=== block 1 ===
Figure 1. Track usage over the die (block 1).
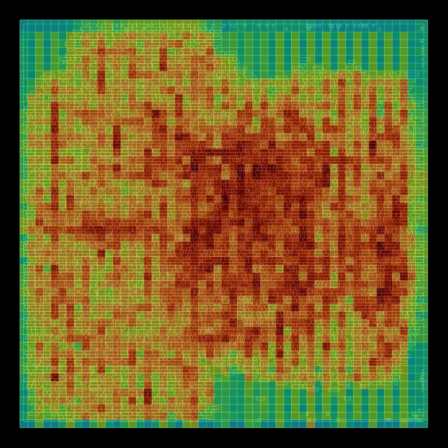

==> config.mk <==
export PLATFORM = sky130hd
export DESIGN_NAME = branch_target_predictor_flat
export DESIGN_NICKNAME = d
export VERILOG_FILES = /design/src/rtl/branch_target_predictor_if.sv /design/src/rtl/branch_target_predictor.sv /design/src/flat_wrapper.sv
export SDC_FILE = /design/constraint.sdc
export NUM_CORES = 2
export LEC_CHECK = 0
export CAP_MARGIN = 40
export CORE_MARGIN = 3
export CORE_UTILIZATION = 58
export DETAILED_ROUTE_END_ITERATION = 12
export PLACE_DENSITY = 0.75
export SYNTH_ARGS = -nofsm -noshare
export SYNTH_HDL_FRONTEND = slang
export SYNTH_SLANG_ARGS = --single-unit
==> constraint.sdc <==
create_clock -name CLK -period 4.85 [get_ports CLK]
set_input_delay 0.485 -clock CLK [delete_from_list [all_inputs] [get_ports CLK]]
set_output_delay 0.485 -clock CLK [all_outputs]
set_load 0.005 [all_outputs]
==> src/rtl/branch_target_predictor_if.sv <==
// Fetch/execute-side signal bundle of the branch target predictor.
// master = fetch/execute pipeline, slave = predictor.
interface branch_target_predictor_if #(
    parameter int PC_W = 13
);
    // Updates use a valid-only handshake: the predictor accepts every cycle in
    // which upd_valid is high (no ready); upd_* are sampled on that posedge only.
    logic [PC_W-1:0] pc;
    logic [PC_W-1:0] prepc;
    logic            hit_predict;
    logic            upd_valid;
    logic [PC_W-1:0] upd_pc;
    logic [PC_W-1:0] upd_target;
    logic            upd_taken;
    logic            upd_mispredict;
    logic [31:0]     perf_branches;
    logic [31:0]     perf_mispred;

    modport master (
        output pc, upd_valid, upd_pc, upd_target, upd_taken, upd_mispredict,
        input  prepc, hit_predict, perf_branches, perf_mispred
    );

    modport slave (
        input  pc, upd_valid, upd_pc, upd_target, upd_taken, upd_mispredict,
        output prepc, hit_predict, perf_branches, perf_mispred
    );
endinterface

==> src/rtl/branch_target_predictor.sv <==
// Direct-mapped branch target buffer with 2-bit saturating direction counters.
// Optional macro BP_PERF_CNT_EN adds resolved-branch / mispredict counters.
module branch_target_predictor #(
    parameter int ENTRIES = 64,
    parameter int IDX_W   = 6,
    parameter int PC_W    = 13
) (
    input logic                        CLK,
    input logic                        NRST,
    branch_target_predictor_if.slave   bp
);
    localparam int TAG_W = PC_W - IDX_W;

    logic              valid_q  [ENTRIES];
    logic [TAG_W-1:0]  tag_q    [ENTRIES];
    logic [PC_W-1:0]   target_q [ENTRIES];
    logic [1:0]        ctr_q    [ENTRIES];

    logic [IDX_W-1:0]  lk_idx;
    logic [TAG_W-1:0]  lk_tag;
    logic              lk_hit;
    logic [IDX_W-1:0]  up_idx;
    logic [TAG_W-1:0]  up_tag;
    logic              up_match;

    assign lk_idx = bp.pc[IDX_W-1:0];
    assign lk_tag = bp.pc[PC_W-1:IDX_W];
    assign up_idx = bp.upd_pc[IDX_W-1:0];
    assign up_tag = bp.upd_pc[PC_W-1:IDX_W];

    // Lookup sees pre-update contents; no bypass from a same-cycle update.
    assign lk_hit         = valid_q[lk_idx] && (tag_q[lk_idx] == lk_tag) && ctr_q[lk_idx][1];
    assign bp.hit_predict = lk_hit;
    assign bp.prepc       = lk_hit ? target_q[lk_idx] : bp.pc + {{(PC_W-1){1'b0}}, 1'b1};

    assign up_match = valid_q[up_idx] && (tag_q[up_idx] == up_tag);

    always_ff @(posedge CLK or negedge NRST) begin
        if (!NRST) begin
            for (int i = 0; i < ENTRIES; i++) begin
                valid_q[i]  <= 1'b0;
                tag_q[i]    <= '0;
                target_q[i] <= '0;
                ctr_q[i]    <= 2'b01;
            end
        end else if (bp.upd_valid) begin
            if (up_match) begin
                if (bp.upd_taken) begin
                    target_q[up_idx] <= bp.upd_target;
                    if (ctr_q[up_idx] != 2'b11) ctr_q[up_idx] <= ctr_q[up_idx] + 2'd1;
                end else if (ctr_q[up_idx] != 2'b00) begin
                    ctr_q[up_idx] <= ctr_q[up_idx] - 2'd1;
                end
            end else if (bp.upd_taken) begin
                // Miss on a taken branch replaces whatever lives at this index.
                valid_q[up_idx]  <= 1'b1;
                tag_q[up_idx]    <= up_tag;
                target_q[up_idx] <= bp.upd_target;
                ctr_q[up_idx]    <= 2'b10;
            end
        end
    end

`ifdef BP_PERF_CNT_EN
    logic [31:0] perf_branches_q;
    logic [31:0] perf_mispred_q;

    always_ff @(posedge CLK or negedge NRST) begin
        if (!NRST) begin
            perf_branches_q <= '0;
            perf_mispred_q  <= '0;
        end else if (bp.upd_valid) begin
            perf_branches_q <= perf_branches_q + 32'd1;
            if (bp.upd_mispredict) perf_mispred_q <= perf_mispred_q + 32'd1;
        end
    end

    assign bp.perf_branches = perf_branches_q;
    assign bp.perf_mispred  = perf_mispred_q;
`else
    logic unused_mispredict;
    assign unused_mispredict = bp.upd_mispredict;
    assign bp.perf_branches  = 32'd0;
    assign bp.perf_mispred   = 32'd0;
`endif
endmodule

==> src/flat_wrapper.sv <==
// flat-port wrapper written by rule: the top's interface ports become plain ports
module branch_target_predictor_flat 
#(
    parameter int ENTRIES = 64,
    parameter int IDX_W   = 6,
    parameter int PC_W    = 13
)
  (CLK, NRST, bp_pc, bp_upd_valid, bp_upd_pc, bp_upd_target, bp_upd_taken, bp_upd_mispredict, bp_prepc, bp_hit_predict, bp_perf_branches, bp_perf_mispred);
  branch_target_predictor_if #(.PC_W(PC_W)) bp_i ();
  input logic CLK;
  input logic NRST;
  input wire logic [$bits(bp_i.pc)-1:0] bp_pc;
  input wire logic [$bits(bp_i.upd_valid)-1:0] bp_upd_valid;
  input wire logic [$bits(bp_i.upd_pc)-1:0] bp_upd_pc;
  input wire logic [$bits(bp_i.upd_target)-1:0] bp_upd_target;
  input wire logic [$bits(bp_i.upd_taken)-1:0] bp_upd_taken;
  input wire logic [$bits(bp_i.upd_mispredict)-1:0] bp_upd_mispredict;
  output wire logic [$bits(bp_i.prepc)-1:0] bp_prepc;
  output wire logic [$bits(bp_i.hit_predict)-1:0] bp_hit_predict;
  output wire logic [$bits(bp_i.perf_branches)-1:0] bp_perf_branches;
  output wire logic [$bits(bp_i.perf_mispred)-1:0] bp_perf_mispred;
  assign bp_i.pc = bp_pc;
  assign bp_i.upd_valid = bp_upd_valid;
  assign bp_i.upd_pc = bp_upd_pc;
  assign bp_i.upd_target = bp_upd_target;
  assign bp_i.upd_taken = bp_upd_taken;
  assign bp_i.upd_mispredict = bp_upd_mispredict;
  assign bp_prepc = bp_i.prepc;
  assign bp_hit_predict = bp_i.hit_predict;
  assign bp_perf_branches = bp_i.perf_branches;
  assign bp_perf_mispred = bp_i.perf_mispred;
  branch_target_predictor #(.ENTRIES(ENTRIES), .IDX_W(IDX_W), .PC_W(PC_W)) u_core (.CLK(CLK), .NRST(NRST), .bp(bp_i));
endmodule
=== block 2 ===
`src/rtl/asym_ram.sv`:
```
// asym_ram: single-clock simple dual-port RAM with independent
// write and read widths, addressed in RAM_WIDTH-bit units.
// Ports:
//   clk     - clock, all state updates on rising edge
//   rst_n   - asynchronous active-low reset (clears rd_data only)
//   wr_en   - write enable
//   wr_addr - write unit address (low WR_L2 bits ignored)
//   wr_data - WR_IND units, lowest slice to lowest address
//   rd_addr - read unit address (low RD_L2 bits ignored)
//   rd_data - registered read data, one cycle latency, read-first
module asym_ram #(
   parameter int RAM_DEPTH      = 64,
   parameter int RAM_ADDR_WIDTH = 6,
   parameter int WR_WIDTH       = 32,
   parameter int RD_WIDTH       = 16,
   parameter int RAM_WIDTH      = 8,
   parameter int WR_IND         = 4,
   parameter int RD_IND         = 2,
   parameter int WR_L2          = 2,
   parameter int RD_L2          = 1,
   parameter int RAM_RD2WR      = 1,
   parameter int RAM_RD_WIDTH   = RAM_WIDTH * RAM_RD2WR,
   parameter int RAMS_RD_WIDTH  = WR_WIDTH * RAM_RD2WR
) (
   input  logic                      clk,
   input  logic                      rst_n,
   input  logic                      wr_en,
   input  logic [RAM_ADDR_WIDTH-1:0] wr_addr,
   input  logic [WR_WIDTH-1:0]       wr_data,
   input  logic [RAM_ADDR_WIDTH-1:0] rd_addr,
   output logic [RD_WIDTH-1:0]       rd_data
);

   // One bank per unit of the wider port: every access of either
   // port touches each bank at most once, so each bank is a plain
   // one-write/one-read memory.
   localparam int NB    = WR_IND * (RAM_RD_WIDTH / RAM_WIDTH);
   localparam int NB_L2 = $clog2(NB);
   localparam int ROW_W = (RAM_ADDR_WIDTH > NB_L2) ?
                          (RAM_ADDR_WIDTH - NB_L2) : 1;
   localparam int ROWS  = 1 << ROW_W;

   logic [RAM_ADDR_WIDTH-1:0] wr_base;
   logic [RAM_ADDR_WIDTH-1:0] rd_base;
   logic [ROW_W-1:0]          wr_row;
   logic [ROW_W-1:0]          rd_row;
   logic [NB-1:0]             bank_we;
   logic [RAMS_RD_WIDTH-1:0]  bank_wdata;
   logic [RAMS_RD_WIDTH-1:0]  bank_rdata;
   logic [RD_WIDTH-1:0]       rd_next;

   assign wr_base = (wr_addr >> WR_L2) << WR_L2;
   assign rd_base = (rd_addr >> RD_L2) << RD_L2;
   assign wr_row  = ROW_W'(wr_base >> NB_L2);
   assign rd_row  = ROW_W'(rd_base >> NB_L2);

   // Narrow write steered onto its lane of banks; a write seen
   // while reset is asserted is dropped.
   always_comb begin
      int wl;
      wl = int'(wr_base) % NB;
      bank_wdata = RAMS_RD_WIDTH'(wr_data) << (wl * RAM_WIDTH);
      bank_we    = NB'({WR_IND{1'b1}}) << wl;
      if (!(wr_en && rst_n)) begin
         bank_we = '0;
      end
   end

   // Narrow read picks its lane out of the combined bank output.
   always_comb begin
      int rl;
      rl = int'(rd_base) % NB;
      rd_next = RD_WIDTH'(bank_rdata >> (rl * RAM_WIDTH));
   end

   for (genvar b = 0; b < NB; b++) begin : g_bank
      logic [RAM_WIDTH-1:0] ram [ROWS];

      always_ff @(posedge clk) begin
         if (bank_we[b]) begin
            ram[wr_row] <= bank_wdata[b*RAM_WIDTH +: RAM_WIDTH];
         end
      end

      assign bank_rdata[b*RAM_WIDTH +: RAM_WIDTH] = ram[rd_row];
   end

   // Bank contents are sampled before the same-edge write lands,
   // giving read-first behaviour on collisions.
   always_ff @(posedge clk or negedge rst_n) begin
      if (!rst_n) begin
         rd_data <= '0;
      end else begin
         rd_data <= rd_next;
      end
   end

endmodule

```
`config.mk`:
```
export PLATFORM = sky130hd
export DESIGN_NAME = asym_ram
export DESIGN_NICKNAME = d
export VERILOG_FILES = /design/src/rtl/asym_ram.sv
export SDC_FILE = /design/constraint.sdc
export NUM_CORES = 1
export LEC_CHECK = 0
export CAP_MARGIN = 10
export CELL_PAD_IN_SITES_DETAIL_PLACEMENT = 1
export CELL_PAD_IN_SITES_GLOBAL_PLACEMENT = 1
export CORE_MARGIN = 3
export CORE_UTILIZATION = 30
export DETAILED_ROUTE_END_ITERATION = 6
export PLACE_DENSITY_LB_ADDON = 0.15
export REMOVE_ABC_BUFFERS = 1
export SYNTH_ARGS = -nofsm -noshare
export SYNTH_HDL_FRONTEND = slang
export SYNTH_SLANG_ARGS = --single-unit
```
`constraint.sdc`:
```
create_clock -name clk -period 3 [get_ports clk]
set_clock_uncertainty 0.2 [all_clocks]
set_input_delay 0.3 -clock clk [delete_from_list [all_inputs] [get_ports clk]]
set_output_delay 0.3 -clock clk [all_outputs]
set_load 0.03 [all_outputs]
```
=== block 3 ===
**src/rtl/usb_rx_pkg.sv**
```systemverilog
// Shared types for the inbound USB receive path: line-state classes, receiver FSM states
// and the default SYNC byte.
package usb_rx_pkg;

  typedef enum logic [1:0] {LS_J, LS_K, LS_SE0, LS_SE1} line_state_t;

  typedef enum logic [2:0] {IDLE, SYNC, DATA, EOP, ERR} rx_state_t;

  localparam logic [7:0] SYNC_DEFAULT = 8'h80;

  // Idle on this link is SE1, not J.
  function automatic line_state_t classify(input logic dp, input logic dm);
    line_state_t ls;
    case ({dp, dm})
      2'b10:   ls = LS_J;
      2'b01:   ls = LS_K;
      2'b00:   ls = LS_SE0;
      default: ls = LS_SE1;
    endcase
    return ls;
  endfunction

endpackage

```
**src/rtl/usb_line_sync.sv**
```systemverilog
// D+/D- synchronizer, line-state classifier and the bit sample strobe, which re-centres
// on every line-state change.
module usb_line_sync
  import usb_rx_pkg::*;
#(
  parameter int unsigned SYNC_STAGES  = 2,
  parameter int unsigned CLKS_PER_BIT = 1
) (
  input  logic        clk,
  input  logic        n_rst,
  input  logic        d_plus,
  input  logic        d_minus,
  output line_state_t line_state,
  output logic        line_dp,
  output logic        strobe
);

  localparam int unsigned CntW = (CLKS_PER_BIT > 1) ? $clog2(CLKS_PER_BIT) : 1;
  localparam logic [CntW-1:0] Half = CntW'(CLKS_PER_BIT / 2);
  localparam logic [CntW-1:0] Last = CntW'(CLKS_PER_BIT - 1);

  logic [SYNC_STAGES-1:0] dp_q;
  logic [SYNC_STAGES-1:0] dm_q;
  line_state_t            ls_prev_q;
  logic [CntW-1:0]        cnt_q;
  logic [CntW-1:0]        cnt_cur;
  logic [CntW-1:0]        cnt_d;

  always_ff @(posedge clk or negedge n_rst) begin
    if (!n_rst) begin
      dp_q      <= '1;
      dm_q      <= '1;
      ls_prev_q <= LS_SE1;
      cnt_q     <= '0;
    end else begin
      dp_q      <= {dp_q[SYNC_STAGES-2:0], d_plus};
      dm_q      <= {dm_q[SYNC_STAGES-2:0], d_minus};
      ls_prev_q <= line_state;
      cnt_q     <= cnt_d;
    end
  end

  assign line_dp    = dp_q[SYNC_STAGES-1];
  assign line_state = classify(dp_q[SYNC_STAGES-1], dm_q[SYNC_STAGES-1]);

  // A change restarts the bit period so the strobe lands mid-bit.
  always_comb begin
    cnt_cur = (line_state != ls_prev_q) ? '0 : cnt_q;
    strobe  = (cnt_cur == Half);
    cnt_d   = (cnt_cur == Last) ? '0 : cnt_cur + CntW'(1);
  end

endmodule

```
**src/rtl/usb_receive_in.sv**
```systemverilog
// Inbound USB receiver: level-change bit decode, SYNC check, LSB-first byte assembly,
// EOP and line-error flagging.
module usb_receive_in
  import usb_rx_pkg::*;
#(
  parameter int unsigned SYNC_STAGES  = 2,
  parameter int unsigned CLKS_PER_BIT = 1,
  parameter logic [7:0]  SYNC_PATTERN = SYNC_DEFAULT
) (
  input  logic       clk,
  input  logic       n_rst,
  input  logic       d_plus,
  input  logic       d_minus,
  output logic [7:0] rx_data,
  output logic       rx_data_valid,
  output logic       rx_active,
  output logic       rx_eop,
  output logic       rx_error
);

  line_state_t line_state;
  logic        line_dp;
  logic        strobe;

  rx_state_t   state_q;
  logic        prev_level_q;
  logic [2:0]  bitcnt_q;
  logic [6:0]  shreg_q;

  logic        line_is_data;
  logic        rx_bit;
  logic [7:0]  byte_nxt;

  usb_line_sync #(
    .SYNC_STAGES  (SYNC_STAGES),
    .CLKS_PER_BIT (CLKS_PER_BIT)
  ) u_line_sync (
    .clk        (clk),
    .n_rst      (n_rst),
    .d_plus     (d_plus),
    .d_minus    (d_minus),
    .line_state (line_state),
    .line_dp    (line_dp),
    .strobe     (strobe)
  );

  // shreg_q holds the seven earlier bits; the current bit completes the byte.
  always_comb begin
    line_is_data = (line_state == LS_J) || (line_state == LS_K);
    rx_bit       = (line_dp != prev_level_q);
    byte_nxt     = {rx_bit, shreg_q};
  end

  always_ff @(posedge clk or negedge n_rst) begin
    if (!n_rst) begin
      state_q       <= IDLE;
      prev_level_q  <= 1'b1;
      bitcnt_q      <= 3'd0;
      shreg_q       <= 7'h00;
      rx_data       <= 8'h00;
      rx_data_valid <= 1'b0;
      rx_active     <= 1'b0;
      rx_eop        <= 1'b0;
      rx_error      <= 1'b0;
    end else begin
      rx_data_valid <= 1'b0;
      rx_eop        <= 1'b0;
      rx_error      <= 1'b0;
      if (strobe) begin
        case (state_q)
          IDLE: begin
            // First bit is always decoded against an implied previous level of J.
            if (line_is_data) begin
              state_q      <= SYNC;
              prev_level_q <= line_dp;
              shreg_q      <= {~line_dp, 6'h00};
              bitcnt_q     <= 3'd1;
            end
          end
          SYNC: begin
            if (line_is_data) begin
              prev_level_q <= line_dp;
              shreg_q      <= byte_nxt[7:1];
              if (bitcnt_q == 3'd7) begin
                bitcnt_q <= 3'd0;
                if (byte_nxt == SYNC_PATTERN) begin
                  state_q   <= DATA;
                  rx_active <= 1'b1;
                end else begin
                  state_q  <= ERR;
                  rx_error <= 1'b1;
                end
              end else begin
                bitcnt_q <= bitcnt_q + 3'd1;
              end
            end else begin
              state_q  <= ERR;
              rx_error <= 1'b1;
            end
          end
          DATA: begin
            if (line_is_data) begin
              prev_level_q <= line_dp;
              shreg_q      <= byte_nxt[7:1];
              bitcnt_q     <= bitcnt_q + 3'd1;
              if (bitcnt_q == 3'd7) begin
                rx_data       <= byte_nxt;
                rx_data_valid <= 1'b1;
              end
            end else if (line_state == LS_SE0) begin
              // A partial byte at EOP is reported alongside the EOP itself.
              state_q   <= EOP;
              rx_active <= 1'b0;
              rx_eop    <= 1'b1;
              rx_error  <= (bitcnt_q != 3'd0);
            end else begin
              state_q   <= ERR;
              rx_active <= 1'b0;
              rx_error  <= 1'b1;
            end
          end
          EOP: begin
            if (line_state == LS_SE1) begin
              state_q <= IDLE;
            end else if (line_is_data) begin
              state_q <= ERR;
            end
          end
          ERR: begin
            if (line_state == LS_SE1) begin
              state_q <= IDLE;
            end
          end
          default: state_q <= IDLE;
        endcase
      end
    end
  end

endmodule
```
**config.mk**
```make
export PLATFORM = sky130hd
export DESIGN_NAME = usb_receive_in
export DESIGN_NICKNAME = d
export VERILOG_FILES = /design/src/rtl/usb_rx_pkg.sv /design/src/rtl/usb_line_sync.sv /design/src/rtl/usb_receive_in.sv
export SDC_FILE = /design/constraint.sdc
export NUM_CORES = 1
export LEC_CHECK = 0
export CORE_ASPECT_RATIO = 0.8
export CORE_MARGIN = 4
export CORE_UTILIZATION = 45
export DETAILED_ROUTE_END_ITERATION = 7
export PLACE_DENSITY_LB_ADDON = 0.25
export SETUP_SLACK_MARGIN = 0.1
export SYNTH_ARGS = -nofsm -noshare
export SYNTH_HDL_FRONTEND = slang
export SYNTH_SLANG_ARGS = --single-unit
```
**constraint.sdc**
```tcl
create_clock -name clk -period 3.3 [get_ports clk]
set_input_delay 0.33 -clock clk [delete_from_list [all_inputs] [get_ports clk]]
set_output_delay 0.33 -clock clk [all_outputs]
set_load 0.05 [all_outputs]
```
=== block 4 ===
===== src/rtl/tpu_job_scheduler.sv =====
// Front-end job scheduler for the systolic TPU core: round-robin request arbitration,
// start pulse generation, done/abort/timeout supervision and tagged completion return.
module tpu_job_scheduler #(
  parameter int NUM_REQ        = 4,
  parameter int ID_WIDTH       = 4,
  parameter int TIMEOUT_CYCLES = 1000
) (
  input  logic                        clk,
  input  logic                        srstn,
  input  logic [NUM_REQ-1:0]          req_valid,
  input  logic [NUM_REQ*ID_WIDTH-1:0] req_id,
  output logic [NUM_REQ-1:0]          req_ready,
  output logic                        tpu_start,
  input  logic                        tpu_done,
  input  logic                        abort,
  output logic                        done_valid,
  input  logic                        done_ready,
  output logic [NUM_REQ-1:0]          done_grant,
  output logic [ID_WIDTH-1:0]         done_id,
  output logic                        done_err,
  output logic                        busy,
  output logic [15:0]                 jobs_done
);

  localparam int          GW   = $clog2(NUM_REQ);
  localparam logic [15:0] TMAX = 16'(TIMEOUT_CYCLES - 1);

  typedef enum logic [1:0] {IDLE, START, RUN, REPORT} state_e;

  state_e              state_q, state_d;
  logic [GW-1:0]       last_grant_q, last_grant_d;
  logic [GW-1:0]       grant_q, grant_d;
  logic [ID_WIDTH-1:0] id_q, id_d;
  logic [15:0]         timer_q, timer_d;
  logic [15:0]         jobs_q, jobs_d;
  logic                run_err;

  logic                tpu_start_q, done_valid_q, busy_q, done_err_q;
  logic [NUM_REQ-1:0]  done_grant_q;
  logic [ID_WIDTH-1:0] done_id_q;

  logic [GW-1:0]       cand, arb_idx;
  logic                arb_found;
  logic [ID_WIDTH-1:0] sel_id;
  logic [NUM_REQ-1:0]  grant_oh;

  // Round-robin search starting one past the requester that last completed.
  always_comb begin
    arb_found = 1'b0;
    arb_idx   = '0;
    cand      = '0;
    for (int i = 1; i <= NUM_REQ; i++) begin
      cand = GW'((int'(last_grant_q) + i) % NUM_REQ);
      if (!arb_found && req_valid[cand]) begin
        arb_found = 1'b1;
        arb_idx   = cand;
      end
    end
    sel_id = '0;
    for (int j = 0; j < NUM_REQ; j++) begin
      if (arb_idx == GW'(j)) sel_id = req_id[j*ID_WIDTH +: ID_WIDTH];
    end
    req_ready = '0;
    if (state_q == IDLE && arb_found) req_ready[arb_idx] = 1'b1;
    grant_oh = '0;
    grant_oh[grant_q] = 1'b1;
  end

  always_comb begin
    state_d      = state_q;
    last_grant_d = last_grant_q;
    grant_d      = grant_q;
    id_d         = id_q;
    timer_d      = timer_q;
    jobs_d       = jobs_q;
    run_err      = 1'b0;
    case (state_q)
      IDLE: begin
        if (arb_found) begin
          grant_d = arb_idx;
          id_d    = sel_id;
          state_d = START;
        end
      end
      START: begin
        timer_d = '0;
        state_d = RUN;
      end
      RUN: begin
        timer_d = timer_q + 16'd1;
        // A same-cycle done beats both abort and timeout.
        if (tpu_done) begin
          state_d = REPORT;
        end else if (abort || timer_q == TMAX) begin
          run_err = 1'b1;
          state_d = REPORT;
        end
      end
      REPORT: begin
        if (done_ready) begin
          last_grant_d = grant_q;
          if (!done_err_q) jobs_d = jobs_q + 16'd1;
          state_d = IDLE;
        end
      end
      default: state_d = IDLE;
    endcase
  end

  always_ff @(posedge clk or negedge srstn) begin
    if (!srstn) begin
      state_q      <= IDLE;
      last_grant_q <= GW'(NUM_REQ - 1);
      grant_q      <= '0;
      id_q         <= '0;
      timer_q      <= '0;
      jobs_q       <= '0;
      tpu_start_q  <= 1'b0;
      done_valid_q <= 1'b0;
      busy_q       <= 1'b0;
      done_grant_q <= '0;
      done_id_q    <= '0;
      done_err_q   <= 1'b0;
    end else begin
      state_q      <= state_d;
      last_grant_q <= last_grant_d;
      grant_q      <= grant_d;
      id_q         <= id_d;
      timer_q      <= timer_d;
      jobs_q       <= jobs_d;
      tpu_start_q  <= (state_d == START);
      done_valid_q <= (state_d == REPORT);
      busy_q       <= (state_d != IDLE);
      // Completion fields are frozen on REPORT entry and cleared once consumed.
      if (state_q == RUN && state_d == REPORT) begin
        done_grant_q <= grant_oh;
        done_id_q    <= id_q;
        done_err_q   <= run_err;
      end else if (state_d != REPORT) begin
        done_grant_q <= '0;
        done_id_q    <= '0;
        done_err_q   <= 1'b0;
      end
    end
  end

  assign tpu_start  = tpu_start_q;
  assign done_valid = done_valid_q;
  assign busy       = busy_q;
  assign done_grant = done_grant_q;
  assign done_id    = done_id_q;
  assign done_err   = done_err_q;
  assign jobs_done  = jobs_q;

endmodule


===== config.mk =====
export PLATFORM = sky130hd
export DESIGN_NAME = tpu_job_scheduler
export DESIGN_NICKNAME = d
export VERILOG_FILES = /design/src/rtl/tpu_job_scheduler.sv
export SDC_FILE = /design/constraint.sdc
export NUM_CORES = 1
export LEC_CHECK = 0
export ABC_AREA = 1
export CELL_PAD_IN_SITES_DETAIL_PLACEMENT = 1
export CELL_PAD_IN_SITES_GLOBAL_PLACEMENT = 1
export CORE_MARGIN = 2
export CORE_UTILIZATION = 41
export CTS_CLUSTER_DIAMETER = 100
export DETAILED_ROUTE_END_ITERATION = 8
export PLACE_DENSITY_LB_ADDON = 0.1
export SYNTH_ARGS = -nofsm -noshare
export SYNTH_HDL_FRONTEND = slang
export SYNTH_SLANG_ARGS = --single-unit

===== constraint.sdc =====
create_clock -name clk -period 4.09 [get_ports clk]
set_input_delay 0.818 -clock clk [delete_from_list [all_inputs] [get_ports clk]]
set_output_delay 0.818 -clock clk [all_outputs]
set_load 0.02 [all_outputs]

Figure 2. Placed cells, one colour a class (block 4).
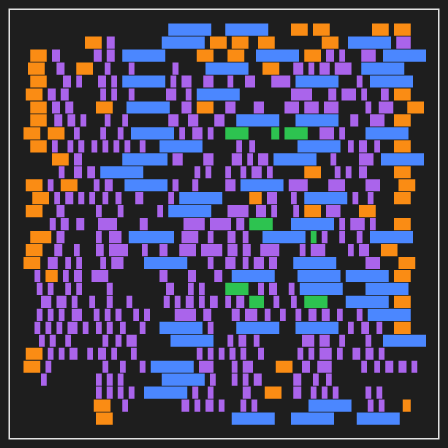
| class | colour | cells |
|---|---|---|
| all other logic | purple | 323 |
| other buffers and delay cells | orange | 58 |
| clock drivers and dummy loads | green | 8 |
| flip-flops | blue | 54 |

==> run notes, block 4 <==
Item: results of the latest flow run.

- Across the whole layout, storage elements account for between 1000 and 1500 um2.
- Among the non-sequential cells, simple AND/OR/NAND/NOR gates take the most area.
- The analysis reports a worst IR drop on VDD of between 0.3 and 0.4 mV.
- The met2 wire length is 3710 um.
- Per the finish-stage timing summary, setup violations number 0.
- The total global routing track utilization is 18.7%.
- The finished cells cover 3740 um2.
- Per STA, the library cell used most along the worst path is nand2_1.
- Detailed placement ended at an HPWL of 5630 um.
- Of the total standard cell area in the layout, the sequential portion is 36.2%.
- The startpoint identified for the worst register-to-register timing path is state_q[0].
- The total number of warnings across the stage logs is 29.
- The overall routed net length is around 7000 um.
- In the final layout, clock buffers and inverters account for 2.31% of the cell area.
- Counting the fill cells in the layout gives ~900.
- The final max-slew violation count is 0.
- The number of placed I/O pins is 57.
- Among all stages on the critical path, the maximum delay recorded is 0.61 ns.
- The number of buffers added to fix hold violations after cts is 0.
- The share of the synthesized netlist area taken by xor and xnor gates is approximately 4.4%.
- Yosys mapped a number of flops with a built-in enable equal to 0.
- The combinational share of power is 54.0%.
- The synthesized netlist was found by Yosys to have slightly below 400 cells.
- The flow ran to the end, and the final reports show no timing, DRC or antenna violations.
- The detail route stage leaves a number of antenna-violating nets equal to 0.
- The last weighted congestion value of the routability-driven placer is 0.834.
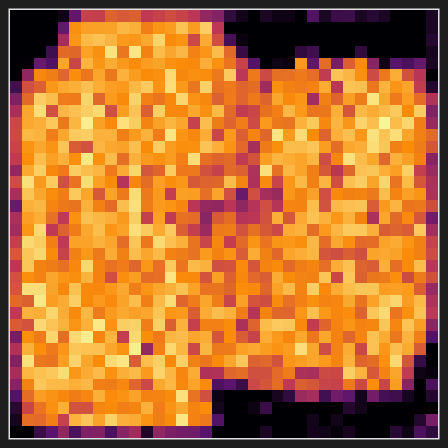
Figure 3: block 1, cell area per tile.
The die is cut into 36 by 36 equal tiles; black is low, pale yellow is high, 0 to 100% covered.
mean over tiles: 62%
nearly empty tiles: 9.2%
fullest tile: 98%
tiles over 75% full: 42%
initial core utilization: 58.6%
placeable core region: 126000 um2
Util after Layout: 66.5%

Figure 4. Register map, names as in the netlist (block 1).
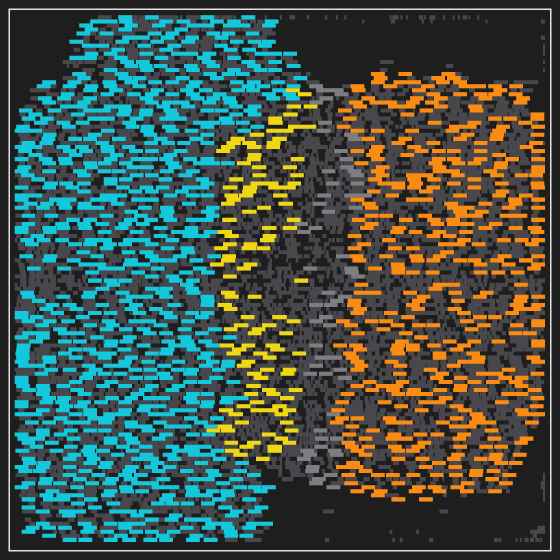
| name in the netlist | colour | sequential cells |
|---|---|---|
| u_core.target_q | cyan | 832 |
| u_core.ctr_q | yellow | 128 |
| u_core.tag_q | orange | 448 |

Notes on Figure 1 above:
peak-usage layer in the global routing report: met2
Total Routing Usage GR: 34.2%
met3 usage: 8.55%

==> run notes, block 1 <==
Item: results of the latest flow run.

- The overall die height is 363 um.
- The number of clock buffers added by TritonCTS is 157.
- Looking at the max-slew report, the worst-margin pin has a slew of 1.11 ns.
- The number of setup violations in the final report is 6.
- The internal power of the cells totals 22.5 mW.
- The routed design uses 102000 um of met2 wire.
- The clock reaches the later pin of the worst-skew pair after 0.83 ns.
- The run finished, with violations left.
- Summing all placed instances gives a cell area of between 70000 and 80000 um2.
- Registers take 36900 um2.
- In this run, the clock network consumes 41.5% of the power.
- The total power consumption of the routed design is 30.1 mW.
- The register with the most flip-flops in the layout has around 830 of them.
- In this run the worst path has a maximum fanout of 5.
- The maximum level of the CTS H-tree is 4.
- Summing all multiplexer cells gives an area fraction of between 30% and 40%.
- The largest family of logic cells by area is multiplexers.
- The final setup slack of the worst path is -0.0194 ns.
- For this design, the CTS-stage hold fixing added 4 buffers.
- The final design instance area without fill is 83700 um2.
- The floorplan die area is 132000 um2.
- The final reports fail on negative setup slack.
- The number of cells in the finished layout apart from fillers is 6955.
- The total overflow left after global routing is 0.
- In the final design database the tool counted between 5000 and 6000 nets.
- The total number of warnings across the stage logs is around 45.
- The net switching power is ~7.7 mW.
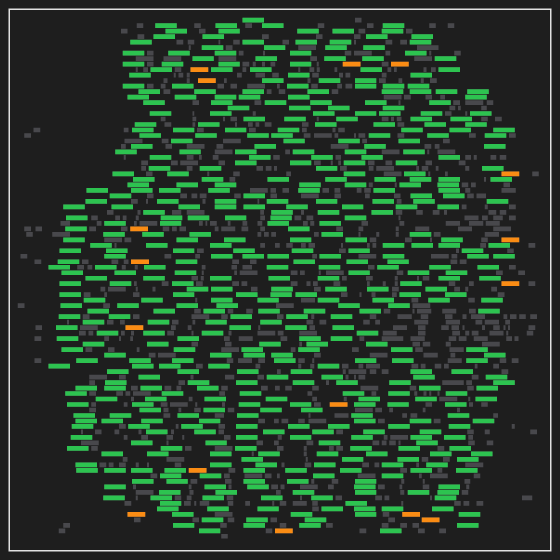
Figure 5: block 2, register map, names as in the netlist.
| name in the netlist | colour | sequential cells | where |
|---|---|---|---|
| g_bank.ram | green | 512 | spread over the die |
| rd_data | orange | 16 | spread over the die |
Util after Layout: 36.3%
Storage cell area: 15800 um2

==> run notes, block 2 <==
Item: results of the latest flow run.

- The overall die height is 268 um.
- The flow ran to the end, and the final reports show no timing, DRC or antenna violations.
- Among all cell classes, the greatest summed area belongs to sequential cells.
- The switching portion of total power is 21.3%.
- Per report_power, the Clock row totals 6.94 mW.
- The combinational group power is around 0.96 mW.
- The detailed-route via count is 10600.
- The detail-routed net length per standard cell is about 25 um.
- The kind of cell adding the most delay to the critical path is buffers and inverters.
- Across all register-to-register paths, the minimum setup slack is 1.50 ns.
- For reference, the critical path is captured by g_bank[2].ram[7][0].
- The arrival time of the worst setup path is 2.32 ns.
- Once detail routing completed, the nets flagged for antenna violations numbered 0.
- The clock-cell share of area is 7.64%.
- The largest driver fanout on the critical path is 22.
- The worst register-to-register path ends at rd_data[14].
- The layout overhead on the synthesized area is 19.5%.
- The endpoint class of the critical path is a register.
- Per the detail_route log, the uppermost layer with routed signals is met5.
- Recorded from the global router log, the overflow total was 0.
- Ranked by instance count, the synthesized netlist is headed by 512 x edfxtp_1, 256 x mux2i_1, 64 x a22oi_1.
- Summing all non-filler instances in the final layout gives an area of 24500 um2.
- The last weighted congestion value of the routability-driven placer is just under 0.7.
- STA puts the critical path data required time at just over 3 ns.
- Final hold analysis gives a worst-case slack of 0.0415 ns.
- The sequential share of power is between 50% and 60%.
- The count of input and output buffers is between 50 and 60.
- The share of the core filled by cells before placement is 30.4%.
- The met2 global-route usage is between 20% and 30%.
- The number of setup violations in the final report is 0.
Figure 6. Register map, names as in the netlist (block 3).
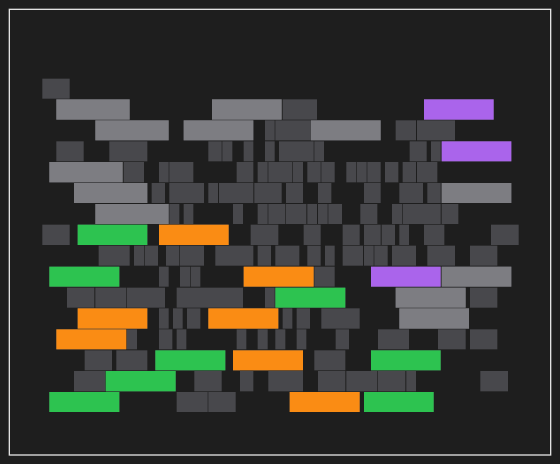
| name in the netlist | colour | sequential cells |
|---|---|---|
| shreg_q | orange | 7 |
| state_q | purple | 3 |
| rx_data | green | 8 |
not coloured: 12
Seq/total area: 45.4%
Storage cell area: 757 um2

==> run notes, block 3 <==
Item: results of the latest flow run.

- After detailed placement, the total cell area comes to approximately 1600 um2.
- The highest metal layer used by the detailed router is met4.
- The total number of warnings across the stage logs is 28.
- The post-cts resize count is 0.
- Across all hold checks on the routed design, the worst slack comes to 0.357 ns.
- Of the total synthesized cell area, the portion taken by full adders, half adders and majority gates is 4.48%.
- The setup slack on the worst flop-to-flop path is 1.18 ns.
- After Yosys synthesis, and, or, nand and nor cells account for 16.9% of the synthesized area.
- The number of cells in the finished layout apart from fillers is 188.
- The largest registers in the layout are rx_data x8, shreg_q x7.
- The global-route congestion overflow total is 0.
- Of the synthesized area, sequential elements account for between 50% and 60%.
- Setup total negative slack on the finished layout was measured at 0 ns.
- The flow ran to the end, and the final reports show no timing, DRC or antenna violations.
- The switching portion of total power is 36.1%.
- In this run the most used layer during global routing was met1.
- The pin count of the biggest net entering global routing is 27.
- The share of the core filled by cells before placement is 48.6%.
- CTS reports a maximum clock tree buffer depth of 2.
- In the detailed route, the total length drawn on met2 is 1010 um.
- Summed over all sequential cells, the power is 0.532 mW.
- The floorplan report lists the tap cell count as 38.
- The transition time of the tightest slew-check pin is around 1.1 ns.
- The final weighted congestion recorded by global placement is approximately 0.84.
- The register with the most flip-flops in the layout has 8 of them.

==> screenshots <==
Sizing map.
panel A
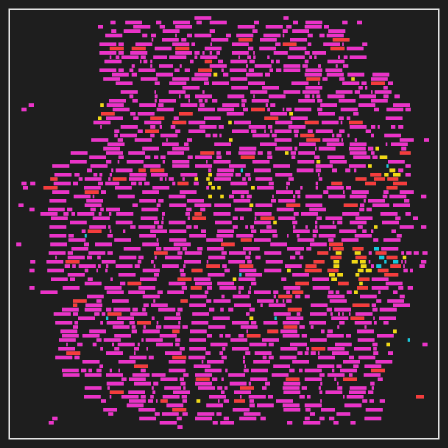
panel B
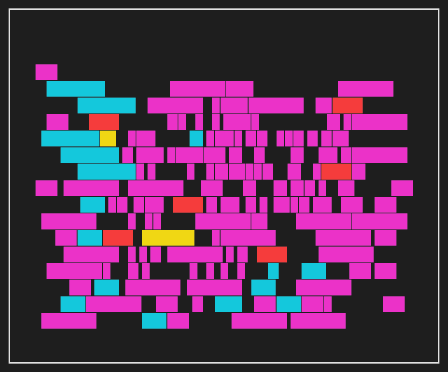
panel C
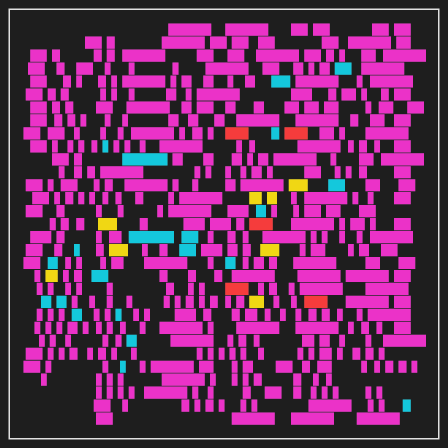
block 2: panel A
block 3: panel B
block 4: panel C

Key to panel A:
| size | colour | cells |
|---|---|---|
| drive 3 to 4 | yellow | 49 |
| drive 6 and up | red | 103 |
| drive 2 | cyan | 12 |
| drive 1 or less | magenta | 1125 |


=== block 5 ===
Figure 7. Cell area per tile (block 5).
The die is cut into 9 by 9 equal tiles; black is low, pale yellow is high, 0 to 100% covered.
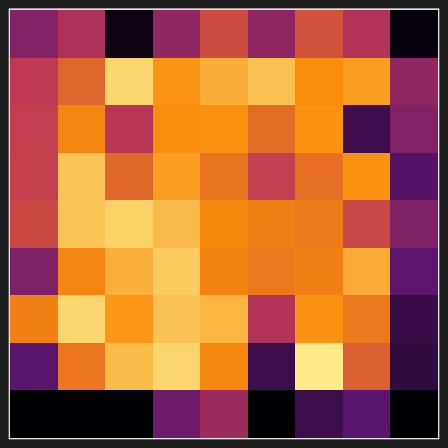

## config.mk

```make
export PLATFORM = sky130hd
export DESIGN_NAME = count_pulse_gen
export DESIGN_NICKNAME = d
export VERILOG_FILES = /design/src/rtl/count_pulse_gen.sv
export SDC_FILE = /design/constraint.sdc
export NUM_CORES = 1
export LEC_CHECK = 0
export ABC_AREA = 1
export ABC_CLOCK_PERIOD_IN_PS = 1500
export CORE_MARGIN = 1
export CORE_UTILIZATION = 52
export CTS_CLUSTER_SIZE = 30
export DETAILED_ROUTE_END_ITERATION = 10
export PLACE_DENSITY_LB_ADDON = 0.1
export SLEW_MARGIN = 20
export SYNTH_ARGS = -nofsm -noshare
export SYNTH_HDL_FRONTEND = slang
export SYNTH_SLANG_ARGS = --single-unit
```

## constraint.sdc

```tcl
create_clock -name clk -period 1.5 [get_ports clk]
set_input_delay 0.375 -clock clk [delete_from_list [all_inputs] [get_ports clk]]
set_output_delay 0.375 -clock clk [all_outputs]
set_load 0.02 [all_outputs]
```

## src/rtl/count_pulse_gen.sv

```systemverilog
// Push-button front end: 2-FF synchroniser, debounce FSM and one-cycle `count` strobe with a wrapping tally.
// Optional auto-repeat while held is enabled by defining COUNT_AUTOREPEAT_EN.
//
// state     | meaning
// IDLE      | button released and stable
// DEB_PRESS | press seen, waiting for it to stay stable
// HELD      | press accepted; auto-repeat timer runs here when enabled
// DEB_REL   | release seen, waiting for it to stay stable
module count_pulse_gen #(
  parameter int DEBOUNCE_CYCLES = 16,
  parameter int REPEAT_DELAY    = 1000,
  parameter int REPEAT_PERIOD   = 200,
  parameter int TALLY_W         = 8
) (
  input  logic               clk,
  input  logic               rst_n,
  input  logic               btn_in,
  output logic               count,
  output logic               pressed,
  output logic [TALLY_W-1:0] tally
);

  localparam int DW = $clog2(DEBOUNCE_CYCLES) + 1;
  localparam logic [DW-1:0] DCNT_TC = DW'(DEBOUNCE_CYCLES);

  if (DEBOUNCE_CYCLES < 2 || REPEAT_PERIOD < 2 || REPEAT_DELAY < 1) begin : g_param_check
    $error("count_pulse_gen: illegal parameter values");
  end

  typedef enum logic [1:0] {IDLE, DEB_PRESS, HELD, DEB_REL} state_t;

  state_t             state, state_nxt;
  logic               s1, btn_s;
  logic [DW-1:0]      dcnt, dcnt_nxt;
  logic               count_nxt, pressed_nxt;
  logic [TALLY_W-1:0] tally_nxt;

`ifdef COUNT_AUTOREPEAT_EN
  localparam int RMAX = (REPEAT_DELAY > REPEAT_PERIOD) ? REPEAT_DELAY : REPEAT_PERIOD;
  localparam int RW   = $clog2(RMAX) + 1;
  localparam logic [RW-1:0] RTMR_DELAY  = RW'(REPEAT_DELAY - 1);
  localparam logic [RW-1:0] RTMR_PERIOD = RW'(REPEAT_PERIOD - 1);

  logic [RW-1:0] rtmr, rtmr_nxt;

  always_ff @(posedge clk) begin
    if (!rst_n) rtmr <= '0;
    else        rtmr <= rtmr_nxt;
  end
`endif

  always_ff @(posedge clk) begin
    if (!rst_n) begin
      s1    <= 1'b0;
      btn_s <= 1'b0;
    end else begin
      s1    <= btn_in;
      btn_s <= s1;
    end
  end

  always_ff @(posedge clk) begin
    if (!rst_n) begin
      state   <= IDLE;
      dcnt    <= '0;
      count   <= 1'b0;
      pressed <= 1'b0;
      tally   <= '0;
    end else begin
      state   <= state_nxt;
      dcnt    <= dcnt_nxt;
      count   <= count_nxt;
      pressed <= pressed_nxt;
      tally   <= tally_nxt;
    end
  end

  // A level is accepted after the entry sample plus DEBOUNCE_CYCLES further
  // matching samples, so count rises DEBOUNCE_CYCLES+2 edges after btn_in is first sampled.
  always_comb begin
    state_nxt   = state;
    dcnt_nxt    = dcnt;
    count_nxt   = 1'b0;
    pressed_nxt = pressed;
    tally_nxt   = tally;
`ifdef COUNT_AUTOREPEAT_EN
    rtmr_nxt    = rtmr;
`endif
    case (state)
      IDLE: begin
        if (btn_s) begin
          state_nxt = DEB_PRESS;
          dcnt_nxt  = DW'(1);
        end
      end
      DEB_PRESS: begin
        if (!btn_s) begin
          state_nxt = IDLE;
          dcnt_nxt  = '0;
        end else if (dcnt == DCNT_TC) begin
          state_nxt   = HELD;
          dcnt_nxt    = '0;
          count_nxt   = 1'b1;
          pressed_nxt = 1'b1;
          tally_nxt   = tally + 1'b1;
`ifdef COUNT_AUTOREPEAT_EN
          rtmr_nxt    = RTMR_DELAY;
`endif
        end else begin
          dcnt_nxt = (dcnt < DCNT_TC) ? dcnt + 1'b1 : dcnt;
        end
      end
      HELD: begin
        if (!btn_s) begin
          state_nxt = DEB_REL;
          dcnt_nxt  = DW'(1);
`ifdef COUNT_AUTOREPEAT_EN
          rtmr_nxt  = '0;
        end else if (rtmr == '0) begin
          count_nxt = 1'b1;
          tally_nxt = tally + 1'b1;
          rtmr_nxt  = RTMR_PERIOD;
        end else begin
          rtmr_nxt  = rtmr - 1'b1;
`endif
        end
      end
      DEB_REL: begin
        if (btn_s) begin
          state_nxt = HELD;
          dcnt_nxt  = '0;
`ifdef COUNT_AUTOREPEAT_EN
          rtmr_nxt  = RTMR_DELAY;
`endif
        end else if (dcnt == DCNT_TC) begin
          state_nxt   = IDLE;
          dcnt_nxt    = '0;
          pressed_nxt = 1'b0;
        end else begin
          dcnt_nxt = (dcnt < DCNT_TC) ? dcnt + 1'b1 : dcnt;
        end
      end
      default: begin
        state_nxt = IDLE;
        dcnt_nxt  = '0;
      end
    endcase
  end

endmodule
```

=== block 6 ===
### config.mk
export PLATFORM = sky130hd
export DESIGN_NAME = st7735_driver
export DESIGN_NICKNAME = d
export VERILOG_FILES = /design/src/rtl/st7735_driver.sv
export SDC_FILE = /design/constraint.sdc
export NUM_CORES = 1
export LEC_CHECK = 0
export ABC_CLOCK_PERIOD_IN_PS = 3700
export CORE_MARGIN = 5
export CORE_UTILIZATION = 55
export DETAILED_ROUTE_END_ITERATION = 10
export PLACE_DENSITY = 0.76
export REMOVE_ABC_BUFFERS = 1
export SYNTH_ARGS = -nofsm -noshare
export SYNTH_HDL_FRONTEND = slang
export SYNTH_SLANG_ARGS = --single-unit
### constraint.sdc
create_clock -name clk -period 3.7 [get_ports clk]
set_input_delay 0.925 -clock clk [delete_from_list [all_inputs] [get_ports clk]]
set_output_delay 0.925 -clock clk [all_outputs]
set_load 0.03 [all_outputs]
### src/rtl/st7735_driver.sv
// st7735_driver: SPI master that initialises an ST7735 panel from a fixed command ROM,
// then streams RGB565 pixels for the (x, y) coordinate it drives.
module st7735_driver #(
   parameter int HALF_PERIOD       = 2,
   parameter int RESET_LOW_CYCLES  = 1200000,
   parameter int RESET_WAIT_CYCLES = 1800000,
   parameter int SWRESET_WAIT      = 1800000,
   parameter int SLPOUT_WAIT       = 3000000,
   parameter int WIDTH             = 160,
   parameter int HEIGHT            = 128
) (
   input  logic        clk,
   input  logic        rst,
   input  logic [15:0] color,
   output logic [7:0]  x,
   output logic [6:0]  y,
   output logic        oled_cs,
   output logic        oled_clk,
   output logic        oled_mosi,
   output logic        oled_dc,
   output logic        reset
);
   typedef enum logic [2:0] {HWRESET, RESET_WAIT, INIT, DELAY, STREAM} state_t;
   typedef enum logic [1:0] {P_IDLE, P_LOW, P_HIGH, P_GAP} phase_t;

   localparam int NROM = 18;
   localparam logic [15:0] HP1  = 16'(HALF_PERIOD - 1);
   localparam logic [31:0] RL1  = 32'(RESET_LOW_CYCLES - 1);
   localparam logic [31:0] RW1  = 32'(RESET_WAIT_CYCLES - 1);
   localparam logic [31:0] SW1  = 32'(SWRESET_WAIT - 1);
   localparam logic [31:0] SL1  = 32'(SLPOUT_WAIT - 1);
   localparam logic [7:0]  XMAX = 8'(WIDTH - 1);
   localparam logic [6:0]  YMAX = 7'(HEIGHT - 1);
   // entry = {post-delay select (1 = SWRESET, 2 = SLPOUT), dc, byte}
   localparam logic [10:0] ROM [NROM] = '{
      11'h201, 11'h411, 11'h03A, 11'h105, 11'h036, 11'h160,
      11'h02A, 11'h100, 11'h100, 11'h100, 11'h19F,
      11'h02B, 11'h100, 11'h100, 11'h100, 11'h17F,
      11'h029, 11'h02C
   };

   state_t      state_q, state_d;
   phase_t      ph_q, ph_d;
   logic [15:0] cnt_q, cnt_d;
   logic [31:0] tmr_q, tmr_d;
   logic [2:0]  bit_q, bit_d;
   logic [7:0]  sr_q, sr_d, lo_q, lo_d;
   logic [4:0]  idx_q, idx_d;
   logic [1:0]  dly_q, dly_d;
   logic        nxt_lo_q, nxt_lo_d;
   logic [7:0]  x_q, x_d;
   logic [6:0]  y_q, y_d;
   logic        cs_q, cs_d, sclk_q, sclk_d, mosi_q, mosi_d, dc_q, dc_d, prst_q, prst_d;
   logic        done, last, load, ld_dc;
   logic [7:0]  ld_byte;
   logic [10:0] ent;

   always_comb begin
      state_d  = state_q;
      ph_d     = ph_q;
      cnt_d    = cnt_q;
      tmr_d    = tmr_q;
      bit_d    = bit_q;
      sr_d     = sr_q;
      lo_d     = lo_q;
      idx_d    = idx_q;
      dly_d    = dly_q;
      nxt_lo_d = nxt_lo_q;
      x_d      = x_q;
      y_d      = y_q;
      cs_d     = cs_q;
      sclk_d   = sclk_q;
      mosi_d   = mosi_q;
      dc_d     = dc_q;
      prst_d   = prst_q;
      load     = 1'b0;
      ld_dc    = 1'b0;
      ld_byte  = '0;
      last     = 1'b0;
      ent      = '0;
      done     = ph_q == P_IDLE || (ph_q == P_GAP && cnt_q == '0);
      case (ph_q)
         P_LOW: begin
            sclk_d = cnt_q == '0;
            ph_d   = cnt_q == '0 ? P_HIGH : P_LOW;
            cnt_d  = cnt_q == '0 ? HP1 : cnt_q - 16'd1;
         end
         P_HIGH: begin
            if (cnt_q == '0) begin
               last   = bit_q == '0;
               sclk_d = 1'b0;
               cnt_d  = HP1;
               cs_d   = last;
               ph_d   = last ? P_GAP : P_LOW;
               bit_d  = bit_q - 3'd1;
               mosi_d = last ? mosi_q : sr_q[6];
               sr_d   = {sr_q[6:0], 1'b0};
            end else begin
               cnt_d = cnt_q - 16'd1;
            end
         end
         P_GAP: cnt_d = cnt_q == '0 ? cnt_q : cnt_q - 16'd1;
         default: ;
      endcase
      case (state_q)
         HWRESET: begin
            prst_d  = tmr_q == RL1;
            state_d = tmr_q == RL1 ? RESET_WAIT : HWRESET;
            tmr_d   = tmr_q == RL1 ? '0 : tmr_q + 32'd1;
         end
         RESET_WAIT: begin
            state_d = tmr_q == RW1 ? INIT : RESET_WAIT;
            tmr_d   = tmr_q == RW1 ? '0 : tmr_q + 32'd1;
         end
         INIT: begin
            if (done) begin
               if (dly_q != '0) begin
                  state_d = DELAY;
                  ph_d    = P_IDLE;
                  tmr_d   = '0;
               end else if (idx_q == 5'(NROM)) begin
                  state_d  = STREAM;
                  ph_d     = P_IDLE;
                  nxt_lo_d = 1'b0;
               end else begin
                  ent     = ROM[idx_q];
                  load    = 1'b1;
                  ld_dc   = ent[8];
                  ld_byte = ent[7:0];
                  dly_d   = ent[10:9];
                  idx_d   = idx_q + 5'd1;
               end
            end
         end
         DELAY: begin
            if (tmr_q == (dly_q == 2'd1 ? SW1 : SL1)) begin
               state_d = INIT;
               dly_d   = '0;
               tmr_d   = '0;
            end else begin
               tmr_d = tmr_q + 32'd1;
            end
         end
         STREAM: begin
            // coordinate advances in the cs-high gap so the next colour is settled before sampling
            if (last && !nxt_lo_q) begin
               x_d = x_q == XMAX ? '0 : x_q + 8'd1;
               y_d = x_q != XMAX ? y_q : (y_q == YMAX ? '0 : y_q + 7'd1);
            end
            if (done) begin
               load     = 1'b1;
               ld_dc    = 1'b1;
               ld_byte  = nxt_lo_q ? lo_q : color[15:8];
               lo_d     = nxt_lo_q ? lo_q : color[7:0];
               nxt_lo_d = !nxt_lo_q;
            end
         end
         default: state_d = HWRESET;
      endcase
      if (load) begin
         cs_d   = 1'b0;
         dc_d   = ld_dc;
         mosi_d = ld_byte[7];
         sr_d   = ld_byte;
         bit_d  = 3'd7;
         ph_d   = P_LOW;
         cnt_d  = HP1;
      end
   end

   always_ff @(posedge clk or posedge rst) begin
      if (rst) begin
         state_q  <= HWRESET;
         ph_q     <= P_IDLE;
         cnt_q    <= '0;
         tmr_q    <= '0;
         bit_q    <= '0;
         sr_q     <= '0;
         lo_q     <= '0;
         idx_q    <= '0;
         dly_q    <= '0;
         nxt_lo_q <= 1'b0;
         x_q      <= '0;
         y_q      <= '0;
         cs_q     <= 1'b1;
         sclk_q   <= 1'b0;
         mosi_q   <= 1'b0;
         dc_q     <= 1'b0;
         prst_q   <= 1'b0;
      end else begin
         state_q  <= state_d;
         ph_q     <= ph_d;
         cnt_q    <= cnt_d;
         tmr_q    <= tmr_d;
         bit_q    <= bit_d;
         sr_q     <= sr_d;
         lo_q     <= lo_d;
         idx_q    <= idx_d;
         dly_q    <= dly_d;
         nxt_lo_q <= nxt_lo_d;
         x_q      <= x_d;
         y_q      <= y_d;
         cs_q     <= cs_d;
         sclk_q   <= sclk_d;
         mosi_q   <= mosi_d;
         dc_q     <= dc_d;
         prst_q   <= prst_d;
      end
   end

   assign x         = x_q;
   assign y         = y_q;
   assign oled_cs   = cs_q;
   assign oled_clk  = sclk_q;
   assign oled_mosi = mosi_q;
   assign oled_dc   = dc_q;
   assign reset     = prst_q;
endmodule

=== block 7 ===
File: src/rtl/L9_pkg.sv
`default_nettype none
// ============================================================================
// Module   : L9_pkg
// Purpose  : Shared lane limits, bias-select code and state encoding for the
//            layer-9 accumulator/bias stage.
// Revision : 1.0  initial release
// ============================================================================
package L9_pkg;

    localparam int LANE_W   = 18;
    localparam int LANE_MAX = 131071;
    localparam int LANE_MIN = -131072;

    // Bias-mux select code that makes the mux drive zero bias.
    localparam logic [2:0] Z_NO_BIAS = 3'b100;

    typedef enum logic [1:0] {
        ST_IDLE = 2'd0,
        ST_ACC  = 2'd1,
        ST_BIAS = 2'd2,
        ST_FIN  = 2'd3
    } state_t;

endpackage
`default_nettype wire

File: src/rtl/sat_add_lane_L9.sv
`default_nettype none
// ============================================================================
// Module   : sat_add_lane_L9
// Purpose  : One lane of accumulator + bias add, 18-bit signed saturation and
//            optional ReLU (macro BIAS_ACC_L9_RELU_EN).
// Revision : 1.0  initial release
// ============================================================================
module sat_add_lane_L9
    import L9_pkg::*;
#(
    parameter int ACC_W = 21
) (
    input  logic signed [ACC_W-1:0]  i_acc,
    input  logic signed [LANE_W-1:0] i_bias,
    output logic signed [LANE_W-1:0] o_result
);

    // One guard bit above the accumulator so the bias add itself cannot wrap.
    localparam int SUM_W = ACC_W + 1;
    localparam logic signed [SUM_W-1:0] c_sat_max = SUM_W'(LANE_MAX);
    localparam logic signed [SUM_W-1:0] c_sat_min = SUM_W'(LANE_MIN);

    logic signed [SUM_W-1:0]  w_sum;
    logic signed [LANE_W-1:0] w_sat;

    always_comb begin
        w_sum = {i_acc[ACC_W-1], i_acc}
              + {{(SUM_W-LANE_W){i_bias[LANE_W-1]}}, i_bias};
        if (w_sum > c_sat_max) begin
            w_sat = LANE_W'(LANE_MAX);
        end else if (w_sum < c_sat_min) begin
            w_sat = LANE_W'(LANE_MIN);
        end else begin
            w_sat = w_sum[LANE_W-1:0];
        end
`ifdef BIAS_ACC_L9_RELU_EN
        o_result = w_sat[LANE_W-1] ? '0 : w_sat;
`else
        o_result = w_sat;
`endif
    end

endmodule
`default_nettype wire

File: src/rtl/bias_acc_l9.sv
`default_nettype none
// ============================================================================
// Module   : bias_acc_l9
// Purpose  : Layer-9 accumulator: sums N_CHUNK partial-sum beats per group,
//            adds the bias bank selected on z, saturates, emits one beat per
//            group for N_GROUP groups. ReLU option: BIAS_ACC_L9_RELU_EN.
// Revision : 1.0  initial release
// ============================================================================
module bias_acc_l9
    import L9_pkg::*;
#(
    parameter int N_adder_tree = 16,
    parameter int N_CHUNK      = 4,
    parameter int N_GROUP      = 4
) (
    input  logic                           clk,
    input  logic                           rst_n,
    input  logic                           start,
    input  logic                           in_valid,
    output logic                           in_ready,
    input  logic [N_adder_tree*LANE_W-1:0] in_data,
    input  logic [N_adder_tree*LANE_W-1:0] BIAS,
    output logic [2:0]                     z,
    output logic                           out_valid,
    output logic [N_adder_tree*LANE_W-1:0] out_data,
    output logic                           busy,
    output logic                           done
);

    localparam int ACC_W = LANE_W + $clog2(N_CHUNK) + 1;
    localparam int CNT_W = $clog2(N_CHUNK + 1);
    localparam int BUS_W = N_adder_tree * LANE_W;

    state_t                  r_state;
    logic signed [ACC_W-1:0] r_acc [N_adder_tree];
    logic [CNT_W-1:0]        r_chunk;
    logic [2:0]              r_group;
    logic [BUS_W-1:0]        w_sat;
    logic                    w_accept;
    logic                    w_last_beat;
    logic                    w_last_group;

    assign w_accept     = (r_state == ST_ACC) && in_valid;
    assign w_last_beat  = (r_chunk == CNT_W'(N_CHUNK - 1));
    assign w_last_group = (r_group == 3'(N_GROUP - 1));

    generate
        for (genvar i = 0; i < N_adder_tree; i++) begin : g_lane
            sat_add_lane_L9 #(
                .ACC_W (ACC_W)
            ) u_lane (
                .i_acc    (r_acc[i]),
                .i_bias   (BIAS[i*LANE_W +: LANE_W]),
                .o_result (w_sat[i*LANE_W +: LANE_W])
            );
        end
    endgenerate

    always_ff @(posedge clk or negedge rst_n) begin
        if (!rst_n) begin
            r_state   <= ST_IDLE;
            r_chunk   <= '0;
            r_group   <= '0;
            in_ready  <= 1'b0;
            z         <= Z_NO_BIAS;
            out_valid <= 1'b0;
            out_data  <= '0;
            busy      <= 1'b0;
            done      <= 1'b0;
            for (int i = 0; i < N_adder_tree; i++) begin
                r_acc[i] <= '0;
            end
        end else begin
            out_valid <= 1'b0;
            done      <= 1'b0;
            case (r_state)
                ST_IDLE: begin
                    if (start) begin
                        r_state  <= ST_ACC;
                        busy     <= 1'b1;
                        in_ready <= 1'b1;
                        z        <= 3'd0;
                        r_group  <= '0;
                        r_chunk  <= '0;
                        for (int i = 0; i < N_adder_tree; i++) begin
                            r_acc[i] <= '0;
                        end
                    end
                end
                ST_ACC: begin
                    if (w_accept) begin
                        for (int i = 0; i < N_adder_tree; i++) begin
                            r_acc[i] <= r_acc[i]
                                + {{(ACC_W-LANE_W){in_data[i*LANE_W+LANE_W-1]}},
                                   in_data[i*LANE_W +: LANE_W]};
                        end
                        r_chunk <= r_chunk + 1'b1;
                        if (w_last_beat) begin
                            r_state  <= ST_BIAS;
                            in_ready <= 1'b0;
                        end
                    end
                end
                ST_BIAS: begin
                    // z has held this group's bank since the group began.
                    out_data  <= w_sat;
                    out_valid <= 1'b1;
                    r_chunk   <= '0;
                    r_group   <= r_group + 3'd1;
                    for (int i = 0; i < N_adder_tree; i++) begin
                        r_acc[i] <= '0;
                    end
                    if (w_last_group) begin
                        r_state <= ST_FIN;
                        z       <= Z_NO_BIAS;
                    end else begin
                        r_state  <= ST_ACC;
                        in_ready <= 1'b1;
                        z        <= r_group + 3'd1;
                    end
                end
                ST_FIN: begin
                    r_state <= ST_IDLE;
                    busy    <= 1'b0;
                    done    <= 1'b1;
                end
                default: begin
                    r_state <= ST_IDLE;
                end
            endcase
        end
    end

endmodule
`default_nettype wire

File: config.mk
export PLATFORM = sky130hd
export DESIGN_NAME = bias_acc_l9
export DESIGN_NICKNAME = d
export VERILOG_FILES = /design/src/rtl/L9_pkg.sv /design/src/rtl/sat_add_lane_L9.sv /design/src/rtl/bias_acc_l9.sv
export SDC_FILE = /design/constraint.sdc
export NUM_CORES = 2
export LEC_CHECK = 0
export ABC_AREA = 1
export CAP_MARGIN = 10
export CORE_MARGIN = 5
export CORE_UTILIZATION = 39
export CTS_CLUSTER_SIZE = 28
export DETAILED_ROUTE_END_ITERATION = 8
export SYNTH_ARGS = -nofsm -noshare
export SYNTH_HDL_FRONTEND = slang
export SYNTH_SLANG_ARGS = --single-unit
export TNS_END_PERCENT = 1
File: constraint.sdc
create_clock -name clk -period 2.54 [get_ports clk]
set_clock_uncertainty 0.1 [all_clocks]
set_input_delay 0.508 -clock clk [delete_from_list [all_inputs] [get_ports clk]]
set_output_delay 0.508 -clock clk [all_outputs]
set_load 0.02 [all_outputs]
Figure 8. Sizing map (block 5).
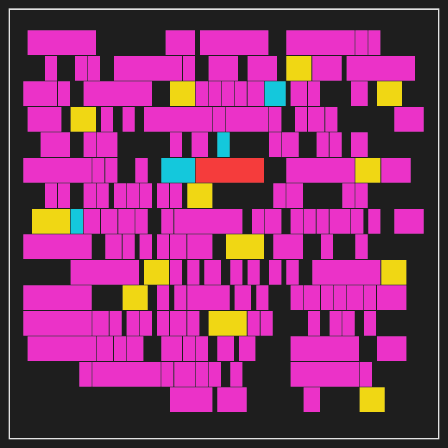
| size | colour | cells |
|---|---|---|
| drive 1 or less | magenta | 150 |
| drive 3 to 4 | yellow | 13 |
| drive 2 | cyan | 4 |
| drive 6 and up | red | 1 |
total non-filler cell area in the finished layout: 1200 um2
Non-CTS buffers: 19
layout overhead on the synthesized area: 21.1%

## Picture notes: Figure 7
emptiest ninth of the die: south-east
mean over tiles: 56%
tiles over 75% full: 32%
fullest tile: 95%
nearly empty tiles: 6.2%

==> run notes, block 5 <==
Item: results of the latest flow run.

- The flow ran to the end, and the final reports show no timing, DRC or antenna violations.
- The total number of warnings across the stage logs is 27.
- Signal routing reaches up to met4.
- The largest driver fanout on the critical path is 4.
- The sink count of the clock tree is 19.
- For this run, the detailed router reports a per-instance via density of ~5.
- The cell count of the worst hold path is 2.
- The skew report gives the latency at the later pin of the worst-skew pair as about 0.3 ns.
- The register with the highest flop count is tally.
- In the detailed route, the total length drawn on met2 is 934 um.
- Per the cell usage report, the commonest logic cell in the layout is nand2_1.
- The last weighted congestion value of the routability-driven placer is 0.894.
- The power consumed by sequential cells is 0.531 mW.
- The endpoint of the most critical setup path is tally[0].
- The chip occupies 2080 um2.
- The synthesized netlist was found by Yosys to have 147 cells.
- Sorting the synthesized cells by how often they occur yields 48 x nand2_1, 21 x inv_1, 19 x dfxtp_1.
- The number of setup violations in the final report is 0.
- Looking at the VDD voltage map, the peak drop is 0.683 mV.
- In the final run the clock tree shows a worst skew of 0.000757 ns.
- The setup slack on the worst flop-to-flop path is 0.13 ns.
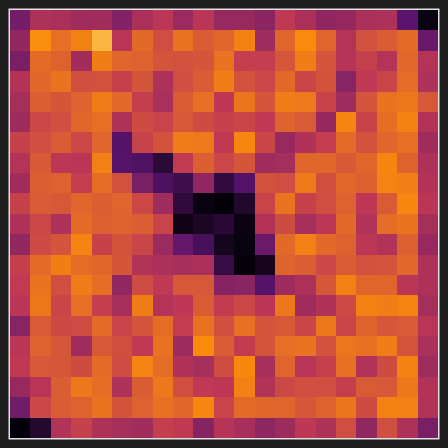
Figure 9: block 7, cell area per tile.
The die is cut into 21 by 21 equal tiles; black is low, pale yellow is high, 0 to 100% covered.
nearly empty tiles: 0.70%
emptiest ninth of the die: centre
mean over tiles: 54%

Figure 10. Register map, names as in the netlist (block 7).
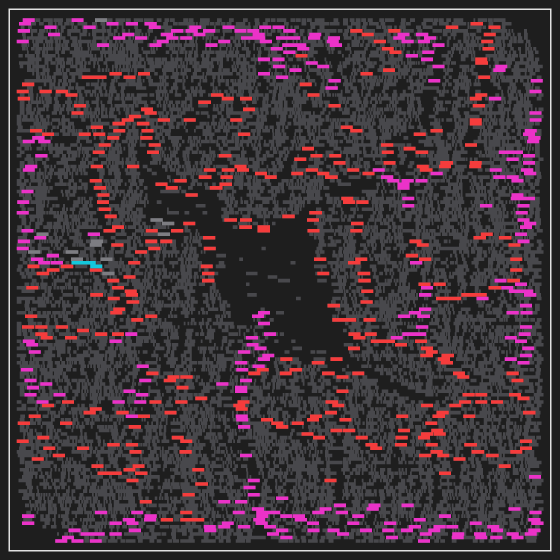
| name in the netlist | colour | sequential cells |
|---|---|---|
| out_data | magenta | 288 |
| r_group | cyan | 3 |
| r_acc | red | 336 |

==> run notes, block 7 <==
Item: results of the latest flow run.

- Looking at the reg2reg group, the worst path ends at out_data[171].
- For this run the detailed placement stage logged an HPWL of approximately 210000 um.
- The TritonCTS clock tree is yes.
- The run finished with clean final reports.
- The detail route stage leaves a number of antenna-violating nets equal to 0.
- The number of buffers created by CTS is 87.
- Sorting the Yosys area breakdown by cell type puts at the top dfrtp_1.
- For reference, the critical path is captured by out_data[171].
- Cells fill around three fifths of the core in the end.
- The layout has between 100 and 150 clock buffers.
- Looking at the post-CTS report, the setup buffer insertion count equals 0.
- In the per-layer summary, the met1 wirelength comes to 112000 um.
- The cell row count is approximately 150.
- The worst relative slew slack is 34.2%.
- STA lists the startpoint of the worst register-to-register path as r_acc[126].
- The worst-skew pair later-pin latency is 0.73 ns.
- The cell area that synthesis handed to floorplanning was about 63000 um2.
- The flow reports that combinational logic draws between 70% and 80% of the design power.
Figure 11. Register map, names as in the netlist (block 6).
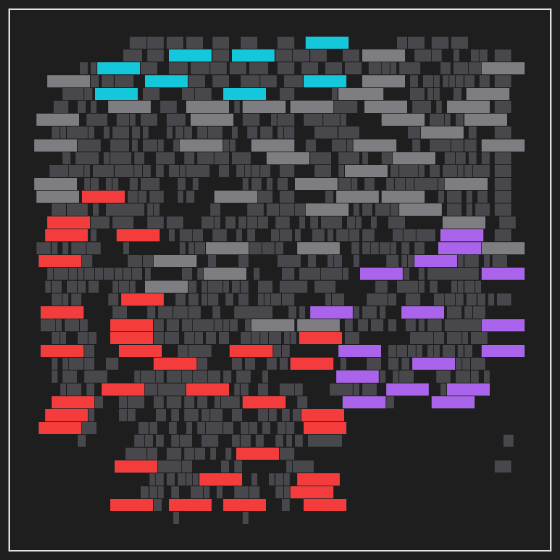
| name in the netlist | colour | sequential cells |
|---|---|---|
| tmr_q | red | 32 |
| cnt_q | purple | 16 |
| lo_q | cyan | 8 |
not coloured: 43

Figure 12. Track usage over the die (block 6).
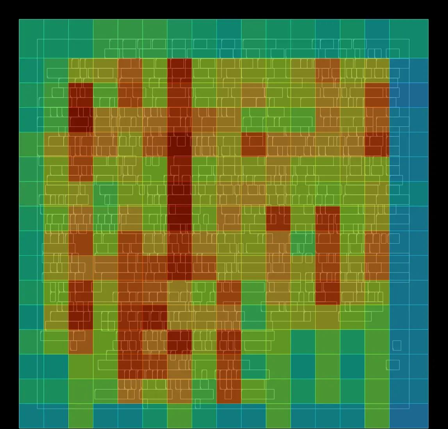
met1 Use GR: 30.1%
per-cell routed wire length: 16.9 um
grt met2 use: 35.4%
Total Routing Usage GR: 22.3%

==> run notes, block 6 <==
Item: results of the latest flow run.

- The chip area line in the Yosys stat output reads 5990 um2.
- The arrival time of data at the worst endpoint is listed as ~3.2 ns.
- The final layout reports a setup TNS of 0 ns.
- The worst hold path endpoint is x[4].
- Per the GRT log, the top usage layer is met2.
- The critical path in the final layout is reported with a setup slack of between 0.7 and 0.8 ns.
- Measured against the total synthesized area, the mux share comes to 6.06%.
- The number of buffers created by CTS is 9.
- The cell count of the worst hold path is 1.
- The largest register by flop count is tmr_q.
- The root cell of the clock tree is clkbuf_8.
- Multi-input gates account for 49.3% of the area.
- The sequential cell area share is 37.1%.
- In the Yosys report, the sequential cells make up 41.4% of the chip area.
- Sorting the synthesized cells by how often they occur yields 98 x dfrtp_1, 71 x nor2_1, 51 x nand2_1.
- Fill cells in the final layout number between 900 and 1000.
- The final clock period utilization by the worst path is 78.9%.
- The total power consumption of the routed design is approximately 1.9 mW.
- The worst relative slew slack is a little over a quarter.
- The post-route minimum period is 2.92 ns.
- The number of cells reported by Yosys stat comes to 660.
- The number of setup violations in the final report is 0.
- The chip width is 114 um.
- The power consumed by sequential cells is 1.08 mW.
- The run finished with clean final reports.
- Per the final report, max-transition violations number 0.
- The total number of warnings across the stage logs is 34.
- The clock network takes up 3.05% of total cell area after layout.
- The flow inserted approximately 140 tap cells.

==> notes/layouts.md <==
Pictures saved along the way, in no particular order.

Placed cells, one colour a class.
(a)
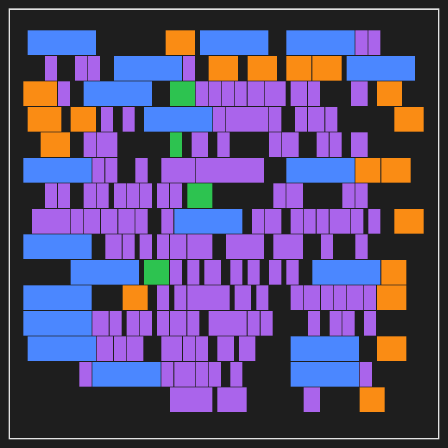
(b)
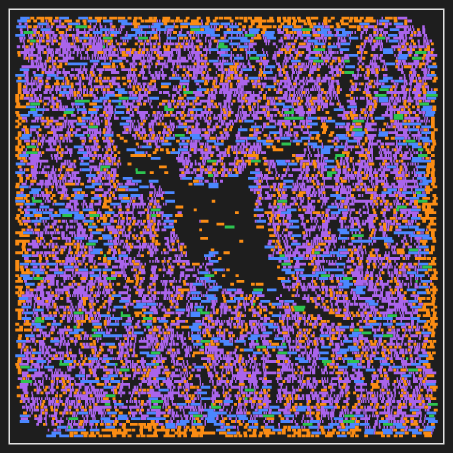
(c)
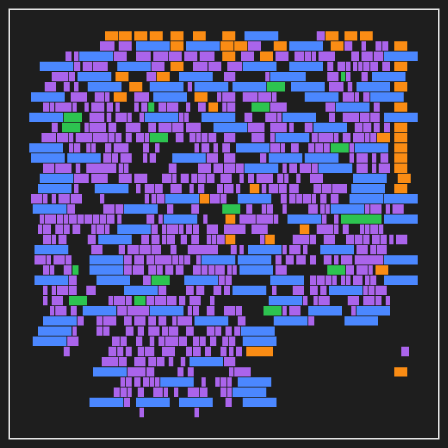
Block 5 is (a).
Block 6 is (c).
Block 7 is (b).
Of these, most sequential cells: (b)


=== block 8 ===
Figure 13. Register map, names as in the netlist (block 8).
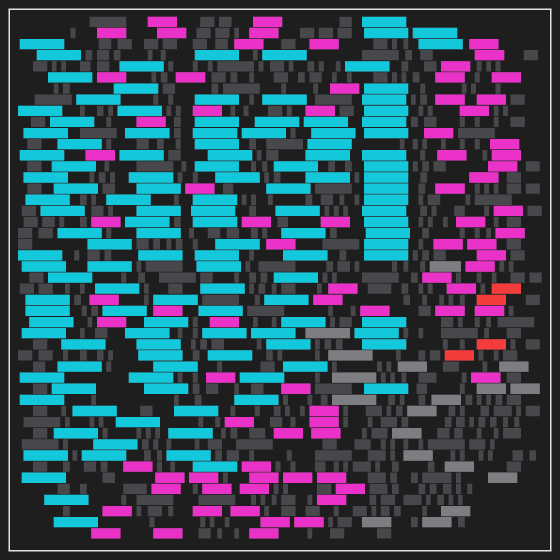

## config.mk

```make
export PLATFORM = sky130hd
export DESIGN_NAME = sa_skew_feeder
export DESIGN_NICKNAME = d
export VERILOG_FILES = /design/src/rtl/sa_skew_feeder.sv
export SDC_FILE = /design/constraint.sdc
export NUM_CORES = 1
export LEC_CHECK = 0
export ABC_AREA = 1
export CELL_PAD_IN_SITES_DETAIL_PLACEMENT = 1
export CELL_PAD_IN_SITES_GLOBAL_PLACEMENT = 1
export CORE_MARGIN = 1.5
export CORE_UTILIZATION = 49
export CTS_CLUSTER_DIAMETER = 40
export CTS_CLUSTER_SIZE = 16
export DETAILED_ROUTE_END_ITERATION = 10
export PLACE_DENSITY_LB_ADDON = 0.1
export SYNTH_ARGS = -nofsm -noshare
export SYNTH_HDL_FRONTEND = slang
export SYNTH_SLANG_ARGS = --single-unit
```

## constraint.sdc

```tcl
create_clock -name clk_i -period 6.8 [get_ports clk_i]
set_clock_uncertainty 0.2 [all_clocks]
set_input_delay 1.02 -clock clk_i [delete_from_list [all_inputs] [get_ports clk_i]]
set_output_delay 1.02 -clock clk_i [all_outputs]
set_load 0.005 [all_outputs]
```

## src/rtl/sa_skew_feeder.sv

```systemverilog
// sa_skew_feeder: edge feeder for the torus systolic array.
// Buffers N-lane operand vectors in a small FIFO and emits them diagonally
// skewed (lane i delayed i extra cycles) toward the PE A_in/B_in ports.
// Zero bubbles are inserted on underflow; after the final vector of a tile
// the skew pipe drains and done_o pulses when the last lane is presented.
// Optional feature macro: SKEW_BUBBLE_CNT_EN adds a saturating 16-bit count
// of STREAM cycles that found the FIFO empty (port bubble_cnt_o).
module sa_skew_feeder #(
  parameter int N     = 4,
  parameter int W     = 8,
  parameter int DEPTH = 4
) (
  input  logic             clk_i,
  input  logic             reset,
  input  logic             v_i,
  input  logic [N*W-1:0]   data_i,
  input  logic             last_i,
  output logic             ready_o,
  output logic [N*W-1:0]   a_o,
  output logic [N-1:0]     v_o,
  output logic             done_o,
  output logic             busy_o
`ifdef SKEW_BUBBLE_CNT_EN
  ,output logic [15:0]     bubble_cnt_o
`endif
);

  localparam int PW   = (DEPTH > 1) ? $clog2(DEPTH) : 1;
  localparam int CNTW = $clog2(DEPTH + 1);
  localparam int DW   = (N > 1) ? $clog2(N) : 1;

  typedef enum logic [1:0] {S_IDLE, S_STREAM, S_DRAIN} state_t;

  // Circular pointer advance; DEPTH need not be a power of two.
  function automatic logic [PW-1:0] ptr_inc(input logic [PW-1:0] p);
    return (p == PW'(DEPTH - 1)) ? '0 : p + 1'b1;
  endfunction

  logic [N*W-1:0]  r_mem_dat [DEPTH];
  logic [DEPTH-1:0] r_mem_last;
  logic [PW-1:0]   r_wptr;
  logic [PW-1:0]   r_rptr;
  logic [CNTW-1:0] r_count;

  state_t          r_state;
  logic [DW-1:0]   r_dcnt;
  logic            r_done;

  logic            w_full;
  logic            w_empty;
  logic            w_push;
  logic            w_pop;
  logic [N*W-1:0]  w_rd_dat;
  logic            w_rd_last;

  assign w_full    = (r_count == CNTW'(DEPTH));
  assign w_empty   = (r_count == '0);
  assign ready_o   = !w_full && !reset;
  assign w_push    = v_i && ready_o;
  assign w_pop     = (r_state != S_DRAIN) && !w_empty;
  assign w_rd_dat  = r_mem_dat[r_rptr];
  assign w_rd_last = r_mem_last[r_rptr];
  assign busy_o    = (r_state != S_IDLE) || !w_empty;
  assign done_o    = r_done;

  // FIFO storage: data entries carry no reset; validity lives in r_count.
  always_ff @(posedge clk_i) begin
    if (w_push) begin
      r_mem_dat[r_wptr]  <= data_i;
      r_mem_last[r_wptr] <= last_i;
    end
  end

  // FIFO pointers and occupancy; simultaneous push and pop leave count unchanged.
  always_ff @(posedge clk_i) begin
    if (reset) begin
      r_wptr  <= '0;
      r_rptr  <= '0;
      r_count <= '0;
    end else begin
      if (w_push) r_wptr <= ptr_inc(r_wptr);
      if (w_pop)  r_rptr <= ptr_inc(r_rptr);
      case ({w_push, w_pop})
        2'b10:   r_count <= r_count + 1'b1;
        2'b01:   r_count <= r_count - 1'b1;
        default: r_count <= r_count;
      endcase
    end
  end

  // Tile sequencer: pops while streaming, then holds off pops for N drain cycles.
  // done_o is registered one cycle early so it coincides with the last lane.
  always_ff @(posedge clk_i) begin
    if (reset) begin
      r_state <= S_IDLE;
      r_dcnt  <= '0;
      r_done  <= 1'b0;
    end else begin
      r_done <= 1'b0;
      case (r_state)
        S_IDLE, S_STREAM: begin
          if (w_pop) begin
            if (w_rd_last) begin
              r_state <= S_DRAIN;
              r_dcnt  <= DW'(N - 1);
              r_done  <= (N == 1);
            end else begin
              r_state <= S_STREAM;
            end
          end
        end
        S_DRAIN: begin
          r_done <= (r_dcnt == DW'(1));
          if (r_dcnt == '0) r_state <= S_IDLE;
          else              r_dcnt  <= r_dcnt - 1'b1;
        end
        default: r_state <= S_IDLE;
      endcase
    end
  end

  // Skew pipe: lane i is i+1 registers deep and shifts every cycle.
  for (genvar gi = 0; gi < N; gi++) begin : g_lane
    logic [W-1:0] r_dat_p [gi+1];
    logic [gi:0]  r_vld_p;

    // Stage 0 loads the popped lane or a zero bubble; later stages shift.
    always_ff @(posedge clk_i) begin
      if (reset) begin
        for (int j = 0; j <= gi; j++) r_dat_p[j] <= '0;
        r_vld_p <= '0;
      end else begin
        r_dat_p[0] <= w_pop ? w_rd_dat[gi*W +: W] : '0;
        r_vld_p[0] <= w_pop;
        for (int j = 1; j <= gi; j++) begin
          r_dat_p[j] <= r_dat_p[j-1];
          r_vld_p[j] <= r_vld_p[j-1];
        end
      end
    end

    assign a_o[gi*W +: W] = r_dat_p[gi];
    assign v_o[gi]        = r_vld_p[gi];
  end

`ifdef SKEW_BUBBLE_CNT_EN
  logic [15:0] r_bub_cnt;

  // Saturating count of streaming cycles that found nothing to pop.
  always_ff @(posedge clk_i) begin
    if (reset) begin
      r_bub_cnt <= '0;
    end else if ((r_state == S_STREAM) && w_empty && (r_bub_cnt != 16'hFFFF)) begin
      r_bub_cnt <= r_bub_cnt + 16'd1;
    end
  end

  assign bubble_cnt_o = r_bub_cnt;
`endif

endmodule
```

=== block 9 ===
File: config.mk
export PLATFORM = sky130hd
export DESIGN_NAME = uart_rx_word
export DESIGN_NICKNAME = d
export VERILOG_FILES = /design/src/rtl/uart_pkg_types.sv /design/src/rtl/uart_rx_byte.sv /design/src/rtl/uart_rx_word.sv
export SDC_FILE = /design/constraint.sdc
export NUM_CORES = 1
export LEC_CHECK = 0
export CAP_MARGIN = 10
export CORE_MARGIN = 4
export CORE_UTILIZATION = 51
export CTS_CLUSTER_DIAMETER = 30
export DETAILED_ROUTE_END_ITERATION = 12
export PLACE_DENSITY = 0.75
export SLEW_MARGIN = 0
export SYNTH_ARGS = -nofsm -noshare
export SYNTH_HDL_FRONTEND = slang
export SYNTH_SLANG_ARGS = --single-unit
File: constraint.sdc
create_clock -name clk -period 1.7 [get_ports clk]
set_input_delay 0.255 -clock clk [delete_from_list [all_inputs] [get_ports clk]]
set_output_delay 0.255 -clock clk [all_outputs]
set_load 0.05 [all_outputs]
File: src/rtl/uart_pkg_types.sv
// Shared types and constants for the UART receive path.
// Optional even-parity support is selected with UART_RX_PARITY_EN.
package uart_pkg_types;

    localparam int unsigned UART_WORD_W          = 16;
    localparam int unsigned UART_BYTE_W          = 8;
    localparam int unsigned CLKS_PER_BIT_DEFAULT = 10416;

    typedef enum logic [2:0] {
        IDLE,
        START,
        DATA,
        PARITY,
        STOP,
        WAIT_HIGH
    } rx_state_t;

    typedef enum logic {
        PH_HIGH,
        PH_LOW
    } phase_t;

endpackage

File: src/rtl/uart_rx_byte.sv
// Byte-level 8N1 receiver: synchronizer, bit FSM and baud counter.
// Define UART_RX_PARITY_EN to expect an even-parity bit after bit 7.
module uart_rx_byte
    import uart_pkg_types::*;
#(
    parameter int unsigned CLKS_PER_BIT = CLKS_PER_BIT_DEFAULT
) (
    input  logic                   clk,
    input  logic                   rst,
    input  logic                   uart_rx,
    output logic [UART_BYTE_W-1:0] byte_data,
    output logic                   byte_valid,
    output logic                   byte_err
);

    localparam int unsigned CNT_W = $clog2(CLKS_PER_BIT);
    localparam int unsigned IDX_W = $clog2(UART_BYTE_W);
    localparam logic [CNT_W-1:0] BIT_END  = CNT_W'(CLKS_PER_BIT - 1);
    localparam logic [CNT_W-1:0] HALF_END = CNT_W'(CLKS_PER_BIT / 2 - 1);
    localparam logic [IDX_W-1:0] IDX_LAST = IDX_W'(UART_BYTE_W - 1);

    logic                   rx_m;
    logic                   rx_s;
    rx_state_t              state;
    rx_state_t              state_n;
    logic [CNT_W-1:0]       cnt;
    logic [CNT_W-1:0]       cnt_n;
    logic [IDX_W-1:0]       idx;
    logic [IDX_W-1:0]       idx_n;
    logic [UART_BYTE_W-1:0] shreg;
    logic [UART_BYTE_W-1:0] shreg_n;
    logic                   byte_valid_n;
    logic                   byte_err_n;
    logic                   bit_end_c;
    logic                   par_ok_c;

`ifdef UART_RX_PARITY_EN
    logic par_bad;
    logic par_bad_n;
    assign par_ok_c = !par_bad;
`else
    assign par_ok_c = 1'b1;
`endif

    assign bit_end_c = (cnt == BIT_END);
    assign byte_data = shreg;

    // State and datapath registers; the synchronizer idles high.
    always_ff @(posedge clk) begin
        if (rst) begin
            rx_m       <= 1'b1;
            rx_s       <= 1'b1;
            state      <= IDLE;
            cnt        <= '0;
            idx        <= '0;
            shreg      <= '0;
            byte_valid <= 1'b0;
            byte_err   <= 1'b0;
`ifdef UART_RX_PARITY_EN
            par_bad    <= 1'b0;
`endif
        end else begin
            rx_m       <= uart_rx;
            rx_s       <= rx_m;
            state      <= state_n;
            cnt        <= cnt_n;
            idx        <= idx_n;
            shreg      <= shreg_n;
            byte_valid <= byte_valid_n;
            byte_err   <= byte_err_n;
`ifdef UART_RX_PARITY_EN
            par_bad    <= par_bad_n;
`endif
        end
    end

    // Next-state logic: every bit is sampled at its centre count.
    always_comb begin
        state_n      = state;
        cnt_n        = cnt + CNT_W'(1);
        idx_n        = idx;
        shreg_n      = shreg;
        byte_valid_n = 1'b0;
        byte_err_n   = 1'b0;
`ifdef UART_RX_PARITY_EN
        par_bad_n    = par_bad;
`endif
        case (state)
            IDLE: begin
                cnt_n = '0;
                if (!rx_s) begin
                    state_n = START;
                end
            end
            START: begin
                if (cnt == HALF_END) begin
                    cnt_n   = '0;
                    idx_n   = '0;
                    state_n = rx_s ? IDLE : DATA;
`ifdef UART_RX_PARITY_EN
                    par_bad_n = 1'b0;
`endif
                end
            end
            DATA: begin
                if (bit_end_c) begin
                    cnt_n   = '0;
                    shreg_n = {rx_s, shreg[UART_BYTE_W-1:1]};
                    if (idx == IDX_LAST) begin
`ifdef UART_RX_PARITY_EN
                        state_n = PARITY;
`else
                        state_n = STOP;
`endif
                    end else begin
                        idx_n = idx + IDX_W'(1);
                    end
                end
            end
`ifdef UART_RX_PARITY_EN
            PARITY: begin
                if (bit_end_c) begin
                    cnt_n   = '0;
                    state_n = STOP;
                    if ((^shreg) != rx_s) begin
                        par_bad_n  = 1'b1;
                        byte_err_n = 1'b1;
                    end
                end
            end
`endif
            STOP: begin
                // A parity error has already been reported, so only one pulse per frame.
                if (bit_end_c) begin
                    cnt_n = '0;
                    if (rx_s) begin
                        state_n      = IDLE;
                        byte_valid_n = par_ok_c;
                    end else begin
                        state_n    = WAIT_HIGH;
                        byte_err_n = par_ok_c;
                    end
                end
            end
            WAIT_HIGH: begin
                cnt_n = '0;
                if (rx_s) begin
                    state_n = IDLE;
                end
            end
            default: begin
                cnt_n   = '0;
                state_n = IDLE;
            end
        endcase
    end

endmodule

File: src/rtl/uart_rx_word.sv
// Pairs received UART bytes into 16-bit words on a valid/ready output.
// Define UART_RX_PARITY_EN to enable even parity in the byte receiver.
module uart_rx_word
    import uart_pkg_types::*;
#(
    parameter int unsigned CLKS_PER_BIT = CLKS_PER_BIT_DEFAULT
) (
    input  logic                   clk,
    input  logic                   rst,
    input  logic                   uart_rx,
    output logic [UART_WORD_W-1:0] data,
    output logic                   valid,
    input  logic                   ready,
    output logic                   frame_err,
    output logic                   overrun
);

    logic [UART_BYTE_W-1:0] byte_data;
    logic                   byte_valid;
    logic                   byte_err;
    phase_t                 phase;
    logic [UART_BYTE_W-1:0] hi;
    logic                   word_done_c;

    uart_rx_byte #(
        .CLKS_PER_BIT(CLKS_PER_BIT)
    ) u_byte (
        .clk       (clk),
        .rst       (rst),
        .uart_rx   (uart_rx),
        .byte_data (byte_data),
        .byte_valid(byte_valid),
        .byte_err  (byte_err)
    );

    assign word_done_c = byte_valid && (phase == PH_LOW);
    assign frame_err   = byte_err;

    // Word assembler and output register; a full output drops the new word.
    always_ff @(posedge clk) begin
        if (rst) begin
            phase   <= PH_HIGH;
            hi      <= '0;
            data    <= '0;
            valid   <= 1'b0;
            overrun <= 1'b0;
        end else begin
            overrun <= 1'b0;
            if (byte_err) begin
                phase <= PH_HIGH;
            end else if (byte_valid) begin
                if (phase == PH_HIGH) begin
                    hi    <= byte_data;
                    phase <= PH_LOW;
                end else begin
                    phase <= PH_HIGH;
                end
            end
            if (word_done_c) begin
                if (!valid || ready) begin
                    data  <= {hi, byte_data};
                    valid <= 1'b1;
                end else begin
                    overrun <= 1'b1;
                end
            end else if (valid && ready) begin
                valid <= 1'b0;
            end
        end
    end

endmodule

=== block 10 ===
$ cat src/rtl/clk_div_pkg.sv
// rtl/clk_div_pkg.sv - shared state enum, reset defaults and config legality check for clk_div_ctrl
// Honours CLK_DIV_CTRL_AUTO_DUTY_EN: when defined, only the divisor is validated.
package clk_div_pkg;

    localparam int CLK_DIV_WIDTH        = 8;
    localparam int CLK_DIV_DEFAULT_DIV  = 4;
    localparam int CLK_DIV_DEFAULT_HIGH = 2;

    typedef enum logic [1:0] {
        IDLE  = 2'd0,
        RUN   = 2'd1,
        DRAIN = 2'd2
    } state_t;

    function automatic logic cfg_legal(input logic [31:0] div, input logic [31:0] high);
`ifdef CLK_DIV_CTRL_AUTO_DUTY_EN
        return (div >= 32'd2) && (high < div);
`else
        return (div >= 32'd2) && (high != 32'd0) && (high < div);
`endif
    endfunction

endpackage

$ cat src/rtl/clk_div_core.sv
// rtl/clk_div_core.sv - period counter with registered clockout, period_tick and a wrap strobe
// A zero run forces the idle waveform; the first running edge always starts a fresh period.
module clk_div_core #(
    parameter int WIDTH = 8
) (
    input  logic             clockin,
    input  logic             reset,
    input  logic             run,
    input  logic [WIDTH-1:0] div_act,
    input  logic [WIDTH-1:0] high_act,
    output logic [WIDTH-1:0] count,
    output logic             clockout,
    output logic             period_tick,
    output logic             wrap
);

    logic             running;
    logic [WIDTH-1:0] count_next;

    assign wrap       = running && (count == div_act - 1'b1);
    assign count_next = (!running || wrap) ? '0 : count + 1'b1;

    always_ff @(posedge clockin or posedge reset) begin
        if (reset) begin
            running     <= 1'b0;
            count       <= '0;
            clockout    <= 1'b0;
            period_tick <= 1'b0;
        end else if (run) begin
            running     <= 1'b1;
            count       <= count_next;
            clockout    <= (count_next < high_act);
            period_tick <= (count_next == '0);
        end else begin
            running     <= 1'b0;
            count       <= '0;
            clockout    <= 1'b0;
            period_tick <= 1'b0;
        end
    end

endmodule

$ cat src/rtl/clk_div_ctrl.sv
// rtl/clk_div_ctrl.sv - run/drain FSM, config handshake and active/pending divisor registers
// Optional CLK_DIV_CTRL_AUTO_DUTY_EN derives the high time as div>>1 and ignores cfg_high.
module clk_div_ctrl
    import clk_div_pkg::*;
#(
    parameter int WIDTH        = CLK_DIV_WIDTH,
    parameter int DEFAULT_DIV  = CLK_DIV_DEFAULT_DIV,
    parameter int DEFAULT_HIGH = CLK_DIV_DEFAULT_HIGH
) (
    input  logic             clockin,
    input  logic             reset,
    input  logic             enable,
    input  logic             cfg_valid,
    output logic             cfg_ready,
    input  logic [WIDTH-1:0] cfg_div,
    input  logic [WIDTH-1:0] cfg_high,
    output logic             cfg_err,
    output logic [WIDTH-1:0] count,
    output logic             clockout,
    output logic             period_tick,
    output logic             busy
);

    localparam logic [WIDTH-1:0] RESET_DIV = WIDTH'(DEFAULT_DIV);
`ifdef CLK_DIV_CTRL_AUTO_DUTY_EN
    localparam logic [WIDTH-1:0] RESET_HIGH = WIDTH'(DEFAULT_DIV >> 1);
`else
    localparam logic [WIDTH-1:0] RESET_HIGH = WIDTH'(DEFAULT_HIGH);
`endif

    state_t           state, state_next;
    logic [WIDTH-1:0] div_act, high_act, pend_div, pend_high, new_high;
    logic             pending, xfer, legal, wrap, run;

`ifdef CLK_DIV_CTRL_AUTO_DUTY_EN
    assign new_high = cfg_div >> 1;
`else
    assign new_high = cfg_high;
`endif

    assign legal     = cfg_legal(32'(cfg_div), 32'(new_high));
    assign cfg_ready = !pending;
    assign xfer      = cfg_valid && cfg_ready;

    always_comb begin
        state_next = state;
        case (state)
            IDLE:    if (enable) state_next = RUN;
            RUN:     if (!enable) state_next = DRAIN;
            DRAIN:   if (enable) state_next = RUN;
                     else if (wrap) state_next = IDLE;
            default: state_next = IDLE;
        endcase
    end

    assign run = (state_next != IDLE);

    // A new setting lands on a wrap edge (or in IDLE) so every period is whole.
    always_ff @(posedge clockin or posedge reset) begin
        if (reset) begin
            state     <= IDLE;
            busy      <= 1'b0;
            cfg_err   <= 1'b0;
            pending   <= 1'b0;
            div_act   <= RESET_DIV;
            high_act  <= RESET_HIGH;
            pend_div  <= '0;
            pend_high <= '0;
        end else begin
            state   <= state_next;
            busy    <= run;
            cfg_err <= xfer && !legal;
            if (xfer && legal) begin
                if (state == IDLE || wrap) begin
                    div_act  <= cfg_div;
                    high_act <= new_high;
                end else begin
                    pend_div  <= cfg_div;
                    pend_high <= new_high;
                    pending   <= 1'b1;
                end
            end else if (pending && wrap) begin
                div_act  <= pend_div;
                high_act <= pend_high;
                pending  <= 1'b0;
            end
        end
    end

    clk_div_core #(.WIDTH(WIDTH)) u_core (
        .clockin     (clockin),
        .reset       (reset),
        .run         (run),
        .div_act     (div_act),
        .high_act    (high_act),
        .count       (count),
        .clockout    (clockout),
        .period_tick (period_tick),
        .wrap        (wrap)
    );

endmodule

$ cat config.mk
export PLATFORM = sky130hd
export DESIGN_NAME = clk_div_ctrl
export DESIGN_NICKNAME = d
export VERILOG_FILES = /design/src/rtl/clk_div_pkg.sv /design/src/rtl/clk_div_core.sv /design/src/rtl/clk_div_ctrl.sv
export SDC_FILE = /design/constraint.sdc
export NUM_CORES = 1
export LEC_CHECK = 0
export ABC_CLOCK_PERIOD_IN_PS = 5400
export CAP_MARGIN = 5
export CORE_ASPECT_RATIO = 1.4
export CORE_MARGIN = 3
export CORE_UTILIZATION = 58
export CTS_CLUSTER_DIAMETER = 120
export DETAILED_ROUTE_END_ITERATION = 7
export DONT_BUFFER_PORTS = 1
export GPL_TIMING_DRIVEN = 0
export PLACE_DENSITY = 0.82
export SLEW_MARGIN = 20
export SYNTH_ARGS = -nofsm -noshare
export SYNTH_HDL_FRONTEND = slang
export SYNTH_HIERARCHICAL = 1
export SYNTH_SLANG_ARGS = --single-unit
$ cat constraint.sdc
create_clock -name clockin -period 5.4 [get_ports clockin]
set_clock_uncertainty 0.2 [all_clocks]
set_input_delay 1.08 -clock clockin [delete_from_list [all_inputs] [get_ports clockin]]
set_output_delay 1.08 -clock clockin [all_outputs]
set_load 0.01 [all_outputs]
=== block 11 ===
==> config.mk <==
export PLATFORM = sky130hd
export DESIGN_NAME = rv32_irq_evt_gen
export DESIGN_NICKNAME = d
export VERILOG_FILES = /design/src/rtl/rv32_irq_evt_gen_pkg.sv /design/src/rtl/rv32_irq_evt_gen_hart_ctrl.sv /design/src/rtl/rv32_irq_evt_gen.sv
export SDC_FILE = /design/constraint.sdc
export NUM_CORES = 1
export LEC_CHECK = 0
export CAP_MARGIN = 20
export CORE_AREA = 2 2 338 340
export DETAILED_ROUTE_END_ITERATION = 8
export DIE_AREA = 0 0 340 342
export PLACE_DENSITY_LB_ADDON = 0.08
export SETUP_SLACK_MARGIN = 0.3
export SYNTH_ARGS = -nofsm -noshare
export SYNTH_HDL_FRONTEND = slang
export SYNTH_SLANG_ARGS = --single-unit
==> constraint.sdc <==
create_clock -name clk -period 6.8 [get_ports clk]
set_input_delay 2.04 -clock clk [delete_from_list [all_inputs] [get_ports clk]]
set_output_delay 2.04 -clock clk [all_outputs]
set_load 0.01 [all_outputs]
==> src/rtl/rv32_irq_evt_gen_pkg.sv <==
// ---------------------------------------------------------------------------
// rv32_irq_evt_gen_pkg
//   Shared types and constants for the machine-level interrupt event producer.
//   - Hart count and hart index type for the barrel core.
//   - irq_evt_t: the {valid, trap target PC} event handed to the next-PC unit.
//   - Interrupt cause codes and the per-hart controller state encoding.
//   - irq_target(): mtvec direct/vectored trap target computation.
// ---------------------------------------------------------------------------
package rv32_irq_evt_gen_pkg;

  localparam int NUM_HARTS  = 8;
  localparam int HART_CNT_W = $clog2(NUM_HARTS);
  localparam int NUM_SRC    = 3;

  // Bit positions of the sources inside each hart's 3-bit group.
  localparam int SRC_MSI = 0;
  localparam int SRC_MTI = 1;
  localparam int SRC_MEI = 2;

  localparam logic [3:0] IRQ_CODE_MSI = 4'd3;
  localparam logic [3:0] IRQ_CODE_MTI = 4'd7;
  localparam logic [3:0] IRQ_CODE_MEI = 4'd11;

  localparam logic [1:0] MTVEC_VECTORED = 2'b01;

  typedef logic [HART_CNT_W-1:0] rv32_hart_cnt_t;

  typedef struct packed {
    logic        valid;
    logic [31:0] data;
  } irq_evt_t;

  typedef enum logic [1:0] {
    IRQ_IDLE,
    IRQ_FIRE,
    IRQ_SERVICE
  } irq_state_e;

  // Trap target for a given cause code. Only MODE=1 vectors; the reserved
  // modes 2/3 fall back to direct mode.
  function automatic logic [31:0] irq_target(input logic [31:0] mtvec,
                                             input logic [3:0]  code);
    logic [31:0] base;
    base = {mtvec[31:2], 2'b00};
    if (mtvec[1:0] == MTVEC_VECTORED) begin
      return base + {26'b0, code, 2'b00};
    end
    return base;
  endfunction

endpackage

==> src/rtl/rv32_irq_evt_gen_hart_ctrl.sv <==
// ---------------------------------------------------------------------------
// rv32_irq_hart_ctrl
//   Interrupt control for a single hart: samples and masks the source lines,
//   picks the highest-priority pending cause, computes the trap target and
//   runs the IDLE -> FIRE -> SERVICE handshake that keeps at most one event
//   outstanding until the hart retires MRET.
// Ports
//   clk, rst_n      clock, asynchronous active-low reset
//   irq_src_i[2:0]  level lines {MEI,MTI,MSI}
//   mie_i[2:0]      per-source enables {MEIE,MTIE,MSIE}
//   mstatus_mie_i   global machine interrupt enable
//   mtvec_i[31:0]   trap vector base and mode
//   mret_i          MRET retired on this hart this cycle
//   irq_evt_o       registered {valid, target}; valid high for the FIRE cycle
//   mcause_o        registered cause, held between events
//   mcause_we_o     mcause write strobe, coincident with irq_evt_o.valid
//   irq_pending_o   mip view (registered src & mie)
//   in_service_o    an event was issued and MRET has not yet been seen
// ---------------------------------------------------------------------------
module rv32_irq_hart_ctrl
  import rv32_irq_evt_gen_pkg::*;
(
  input  logic        clk,
  input  logic        rst_n,
  input  logic [2:0]  irq_src_i,
  input  logic [2:0]  mie_i,
  input  logic        mstatus_mie_i,
  input  logic [31:0] mtvec_i,
  input  logic        mret_i,
  output irq_evt_t    irq_evt_o,
  output logic [31:0] mcause_o,
  output logic        mcause_we_o,
  output logic [2:0]  irq_pending_o,
  output logic        in_service_o
);

  irq_state_e  state_q, state_d;
  logic [2:0]  pend_q;
  logic [3:0]  code;
  logic        take;
  logic        valid_q;
  logic [31:0] target_q;
  logic [31:0] mcause_q;

  // NOTE: every flop here is cleared by the async reset so that all outputs
  // read zero while rst_n is low, independent of the clock.
  always_ff @(posedge clk or negedge rst_n) begin
    if (!rst_n) begin
      pend_q <= '0;
    end else begin
      // NOTE: sequential state uses non-blocking assignments so every flop
      // samples pre-edge values, regardless of statement order.
      pend_q <= irq_src_i & mie_i;
    end
  end

  // Fixed priority MEI > MSI > MTI.
  always_comb begin
    // NOTE: default first, so no path leaves code unassigned (no latch).
    code = IRQ_CODE_MTI;
    if (pend_q[SRC_MEI]) begin
      code = IRQ_CODE_MEI;
    end else if (pend_q[SRC_MSI]) begin
      code = IRQ_CODE_MSI;
    end else if (pend_q[SRC_MTI]) begin
      code = IRQ_CODE_MTI;
    end
  end

  assign take = (state_q == IRQ_IDLE) && mstatus_mie_i && (|pend_q);

  always_comb begin
    state_d = state_q;
    unique case (state_q)
      IRQ_IDLE:    if (take)   state_d = IRQ_FIRE;
      IRQ_FIRE:                state_d = IRQ_SERVICE;
      IRQ_SERVICE: if (mret_i) state_d = IRQ_IDLE;
      default:                 state_d = IRQ_IDLE;
    endcase
  end

  always_ff @(posedge clk or negedge rst_n) begin
    if (!rst_n) begin
      state_q <= IRQ_IDLE;
    end else begin
      state_q <= state_d;
    end
  end

  // Event payload is captured on the IDLE->FIRE edge, so later mtvec/mie
  // changes cannot disturb an event already in flight.
  always_ff @(posedge clk or negedge rst_n) begin
    if (!rst_n) begin
      valid_q  <= 1'b0;
      target_q <= '0;
      mcause_q <= '0;
    end else begin
      valid_q <= take;
      if (take) begin
        target_q <= irq_target(mtvec_i, code);
        mcause_q <= {1'b1, 27'b0, code};
      end
    end
  end

  assign irq_evt_o.valid = valid_q;
  assign irq_evt_o.data  = target_q;
  assign mcause_o        = mcause_q;
  assign mcause_we_o     = valid_q;
  assign irq_pending_o   = pend_q;
  assign in_service_o    = (state_q != IRQ_IDLE);

endmodule

==> src/rtl/rv32_irq_evt_gen.sv <==
// ---------------------------------------------------------------------------
// rv32_irq_evt_gen
//   Producer side of the per-hart irq_evt_t channel feeding rv32_next_pc.
//   One rv32_irq_hart_ctrl per hart; this level only splits the flattened
//   buses and decodes which hart retired an MRET.
// Ports
//   clk, rst_n      clock, asynchronous active-low reset
//   irq_src_i       NUM_HARTS x {MEI,MTI,MSI} level lines
//   mie_i           NUM_HARTS x {MEIE,MTIE,MSIE}
//   mstatus_mie_i   NUM_HARTS global enables
//   mtvec_i         NUM_HARTS x 32-bit mtvec
//   mret_i          an MRET retired this cycle
//   mret_hart_i     hart that retired it
//   irq_evt_o       NUM_HARTS x irq_evt_t
//   mcause_o        NUM_HARTS x 32-bit cause
//   mcause_we_o     NUM_HARTS mcause write strobes
//   irq_pending_o   NUM_HARTS x 3-bit mip view
//   in_service_o    NUM_HARTS handler-active flags
// ---------------------------------------------------------------------------
module rv32_irq_evt_gen
  import rv32_irq_evt_gen_pkg::*;
#(
  parameter int NUM_HARTS = rv32_irq_evt_gen_pkg::NUM_HARTS
) (
  input  logic                      clk,
  input  logic                      rst_n,
  input  logic [NUM_HARTS*3-1:0]    irq_src_i,
  input  logic [NUM_HARTS*3-1:0]    mie_i,
  input  logic [NUM_HARTS-1:0]      mstatus_mie_i,
  input  logic [NUM_HARTS*32-1:0]   mtvec_i,
  input  logic                      mret_i,
  input  rv32_hart_cnt_t            mret_hart_i,
  output irq_evt_t [NUM_HARTS-1:0]  irq_evt_o,
  output logic [NUM_HARTS*32-1:0]   mcause_o,
  output logic [NUM_HARTS-1:0]      mcause_we_o,
  output logic [NUM_HARTS*3-1:0]    irq_pending_o,
  output logic [NUM_HARTS-1:0]      in_service_o
);

  logic [NUM_HARTS-1:0] mret_hit;

  for (genvar h = 0; h < NUM_HARTS; h++) begin : g_hart
    assign mret_hit[h] = mret_i && (mret_hart_i == rv32_hart_cnt_t'(h));

    rv32_irq_hart_ctrl u_ctrl (
      .clk           (clk),
      .rst_n         (rst_n),
      .irq_src_i     (irq_src_i[h*3 +: 3]),
      .mie_i         (mie_i[h*3 +: 3]),
      .mstatus_mie_i (mstatus_mie_i[h]),
      .mtvec_i       (mtvec_i[h*32 +: 32]),
      .mret_i        (mret_hit[h]),
      .irq_evt_o     (irq_evt_o[h]),
      .mcause_o      (mcause_o[h*32 +: 32]),
      .mcause_we_o   (mcause_we_o[h]),
      .irq_pending_o (irq_pending_o[h*3 +: 3]),
      .in_service_o  (in_service_o[h])
    );
  end

endmodule


## Gallery

Placed cells, one colour a class.
picture 1
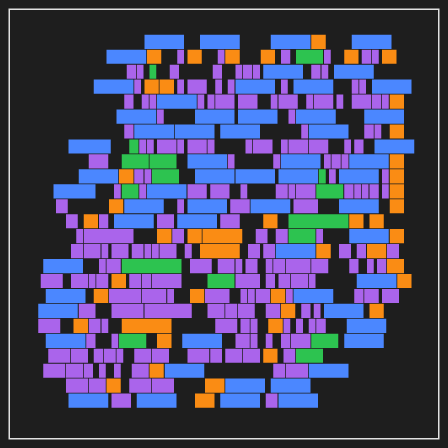
picture 2
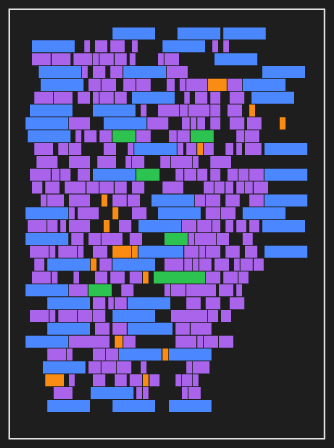
picture 3
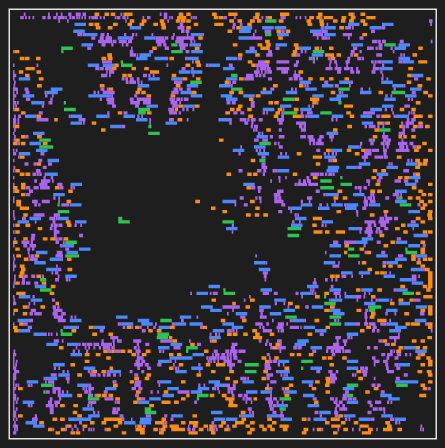
picture 4
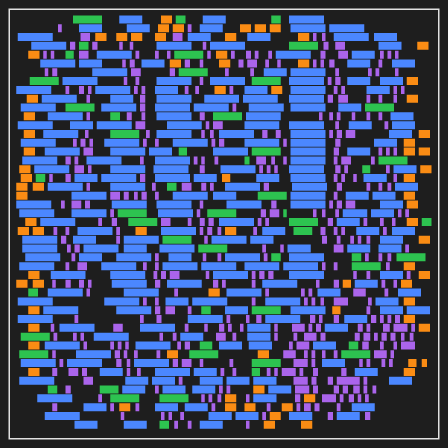
Picture 3 comes from block 11.
Picture 1 comes from block 9.
Picture 2 comes from block 10.
Picture 4 comes from block 8.
The one with the fewest sequential cells is picture 2.
The one with the lowest utilization is picture 3.

Key to picture 2:
| class | colour | cells |
|---|---|---|
| flip-flops | blue | 48 |
| other buffers and delay cells | orange | 15 |
| all other logic | purple | 220 |
| clock drivers and dummy loads | green | 6 |

Figure 14. Sizing map (block 9).
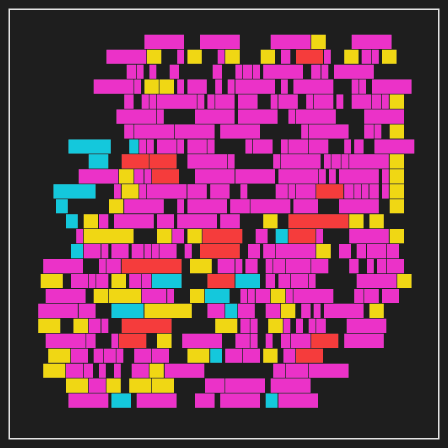
| size | colour | cells |
|---|---|---|
| drive 6 and up | red | 15 |
| drive 3 to 4 | yellow | 52 |
| drive 1 or less | magenta | 233 |
| drive 2 | cyan | 16 |

==> run notes, block 9 <==
Item: results of the latest flow run.

- Counting distinct cell types in the post-synthesis netlist gives 43.
- For reference, the critical path is captured by u_byte.cnt[7].
- The startpoint of the worst register-to-register path is u_byte.cnt[1].
- The cell area power density is 977 nW/um2.
- The sequential share of power is ~47%.
- The via count of the first global-routing pass is approximately 1800.
- The largest registers in the layout are data x16, u_byte.cnt x14.
- The fraction of post-synthesis cell area in the top cell type by area is roughly 47%.
- The total core area is ~4700 um2.
- The die is about 78 um tall.
- Global routing finished with a remaining overflow of 0.
- The maximum level of the CTS H-tree is 3.
- The routed design uses 2170 um of met2 wire.
- The run reported a max-capacitance violation count of 0.
- For this run, the script counts the antenna cells in the layout as 0.
- The post-CTS hold buffer count recorded in the log is 0.
- The chip area line in the Yosys stat output reads 2490 um2.
- The amount of wire on met3 after detailed routing is 161 um.
- The flow ran to the end, and the final reports show no timing, DRC or antenna violations.
- Clock tree synthesis selected as its root buffer the cell clkbuf_8.
- The floorplan die area is 6060 um2.
- Across all hold checks on the routed design, the worst slack comes to about 0.41 ns.
- The portion of the post-synthesis area used by sequential elements is 47.4%.
- The power report lists cell-internal power as 2.38 mW.
- In the post-route analysis, the smallest setup slack over all paths is 0.0883 ns.
- In the final routing, the length of wire on met1 measures 2140 um.
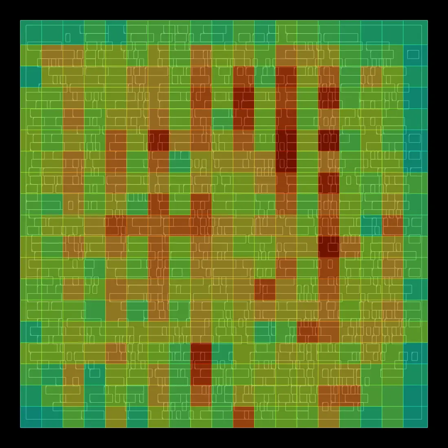
Figure 15: block 8, track usage over the die.
per-cell routed wire length: 16.8 um
met3 usage: 3.31%
grt met2 use: 35.8%

Notes on Figure 13 above:
| name in the netlist | colour | sequential cells |
|---|---|---|
| g_lane.r_vld_p | red | 4 |
| g_lane.r_dat_p | magenta | 80 |
| r_mem_dat | cyan | 128 |

==> run notes, block 8 <==
Item: results of the latest flow run.

- The synthesis log from Yosys contains 0 warnings.
- The sequential cell area share is 60.1%.
- After detailed routing, no signal wire sits above met4.
- The last weighted congestion value of the routability-driven placer is between 0.7 and 0.8.
- The placed instances occupy a cell area of 8930 um2.
- The count of non-CTS inverters in the layout is 74.
- The post-cts resize count is 0.
- At the end of the flow the core is filled with cells to about 60%.
- The amount of wire on met3 after detailed routing is 749 um.
- The final clock period utilization by the worst path is 51.7%.
- The sequential cell count is about 230.
- TritonCTS built the clock tree.
- The cell sequence reported for the critical path is buf_2 -> buf_4 -> a21oi_1 -> clkdlybuf4s50_1.
- The final setup slack of the worst path is around 3.3 ns.
- STA shows the worst reg2reg path with a cell count of 4.
- For this run the aggregate overflow at the end of global routing stands at 0.
- The number of buffers created by CTS is 28.
- The largest driver fanout on the critical path is 57.
- The total setup buffers inserted after CTS is 0.
- The register with the highest flop count is r_mem_dat.
- The die is 132 um wide.
- The run finished with clean final reports.
- The layout overhead on the synthesized area is 20.7%.
- Before CTS, the worst setup slack after placement is around 3.2 ns.
- On the critical path, the stage with the largest delay is an instance of clkdlybuf4s50_1.
- The final design instance area without fill is 9860 um2.
Figure 16. I/O nets highlighted (block 10).
Scale bar: 20 um.
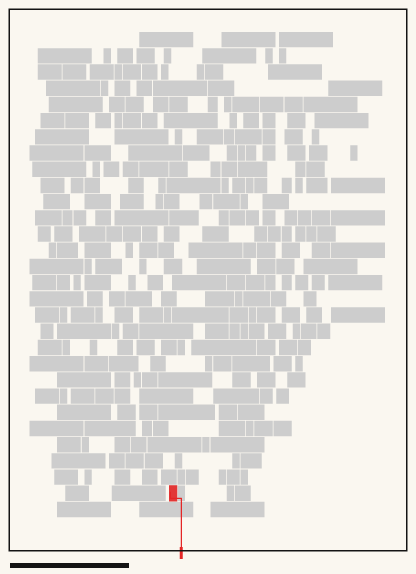
| port | colour | bits | direction | edge | end cells | wire |
|---|---|---|---|---|---|---|
| cfg_valid | red | 1 | input | south | 1 | 11.2 um |

==> run notes, block 10 <==
Item: results of the latest flow run.

- The flow ran to the end, and the final reports show no timing, DRC or antenna violations.
- Looking at the gate-level netlist, the highest instance count belongs to dfrtp_1.
- Counting the buffers created by CTS gives 5.
- In the placement report, post-DP HPWL is listed as 4930 um.
- The maximum level of the CTS H-tree is 2.
- Synthesis produced a netlist whose cell count is between 200 and 300.
- The total global routing track utilization is about 23%.
- The TritonCTS clock tree is yes.
- The number of cells on the worst hold path is listed as 1.
- The layout report gives the register share of total cell area as approximately two fifths.
- Summing over the stages, the warning tally comes to 26.
- The global-route congestion overflow total is 0.
- The final max-slew violation count is 0.
- For reference, the clock transition at the flip-flops on the worst setup and hold paths is 0.08 ns.
- Once detail routing completed, the nets flagged for antenna violations numbered 0.
- For met3 alone, demand over resource in global routing was 4.61%.
- The final timing report counts setup violations totalling 0.
- The simple-gate area share of the yosys netlist is around 16%.
- The area after detailed placement is 3050 um2.
- The clock net in this run drives a total of 48 sinks.
- The mean area per synthesized cell is 10.5 um2.
- The final worst hold slack is 0.305 ns.
Figure 17. Register map, names as in the netlist (block 11).
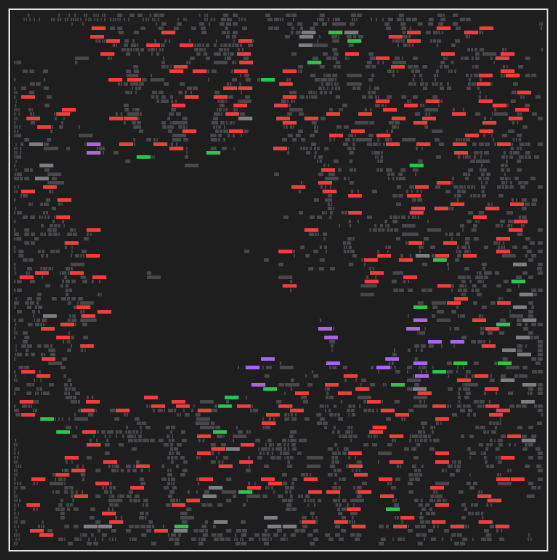
| name in the netlist | colour | sequential cells |
|---|---|---|
| g_hart.u_ctrl.target_q | red | 240 |
| g_hart.u_ctrl.state_q | purple | 16 |
| g_hart.u_ctrl.mcause_o | green | 24 |
Util after Layout: 24.4%
power dissipated in sequential cells: 3.12 mW
Seq/total area: 28.3%
Storage cell area: 7810 um2

Figure 18. Track usage over the die (block 11).
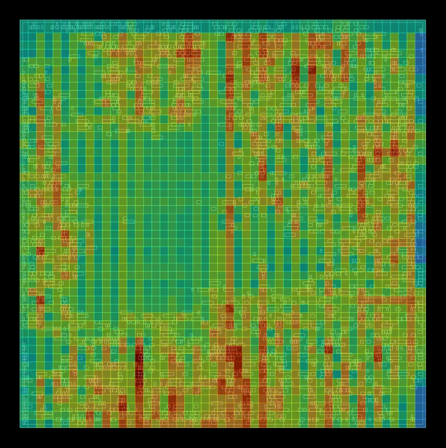
met1 Use GR: 15.1%
grt met2 use: 24.0%
met3 usage: 4.75%
peak-usage layer in the global routing report: met2
Total Routing Usage GR: 13.4%

==> run notes, block 11 <==
Item: results of the latest flow run.

- The run finished with clean final reports.
- Summed over all nets, wire length on met3 after detailed routing comes to 6520 um.
- The combinational group power is 3.87 mW.
- The number of flip-flops and latches in the synthesized netlist is 312.
- The endpoint of the worst register-to-register path is g_hart[4].u_ctrl.target_q[27].
- On the reported timing paths, the clock transition at the registers reads about 0.06 ns.
- The endpoint class of the critical path is an output pin.
- The number of placed I/O pins is 878.
- The flip-flop count of the largest register, all copies and words added is 240.
- The number of distinct library cells after synthesis is 62.
- The last timing report of the flow puts the setup violation total at 0.
- Leaving out fill and tap cells, the most frequent cell in the layout is clkdlybuf4s50_1.
- The final layout report lists a non-clock inverter count of 68.
- The number of instances in the synthesized netlist is 2101.
- Looking at the critical path, the single cell with the biggest stage delay is nor2_1.
- The data required time reported for the critical path is between 4 and 5 ns.
- The portion of the post-synthesis area used by sequential elements is 41.4%.
- Of the total synthesized cell area, the portion taken by AND-OR and OR-AND cells is roughly an eighth.
- Pins over their slew limit in the final report were tallied at 0.
- The floorplan die area is 116000 um2.
- Before any placement, the netlist area is recorded as about 19000 um2.
- The run reported a max-capacitance violation count of 0.
- The top achievable clock speed is 241 MHz.
- Non-clock buffering takes up 24.0% of total cell area after layout.
- Per STA, the endpoint of the critical path is in_service_o[3].
- The total power consumption of the routed design is 9.69 mW.
- The first-pass GRT wire length is 116000 um.
- Registers are responsible for between 30% and 40% of the overall power.

=== block 12 ===
`config.mk`:
```
export PLATFORM = sky130hd
export DESIGN_NAME = meas_avg
export DESIGN_NICKNAME = d
export VERILOG_FILES = /design/src/rtl/meas_avg_pkg.sv /design/src/rtl/meas_acc.sv /design/src/rtl/meas_avg.sv
export SDC_FILE = /design/constraint.sdc
export NUM_CORES = 1
export LEC_CHECK = 0
export ABC_AREA = 1
export CORE_ASPECT_RATIO = 0.5
export CORE_MARGIN = 2
export CORE_UTILIZATION = 45
export CTS_CLUSTER_SIZE = 30
export DETAILED_ROUTE_END_ITERATION = 10
export PLACE_DENSITY_LB_ADDON = 0.25
export SLEW_MARGIN = 20
export SYNTH_ARGS = -nofsm -noshare
export SYNTH_HDL_FRONTEND = slang
export SYNTH_SLANG_ARGS = --single-unit
```
`constraint.sdc`:
```
create_clock -name clk_i -period 20.6 [get_ports clk_i]
set_input_delay 3.09 -clock clk_i [delete_from_list [all_inputs] [get_ports clk_i]]
set_output_delay 3.09 -clock clk_i [all_outputs]
set_load 0.02 [all_outputs]
```
`src/rtl/meas_avg_pkg.sv`:
```
// Shared definitions for the measurement averaging stage: default widths,
// the packed {ref, sig} result word, window state encoding and the clamp
// applied to the requested window length.
package meas_avg_pkg;

  localparam int DEF_DATA_WIDTH   = 32;
  localparam int DEF_AVG_LOG2_MAX = 4;
  localparam int ACC_WIDTH        = DEF_DATA_WIDTH + DEF_AVG_LOG2_MAX;

  // One measure result as it arrives from the measure block.
  typedef struct packed {
    logic [DEF_DATA_WIDTH-1:0] ref_cnt;
    logic [DEF_DATA_WIDTH-1:0] sig_cnt;
  } meas_word_t;

  // Window occupancy; the close event returns the window to WIN_EMPTY.
  typedef enum logic [0:0] {
    WIN_EMPTY = 1'b0,
    WIN_FILL  = 1'b1
  } win_state_t;

  // Requested log2 window length limited to what the accumulators can hold
  // without wrapping.
  function automatic logic [2:0] clamp_log2(input logic [2:0] req, input int max_log2);
    if (int'(req) > max_log2) begin
      return 3'(max_log2);
    end
    return req;
  endfunction

endpackage

```
`src/rtl/meas_acc.sv`:
```
// One field of the averager: running accumulator, stage-1 window sum and
// stage-2 truncating divide-by-2^n. Control comes entirely from meas_avg.
module meas_acc
  import meas_avg_pkg::*;
#(
  parameter int DATA_WIDTH   = DEF_DATA_WIDTH,
  parameter int AVG_LOG2_MAX = DEF_AVG_LOG2_MAX
) (
  input  logic                  clk_i,
  input  logic                  rst_i,
  input  logic                  clr_i,     // flush the partial sum
  input  logic                  add_i,     // accepted sample this cycle
  input  logic                  close_i,   // accepted sample completes the window
  input  logic [DATA_WIDTH-1:0] sample_i,
  input  logic                  ld_out_i,  // stage-1 sum is valid, produce average
  input  logic [2:0]            shift_i,   // n latched for the closed window
  output logic [DATA_WIDTH-1:0] data_o
);

  localparam int ACC_W = DATA_WIDTH + AVG_LOG2_MAX;

  logic [ACC_W-1:0]      acc_q, acc_d;
  logic [ACC_W-1:0]      s1_q, s1_d;
  logic [DATA_WIDTH-1:0] out_q, out_d;
  logic [ACC_W-1:0]      sum;

  // Next-state for accumulator, stage-1 sum and stage-2 average.
  always_comb begin
    sum   = acc_q + {{AVG_LOG2_MAX{1'b0}}, sample_i};
    acc_d = acc_q;
    s1_d  = s1_q;
    out_d = out_q;
    if (clr_i) begin
      acc_d = '0;
    end else if (close_i) begin
      // The closing sample goes straight into the window sum so the
      // accumulator is free for a new window on the very next cycle.
      acc_d = '0;
      s1_d  = sum;
    end else if (add_i) begin
      acc_d = sum;
    end
    if (ld_out_i) begin
      // Truncating shift; the average of DATA_WIDTH-bit samples always fits.
      out_d = DATA_WIDTH'(s1_q >> shift_i);
    end
  end

  // Field registers with asynchronous reset.
  always_ff @(posedge clk_i or posedge rst_i) begin
    if (rst_i) begin
      acc_q <= '0;
      s1_q  <= '0;
      out_q <= '0;
    end else begin
      acc_q <= acc_d;
      s1_q  <= s1_d;
      out_q <= out_d;
    end
  end

  assign data_o = out_q;

endmodule

```
`src/rtl/meas_avg.sv`:
```
// Measurement averaging stage between the measure block and the regfile
// write port. Averages 2^n consecutive {ref, sig} results and emits one
// write strobe two cycles after the window's last sample.
module meas_avg
  import meas_avg_pkg::*;
#(
  parameter int DATA_WIDTH   = DEF_DATA_WIDTH,
  parameter int AVG_LOG2_MAX = DEF_AVG_LOG2_MAX
) (
  input  logic                    clk_i,
  input  logic                    rst_i,
  input  logic [2:0]              avg_log2_i,
  input  logic                    clr_i,
  input  logic                    in_vld_i,
  input  logic [2*DATA_WIDTH-1:0] in_data_i,
  output logic                    out_vld_o,
  output logic [2*DATA_WIDTH-1:0] out_data_o,
  output logic                    busy_o,
  output logic [AVG_LOG2_MAX:0]   win_cnt_o
);

  localparam int CW = AVG_LOG2_MAX + 1;

  win_state_t    state_q, state_d;
  logic [CW-1:0] win_cnt_q, win_cnt_d;
  logic [2:0]    n_q, n_d;     // n of the window being filled
  logic [2:0]    n1_q, n1_d;   // n of the window sitting in stage 1
  logic          v1_q, v1_d;
  logic          v2_q, v2_d;

  logic          accept;
  logic          win_start;
  logic          win_busy;
  logic [2:0]    n_eff;
  logic          close;
  logic          ld_out;

  // Sample acceptance, effective n and window-close detection.
  always_comb begin
    accept = in_vld_i & ~clr_i;
    n_eff  = win_start ? clamp_log2(avg_log2_i, AVG_LOG2_MAX) : n_q;
    close  = accept & ((win_cnt_q + CW'(1)) == (CW'(1) << n_eff));
    ld_out = v1_q & ~clr_i;
  end

  // Window state register.
  always_ff @(posedge clk_i or posedge rst_i) begin
    if (rst_i) begin
      state_q <= WIN_EMPTY;
    end else begin
      state_q <= state_d;
    end
  end

  // Window next-state: a one-sample window (n = 0) closes without leaving EMPTY.
  always_comb begin
    state_d = state_q;
    case (state_q)
      WIN_EMPTY: if (accept && !close) state_d = WIN_FILL;
      WIN_FILL:  if (clr_i || close)   state_d = WIN_EMPTY;
      default:                         state_d = WIN_EMPTY;
    endcase
  end

  // Window state decode.
  always_comb begin
    win_start = (state_q == WIN_EMPTY);
    win_busy  = (state_q == WIN_FILL);
  end

  // Counter, n latches and the two-stage valid pipeline.
  always_comb begin
    win_cnt_d = win_cnt_q;
    n_d       = n_q;
    n1_d      = n1_q;
    if (clr_i || close) begin
      win_cnt_d = '0;
    end else if (accept) begin
      win_cnt_d = win_cnt_q + CW'(1);
    end
    if (accept && win_start) begin
      n_d = n_eff;
    end
    if (close) begin
      n1_d = n_eff;
    end
    v1_d = close;
    v2_d = ld_out;
  end

  // Control registers with asynchronous reset.
  always_ff @(posedge clk_i or posedge rst_i) begin
    if (rst_i) begin
      win_cnt_q <= '0;
      n_q       <= '0;
      n1_q      <= '0;
      v1_q      <= 1'b0;
      v2_q      <= 1'b0;
    end else begin
      win_cnt_q <= win_cnt_d;
      n_q       <= n_d;
      n1_q      <= n1_d;
      v1_q      <= v1_d;
      v2_q      <= v2_d;
    end
  end

  logic [DATA_WIDTH-1:0] ref_avg;
  logic [DATA_WIDTH-1:0] sig_avg;

  meas_acc #(
    .DATA_WIDTH  (DATA_WIDTH),
    .AVG_LOG2_MAX(AVG_LOG2_MAX)
  ) u_acc_ref (
    .clk_i   (clk_i),
    .rst_i   (rst_i),
    .clr_i   (clr_i),
    .add_i   (accept),
    .close_i (close),
    .sample_i(in_data_i[2*DATA_WIDTH-1:DATA_WIDTH]),
    .ld_out_i(ld_out),
    .shift_i (n1_q),
    .data_o  (ref_avg)
  );

  meas_acc #(
    .DATA_WIDTH  (DATA_WIDTH),
    .AVG_LOG2_MAX(AVG_LOG2_MAX)
  ) u_acc_sig (
    .clk_i   (clk_i),
    .rst_i   (rst_i),
    .clr_i   (clr_i),
    .add_i   (accept),
    .close_i (close),
    .sample_i(in_data_i[DATA_WIDTH-1:0]),
    .ld_out_i(ld_out),
    .shift_i (n1_q),
    .data_o  (sig_avg)
  );

  assign out_vld_o  = v2_q;
  assign out_data_o = {ref_avg, sig_avg};
  assign busy_o     = win_busy;
  assign win_cnt_o  = win_cnt_q;

endmodule
```
Figure 19. Cell area per tile (block 12).
The die is cut into 27 by 14 equal tiles; black is low, pale yellow is high, 0 to 100% covered.
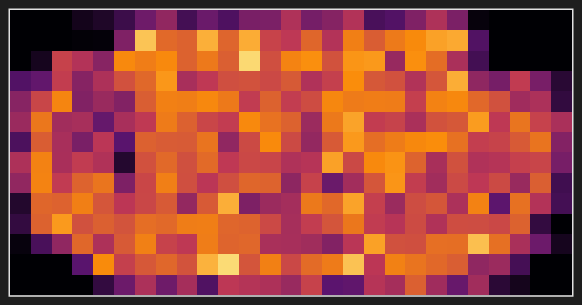
nearly empty tiles: 9.0%
mean over tiles: 48%
tiles over 75% full: 7.4%
fullest tile: 92%

==> run notes <==
Item: results of the latest flow run.

- The flow ran to the end, and the final reports show no timing, DRC or antenna violations.
- Summed over all layers, the routed wires come to 44000 um.
- The startpoint identified for the worst register-to-register timing path is busy_o.
- Post-synth the commonest register cell is dfrtp_1.
- The met2 global-route usage is 42.9%.
- Detailed placement ended at an HPWL of roughly 33000 um.
- The script parses the final routing iteration and logs DRC violations as 0.
- The sequential cell area is around 5600 um2.
- The amount of wire on met3 after detailed routing is around 1800 um.
- The worst slack at placement is 13.84 ns.
- The endpoint of the worst register-to-register path is u_acc_sig.s1_q[28].
- Per the post-run analysis, buffers plus inverters along the critical path come to 4.
- On the reported timing paths, the clock transition at the registers reads 0.06 ns.
- In the floorplan report the effective utilization is 46.2%.
- The detailed-route via count is 15100.
- The worst setup path is captured at a register.
- The transition time of the tightest slew-check pin is 1.07 ns.
- The final core area utilization is 53.3%.
- Per the detail_route log, the uppermost layer with routed signals is met4.
- The fraction of final cell area spent on clock buffers and inverters in this run is 4.17%.
- The number of buffers created by CTS is 22.
- The via count of the first global-routing pass is approximately 14000.
- Entering global routing, the biggest net connects 93 pins.
Figure 20. Track usage over the die (block 12).
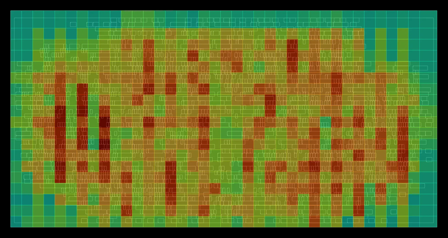
met3 usage: 3.05%
Total Routing Usage GR: 24.9%
per-cell routed wire length: 15.0 um



==> gallery <==
Sizing map.
shot_01.png
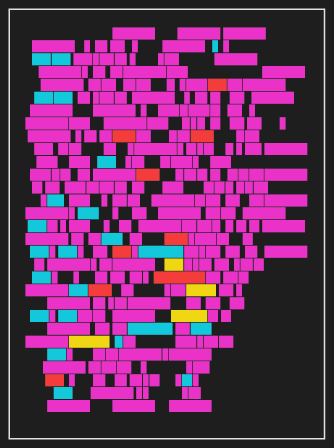
shot_02.png
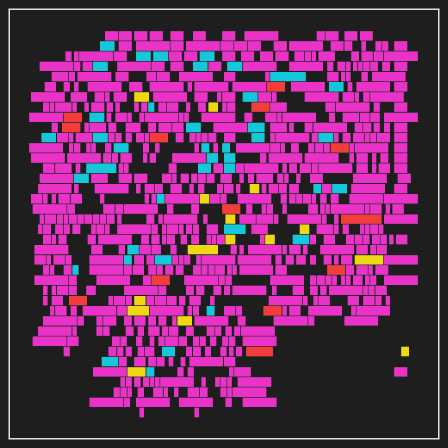
shot_03.png
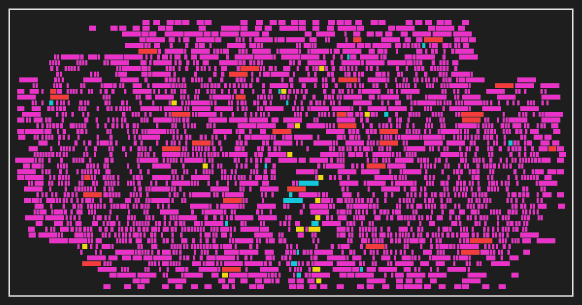
For block 12, see shot_03.png.
For block 6, see shot_02.png.
For block 10, see shot_01.png.
Of these, fewest cells: shot_01.png
Of these, most cells: shot_03.png

Key to shot_02.png:
| size | colour | cells |
|---|---|---|
| drive 6 and up | red | 13 |
| drive 2 | cyan | 40 |
| drive 1 or less | magenta | 623 |
| drive 3 to 4 | yellow | 15 |


==> screenshots <==
Track usage over the die.
image #1
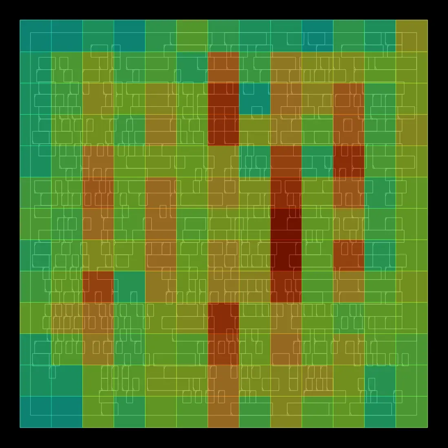
image #2
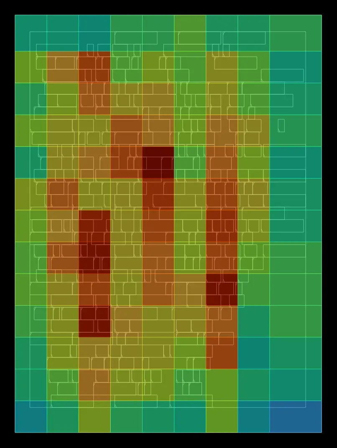
image #3
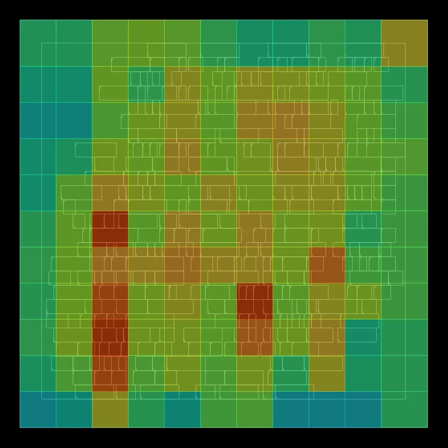
image #4
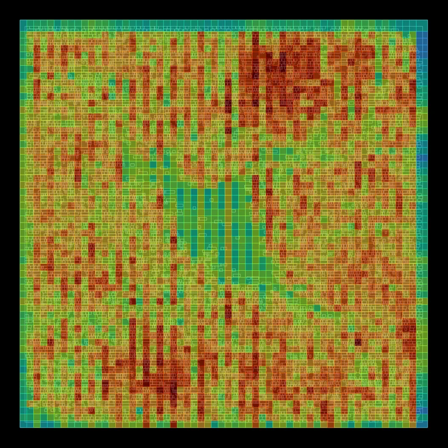
image #5
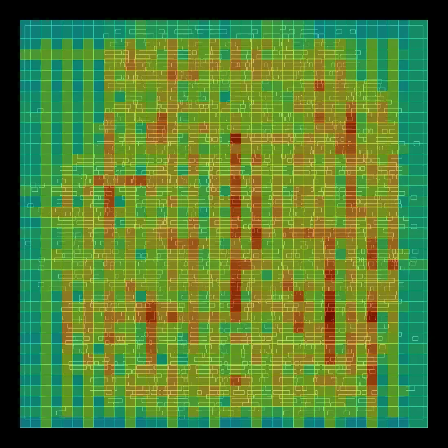
Image #3 is block 9.
Image #2 is block 10.
Image #4 is block 7.
Image #5 is block 2.
Image #1 is block 4.

Power and IR drop assume default switching activity.
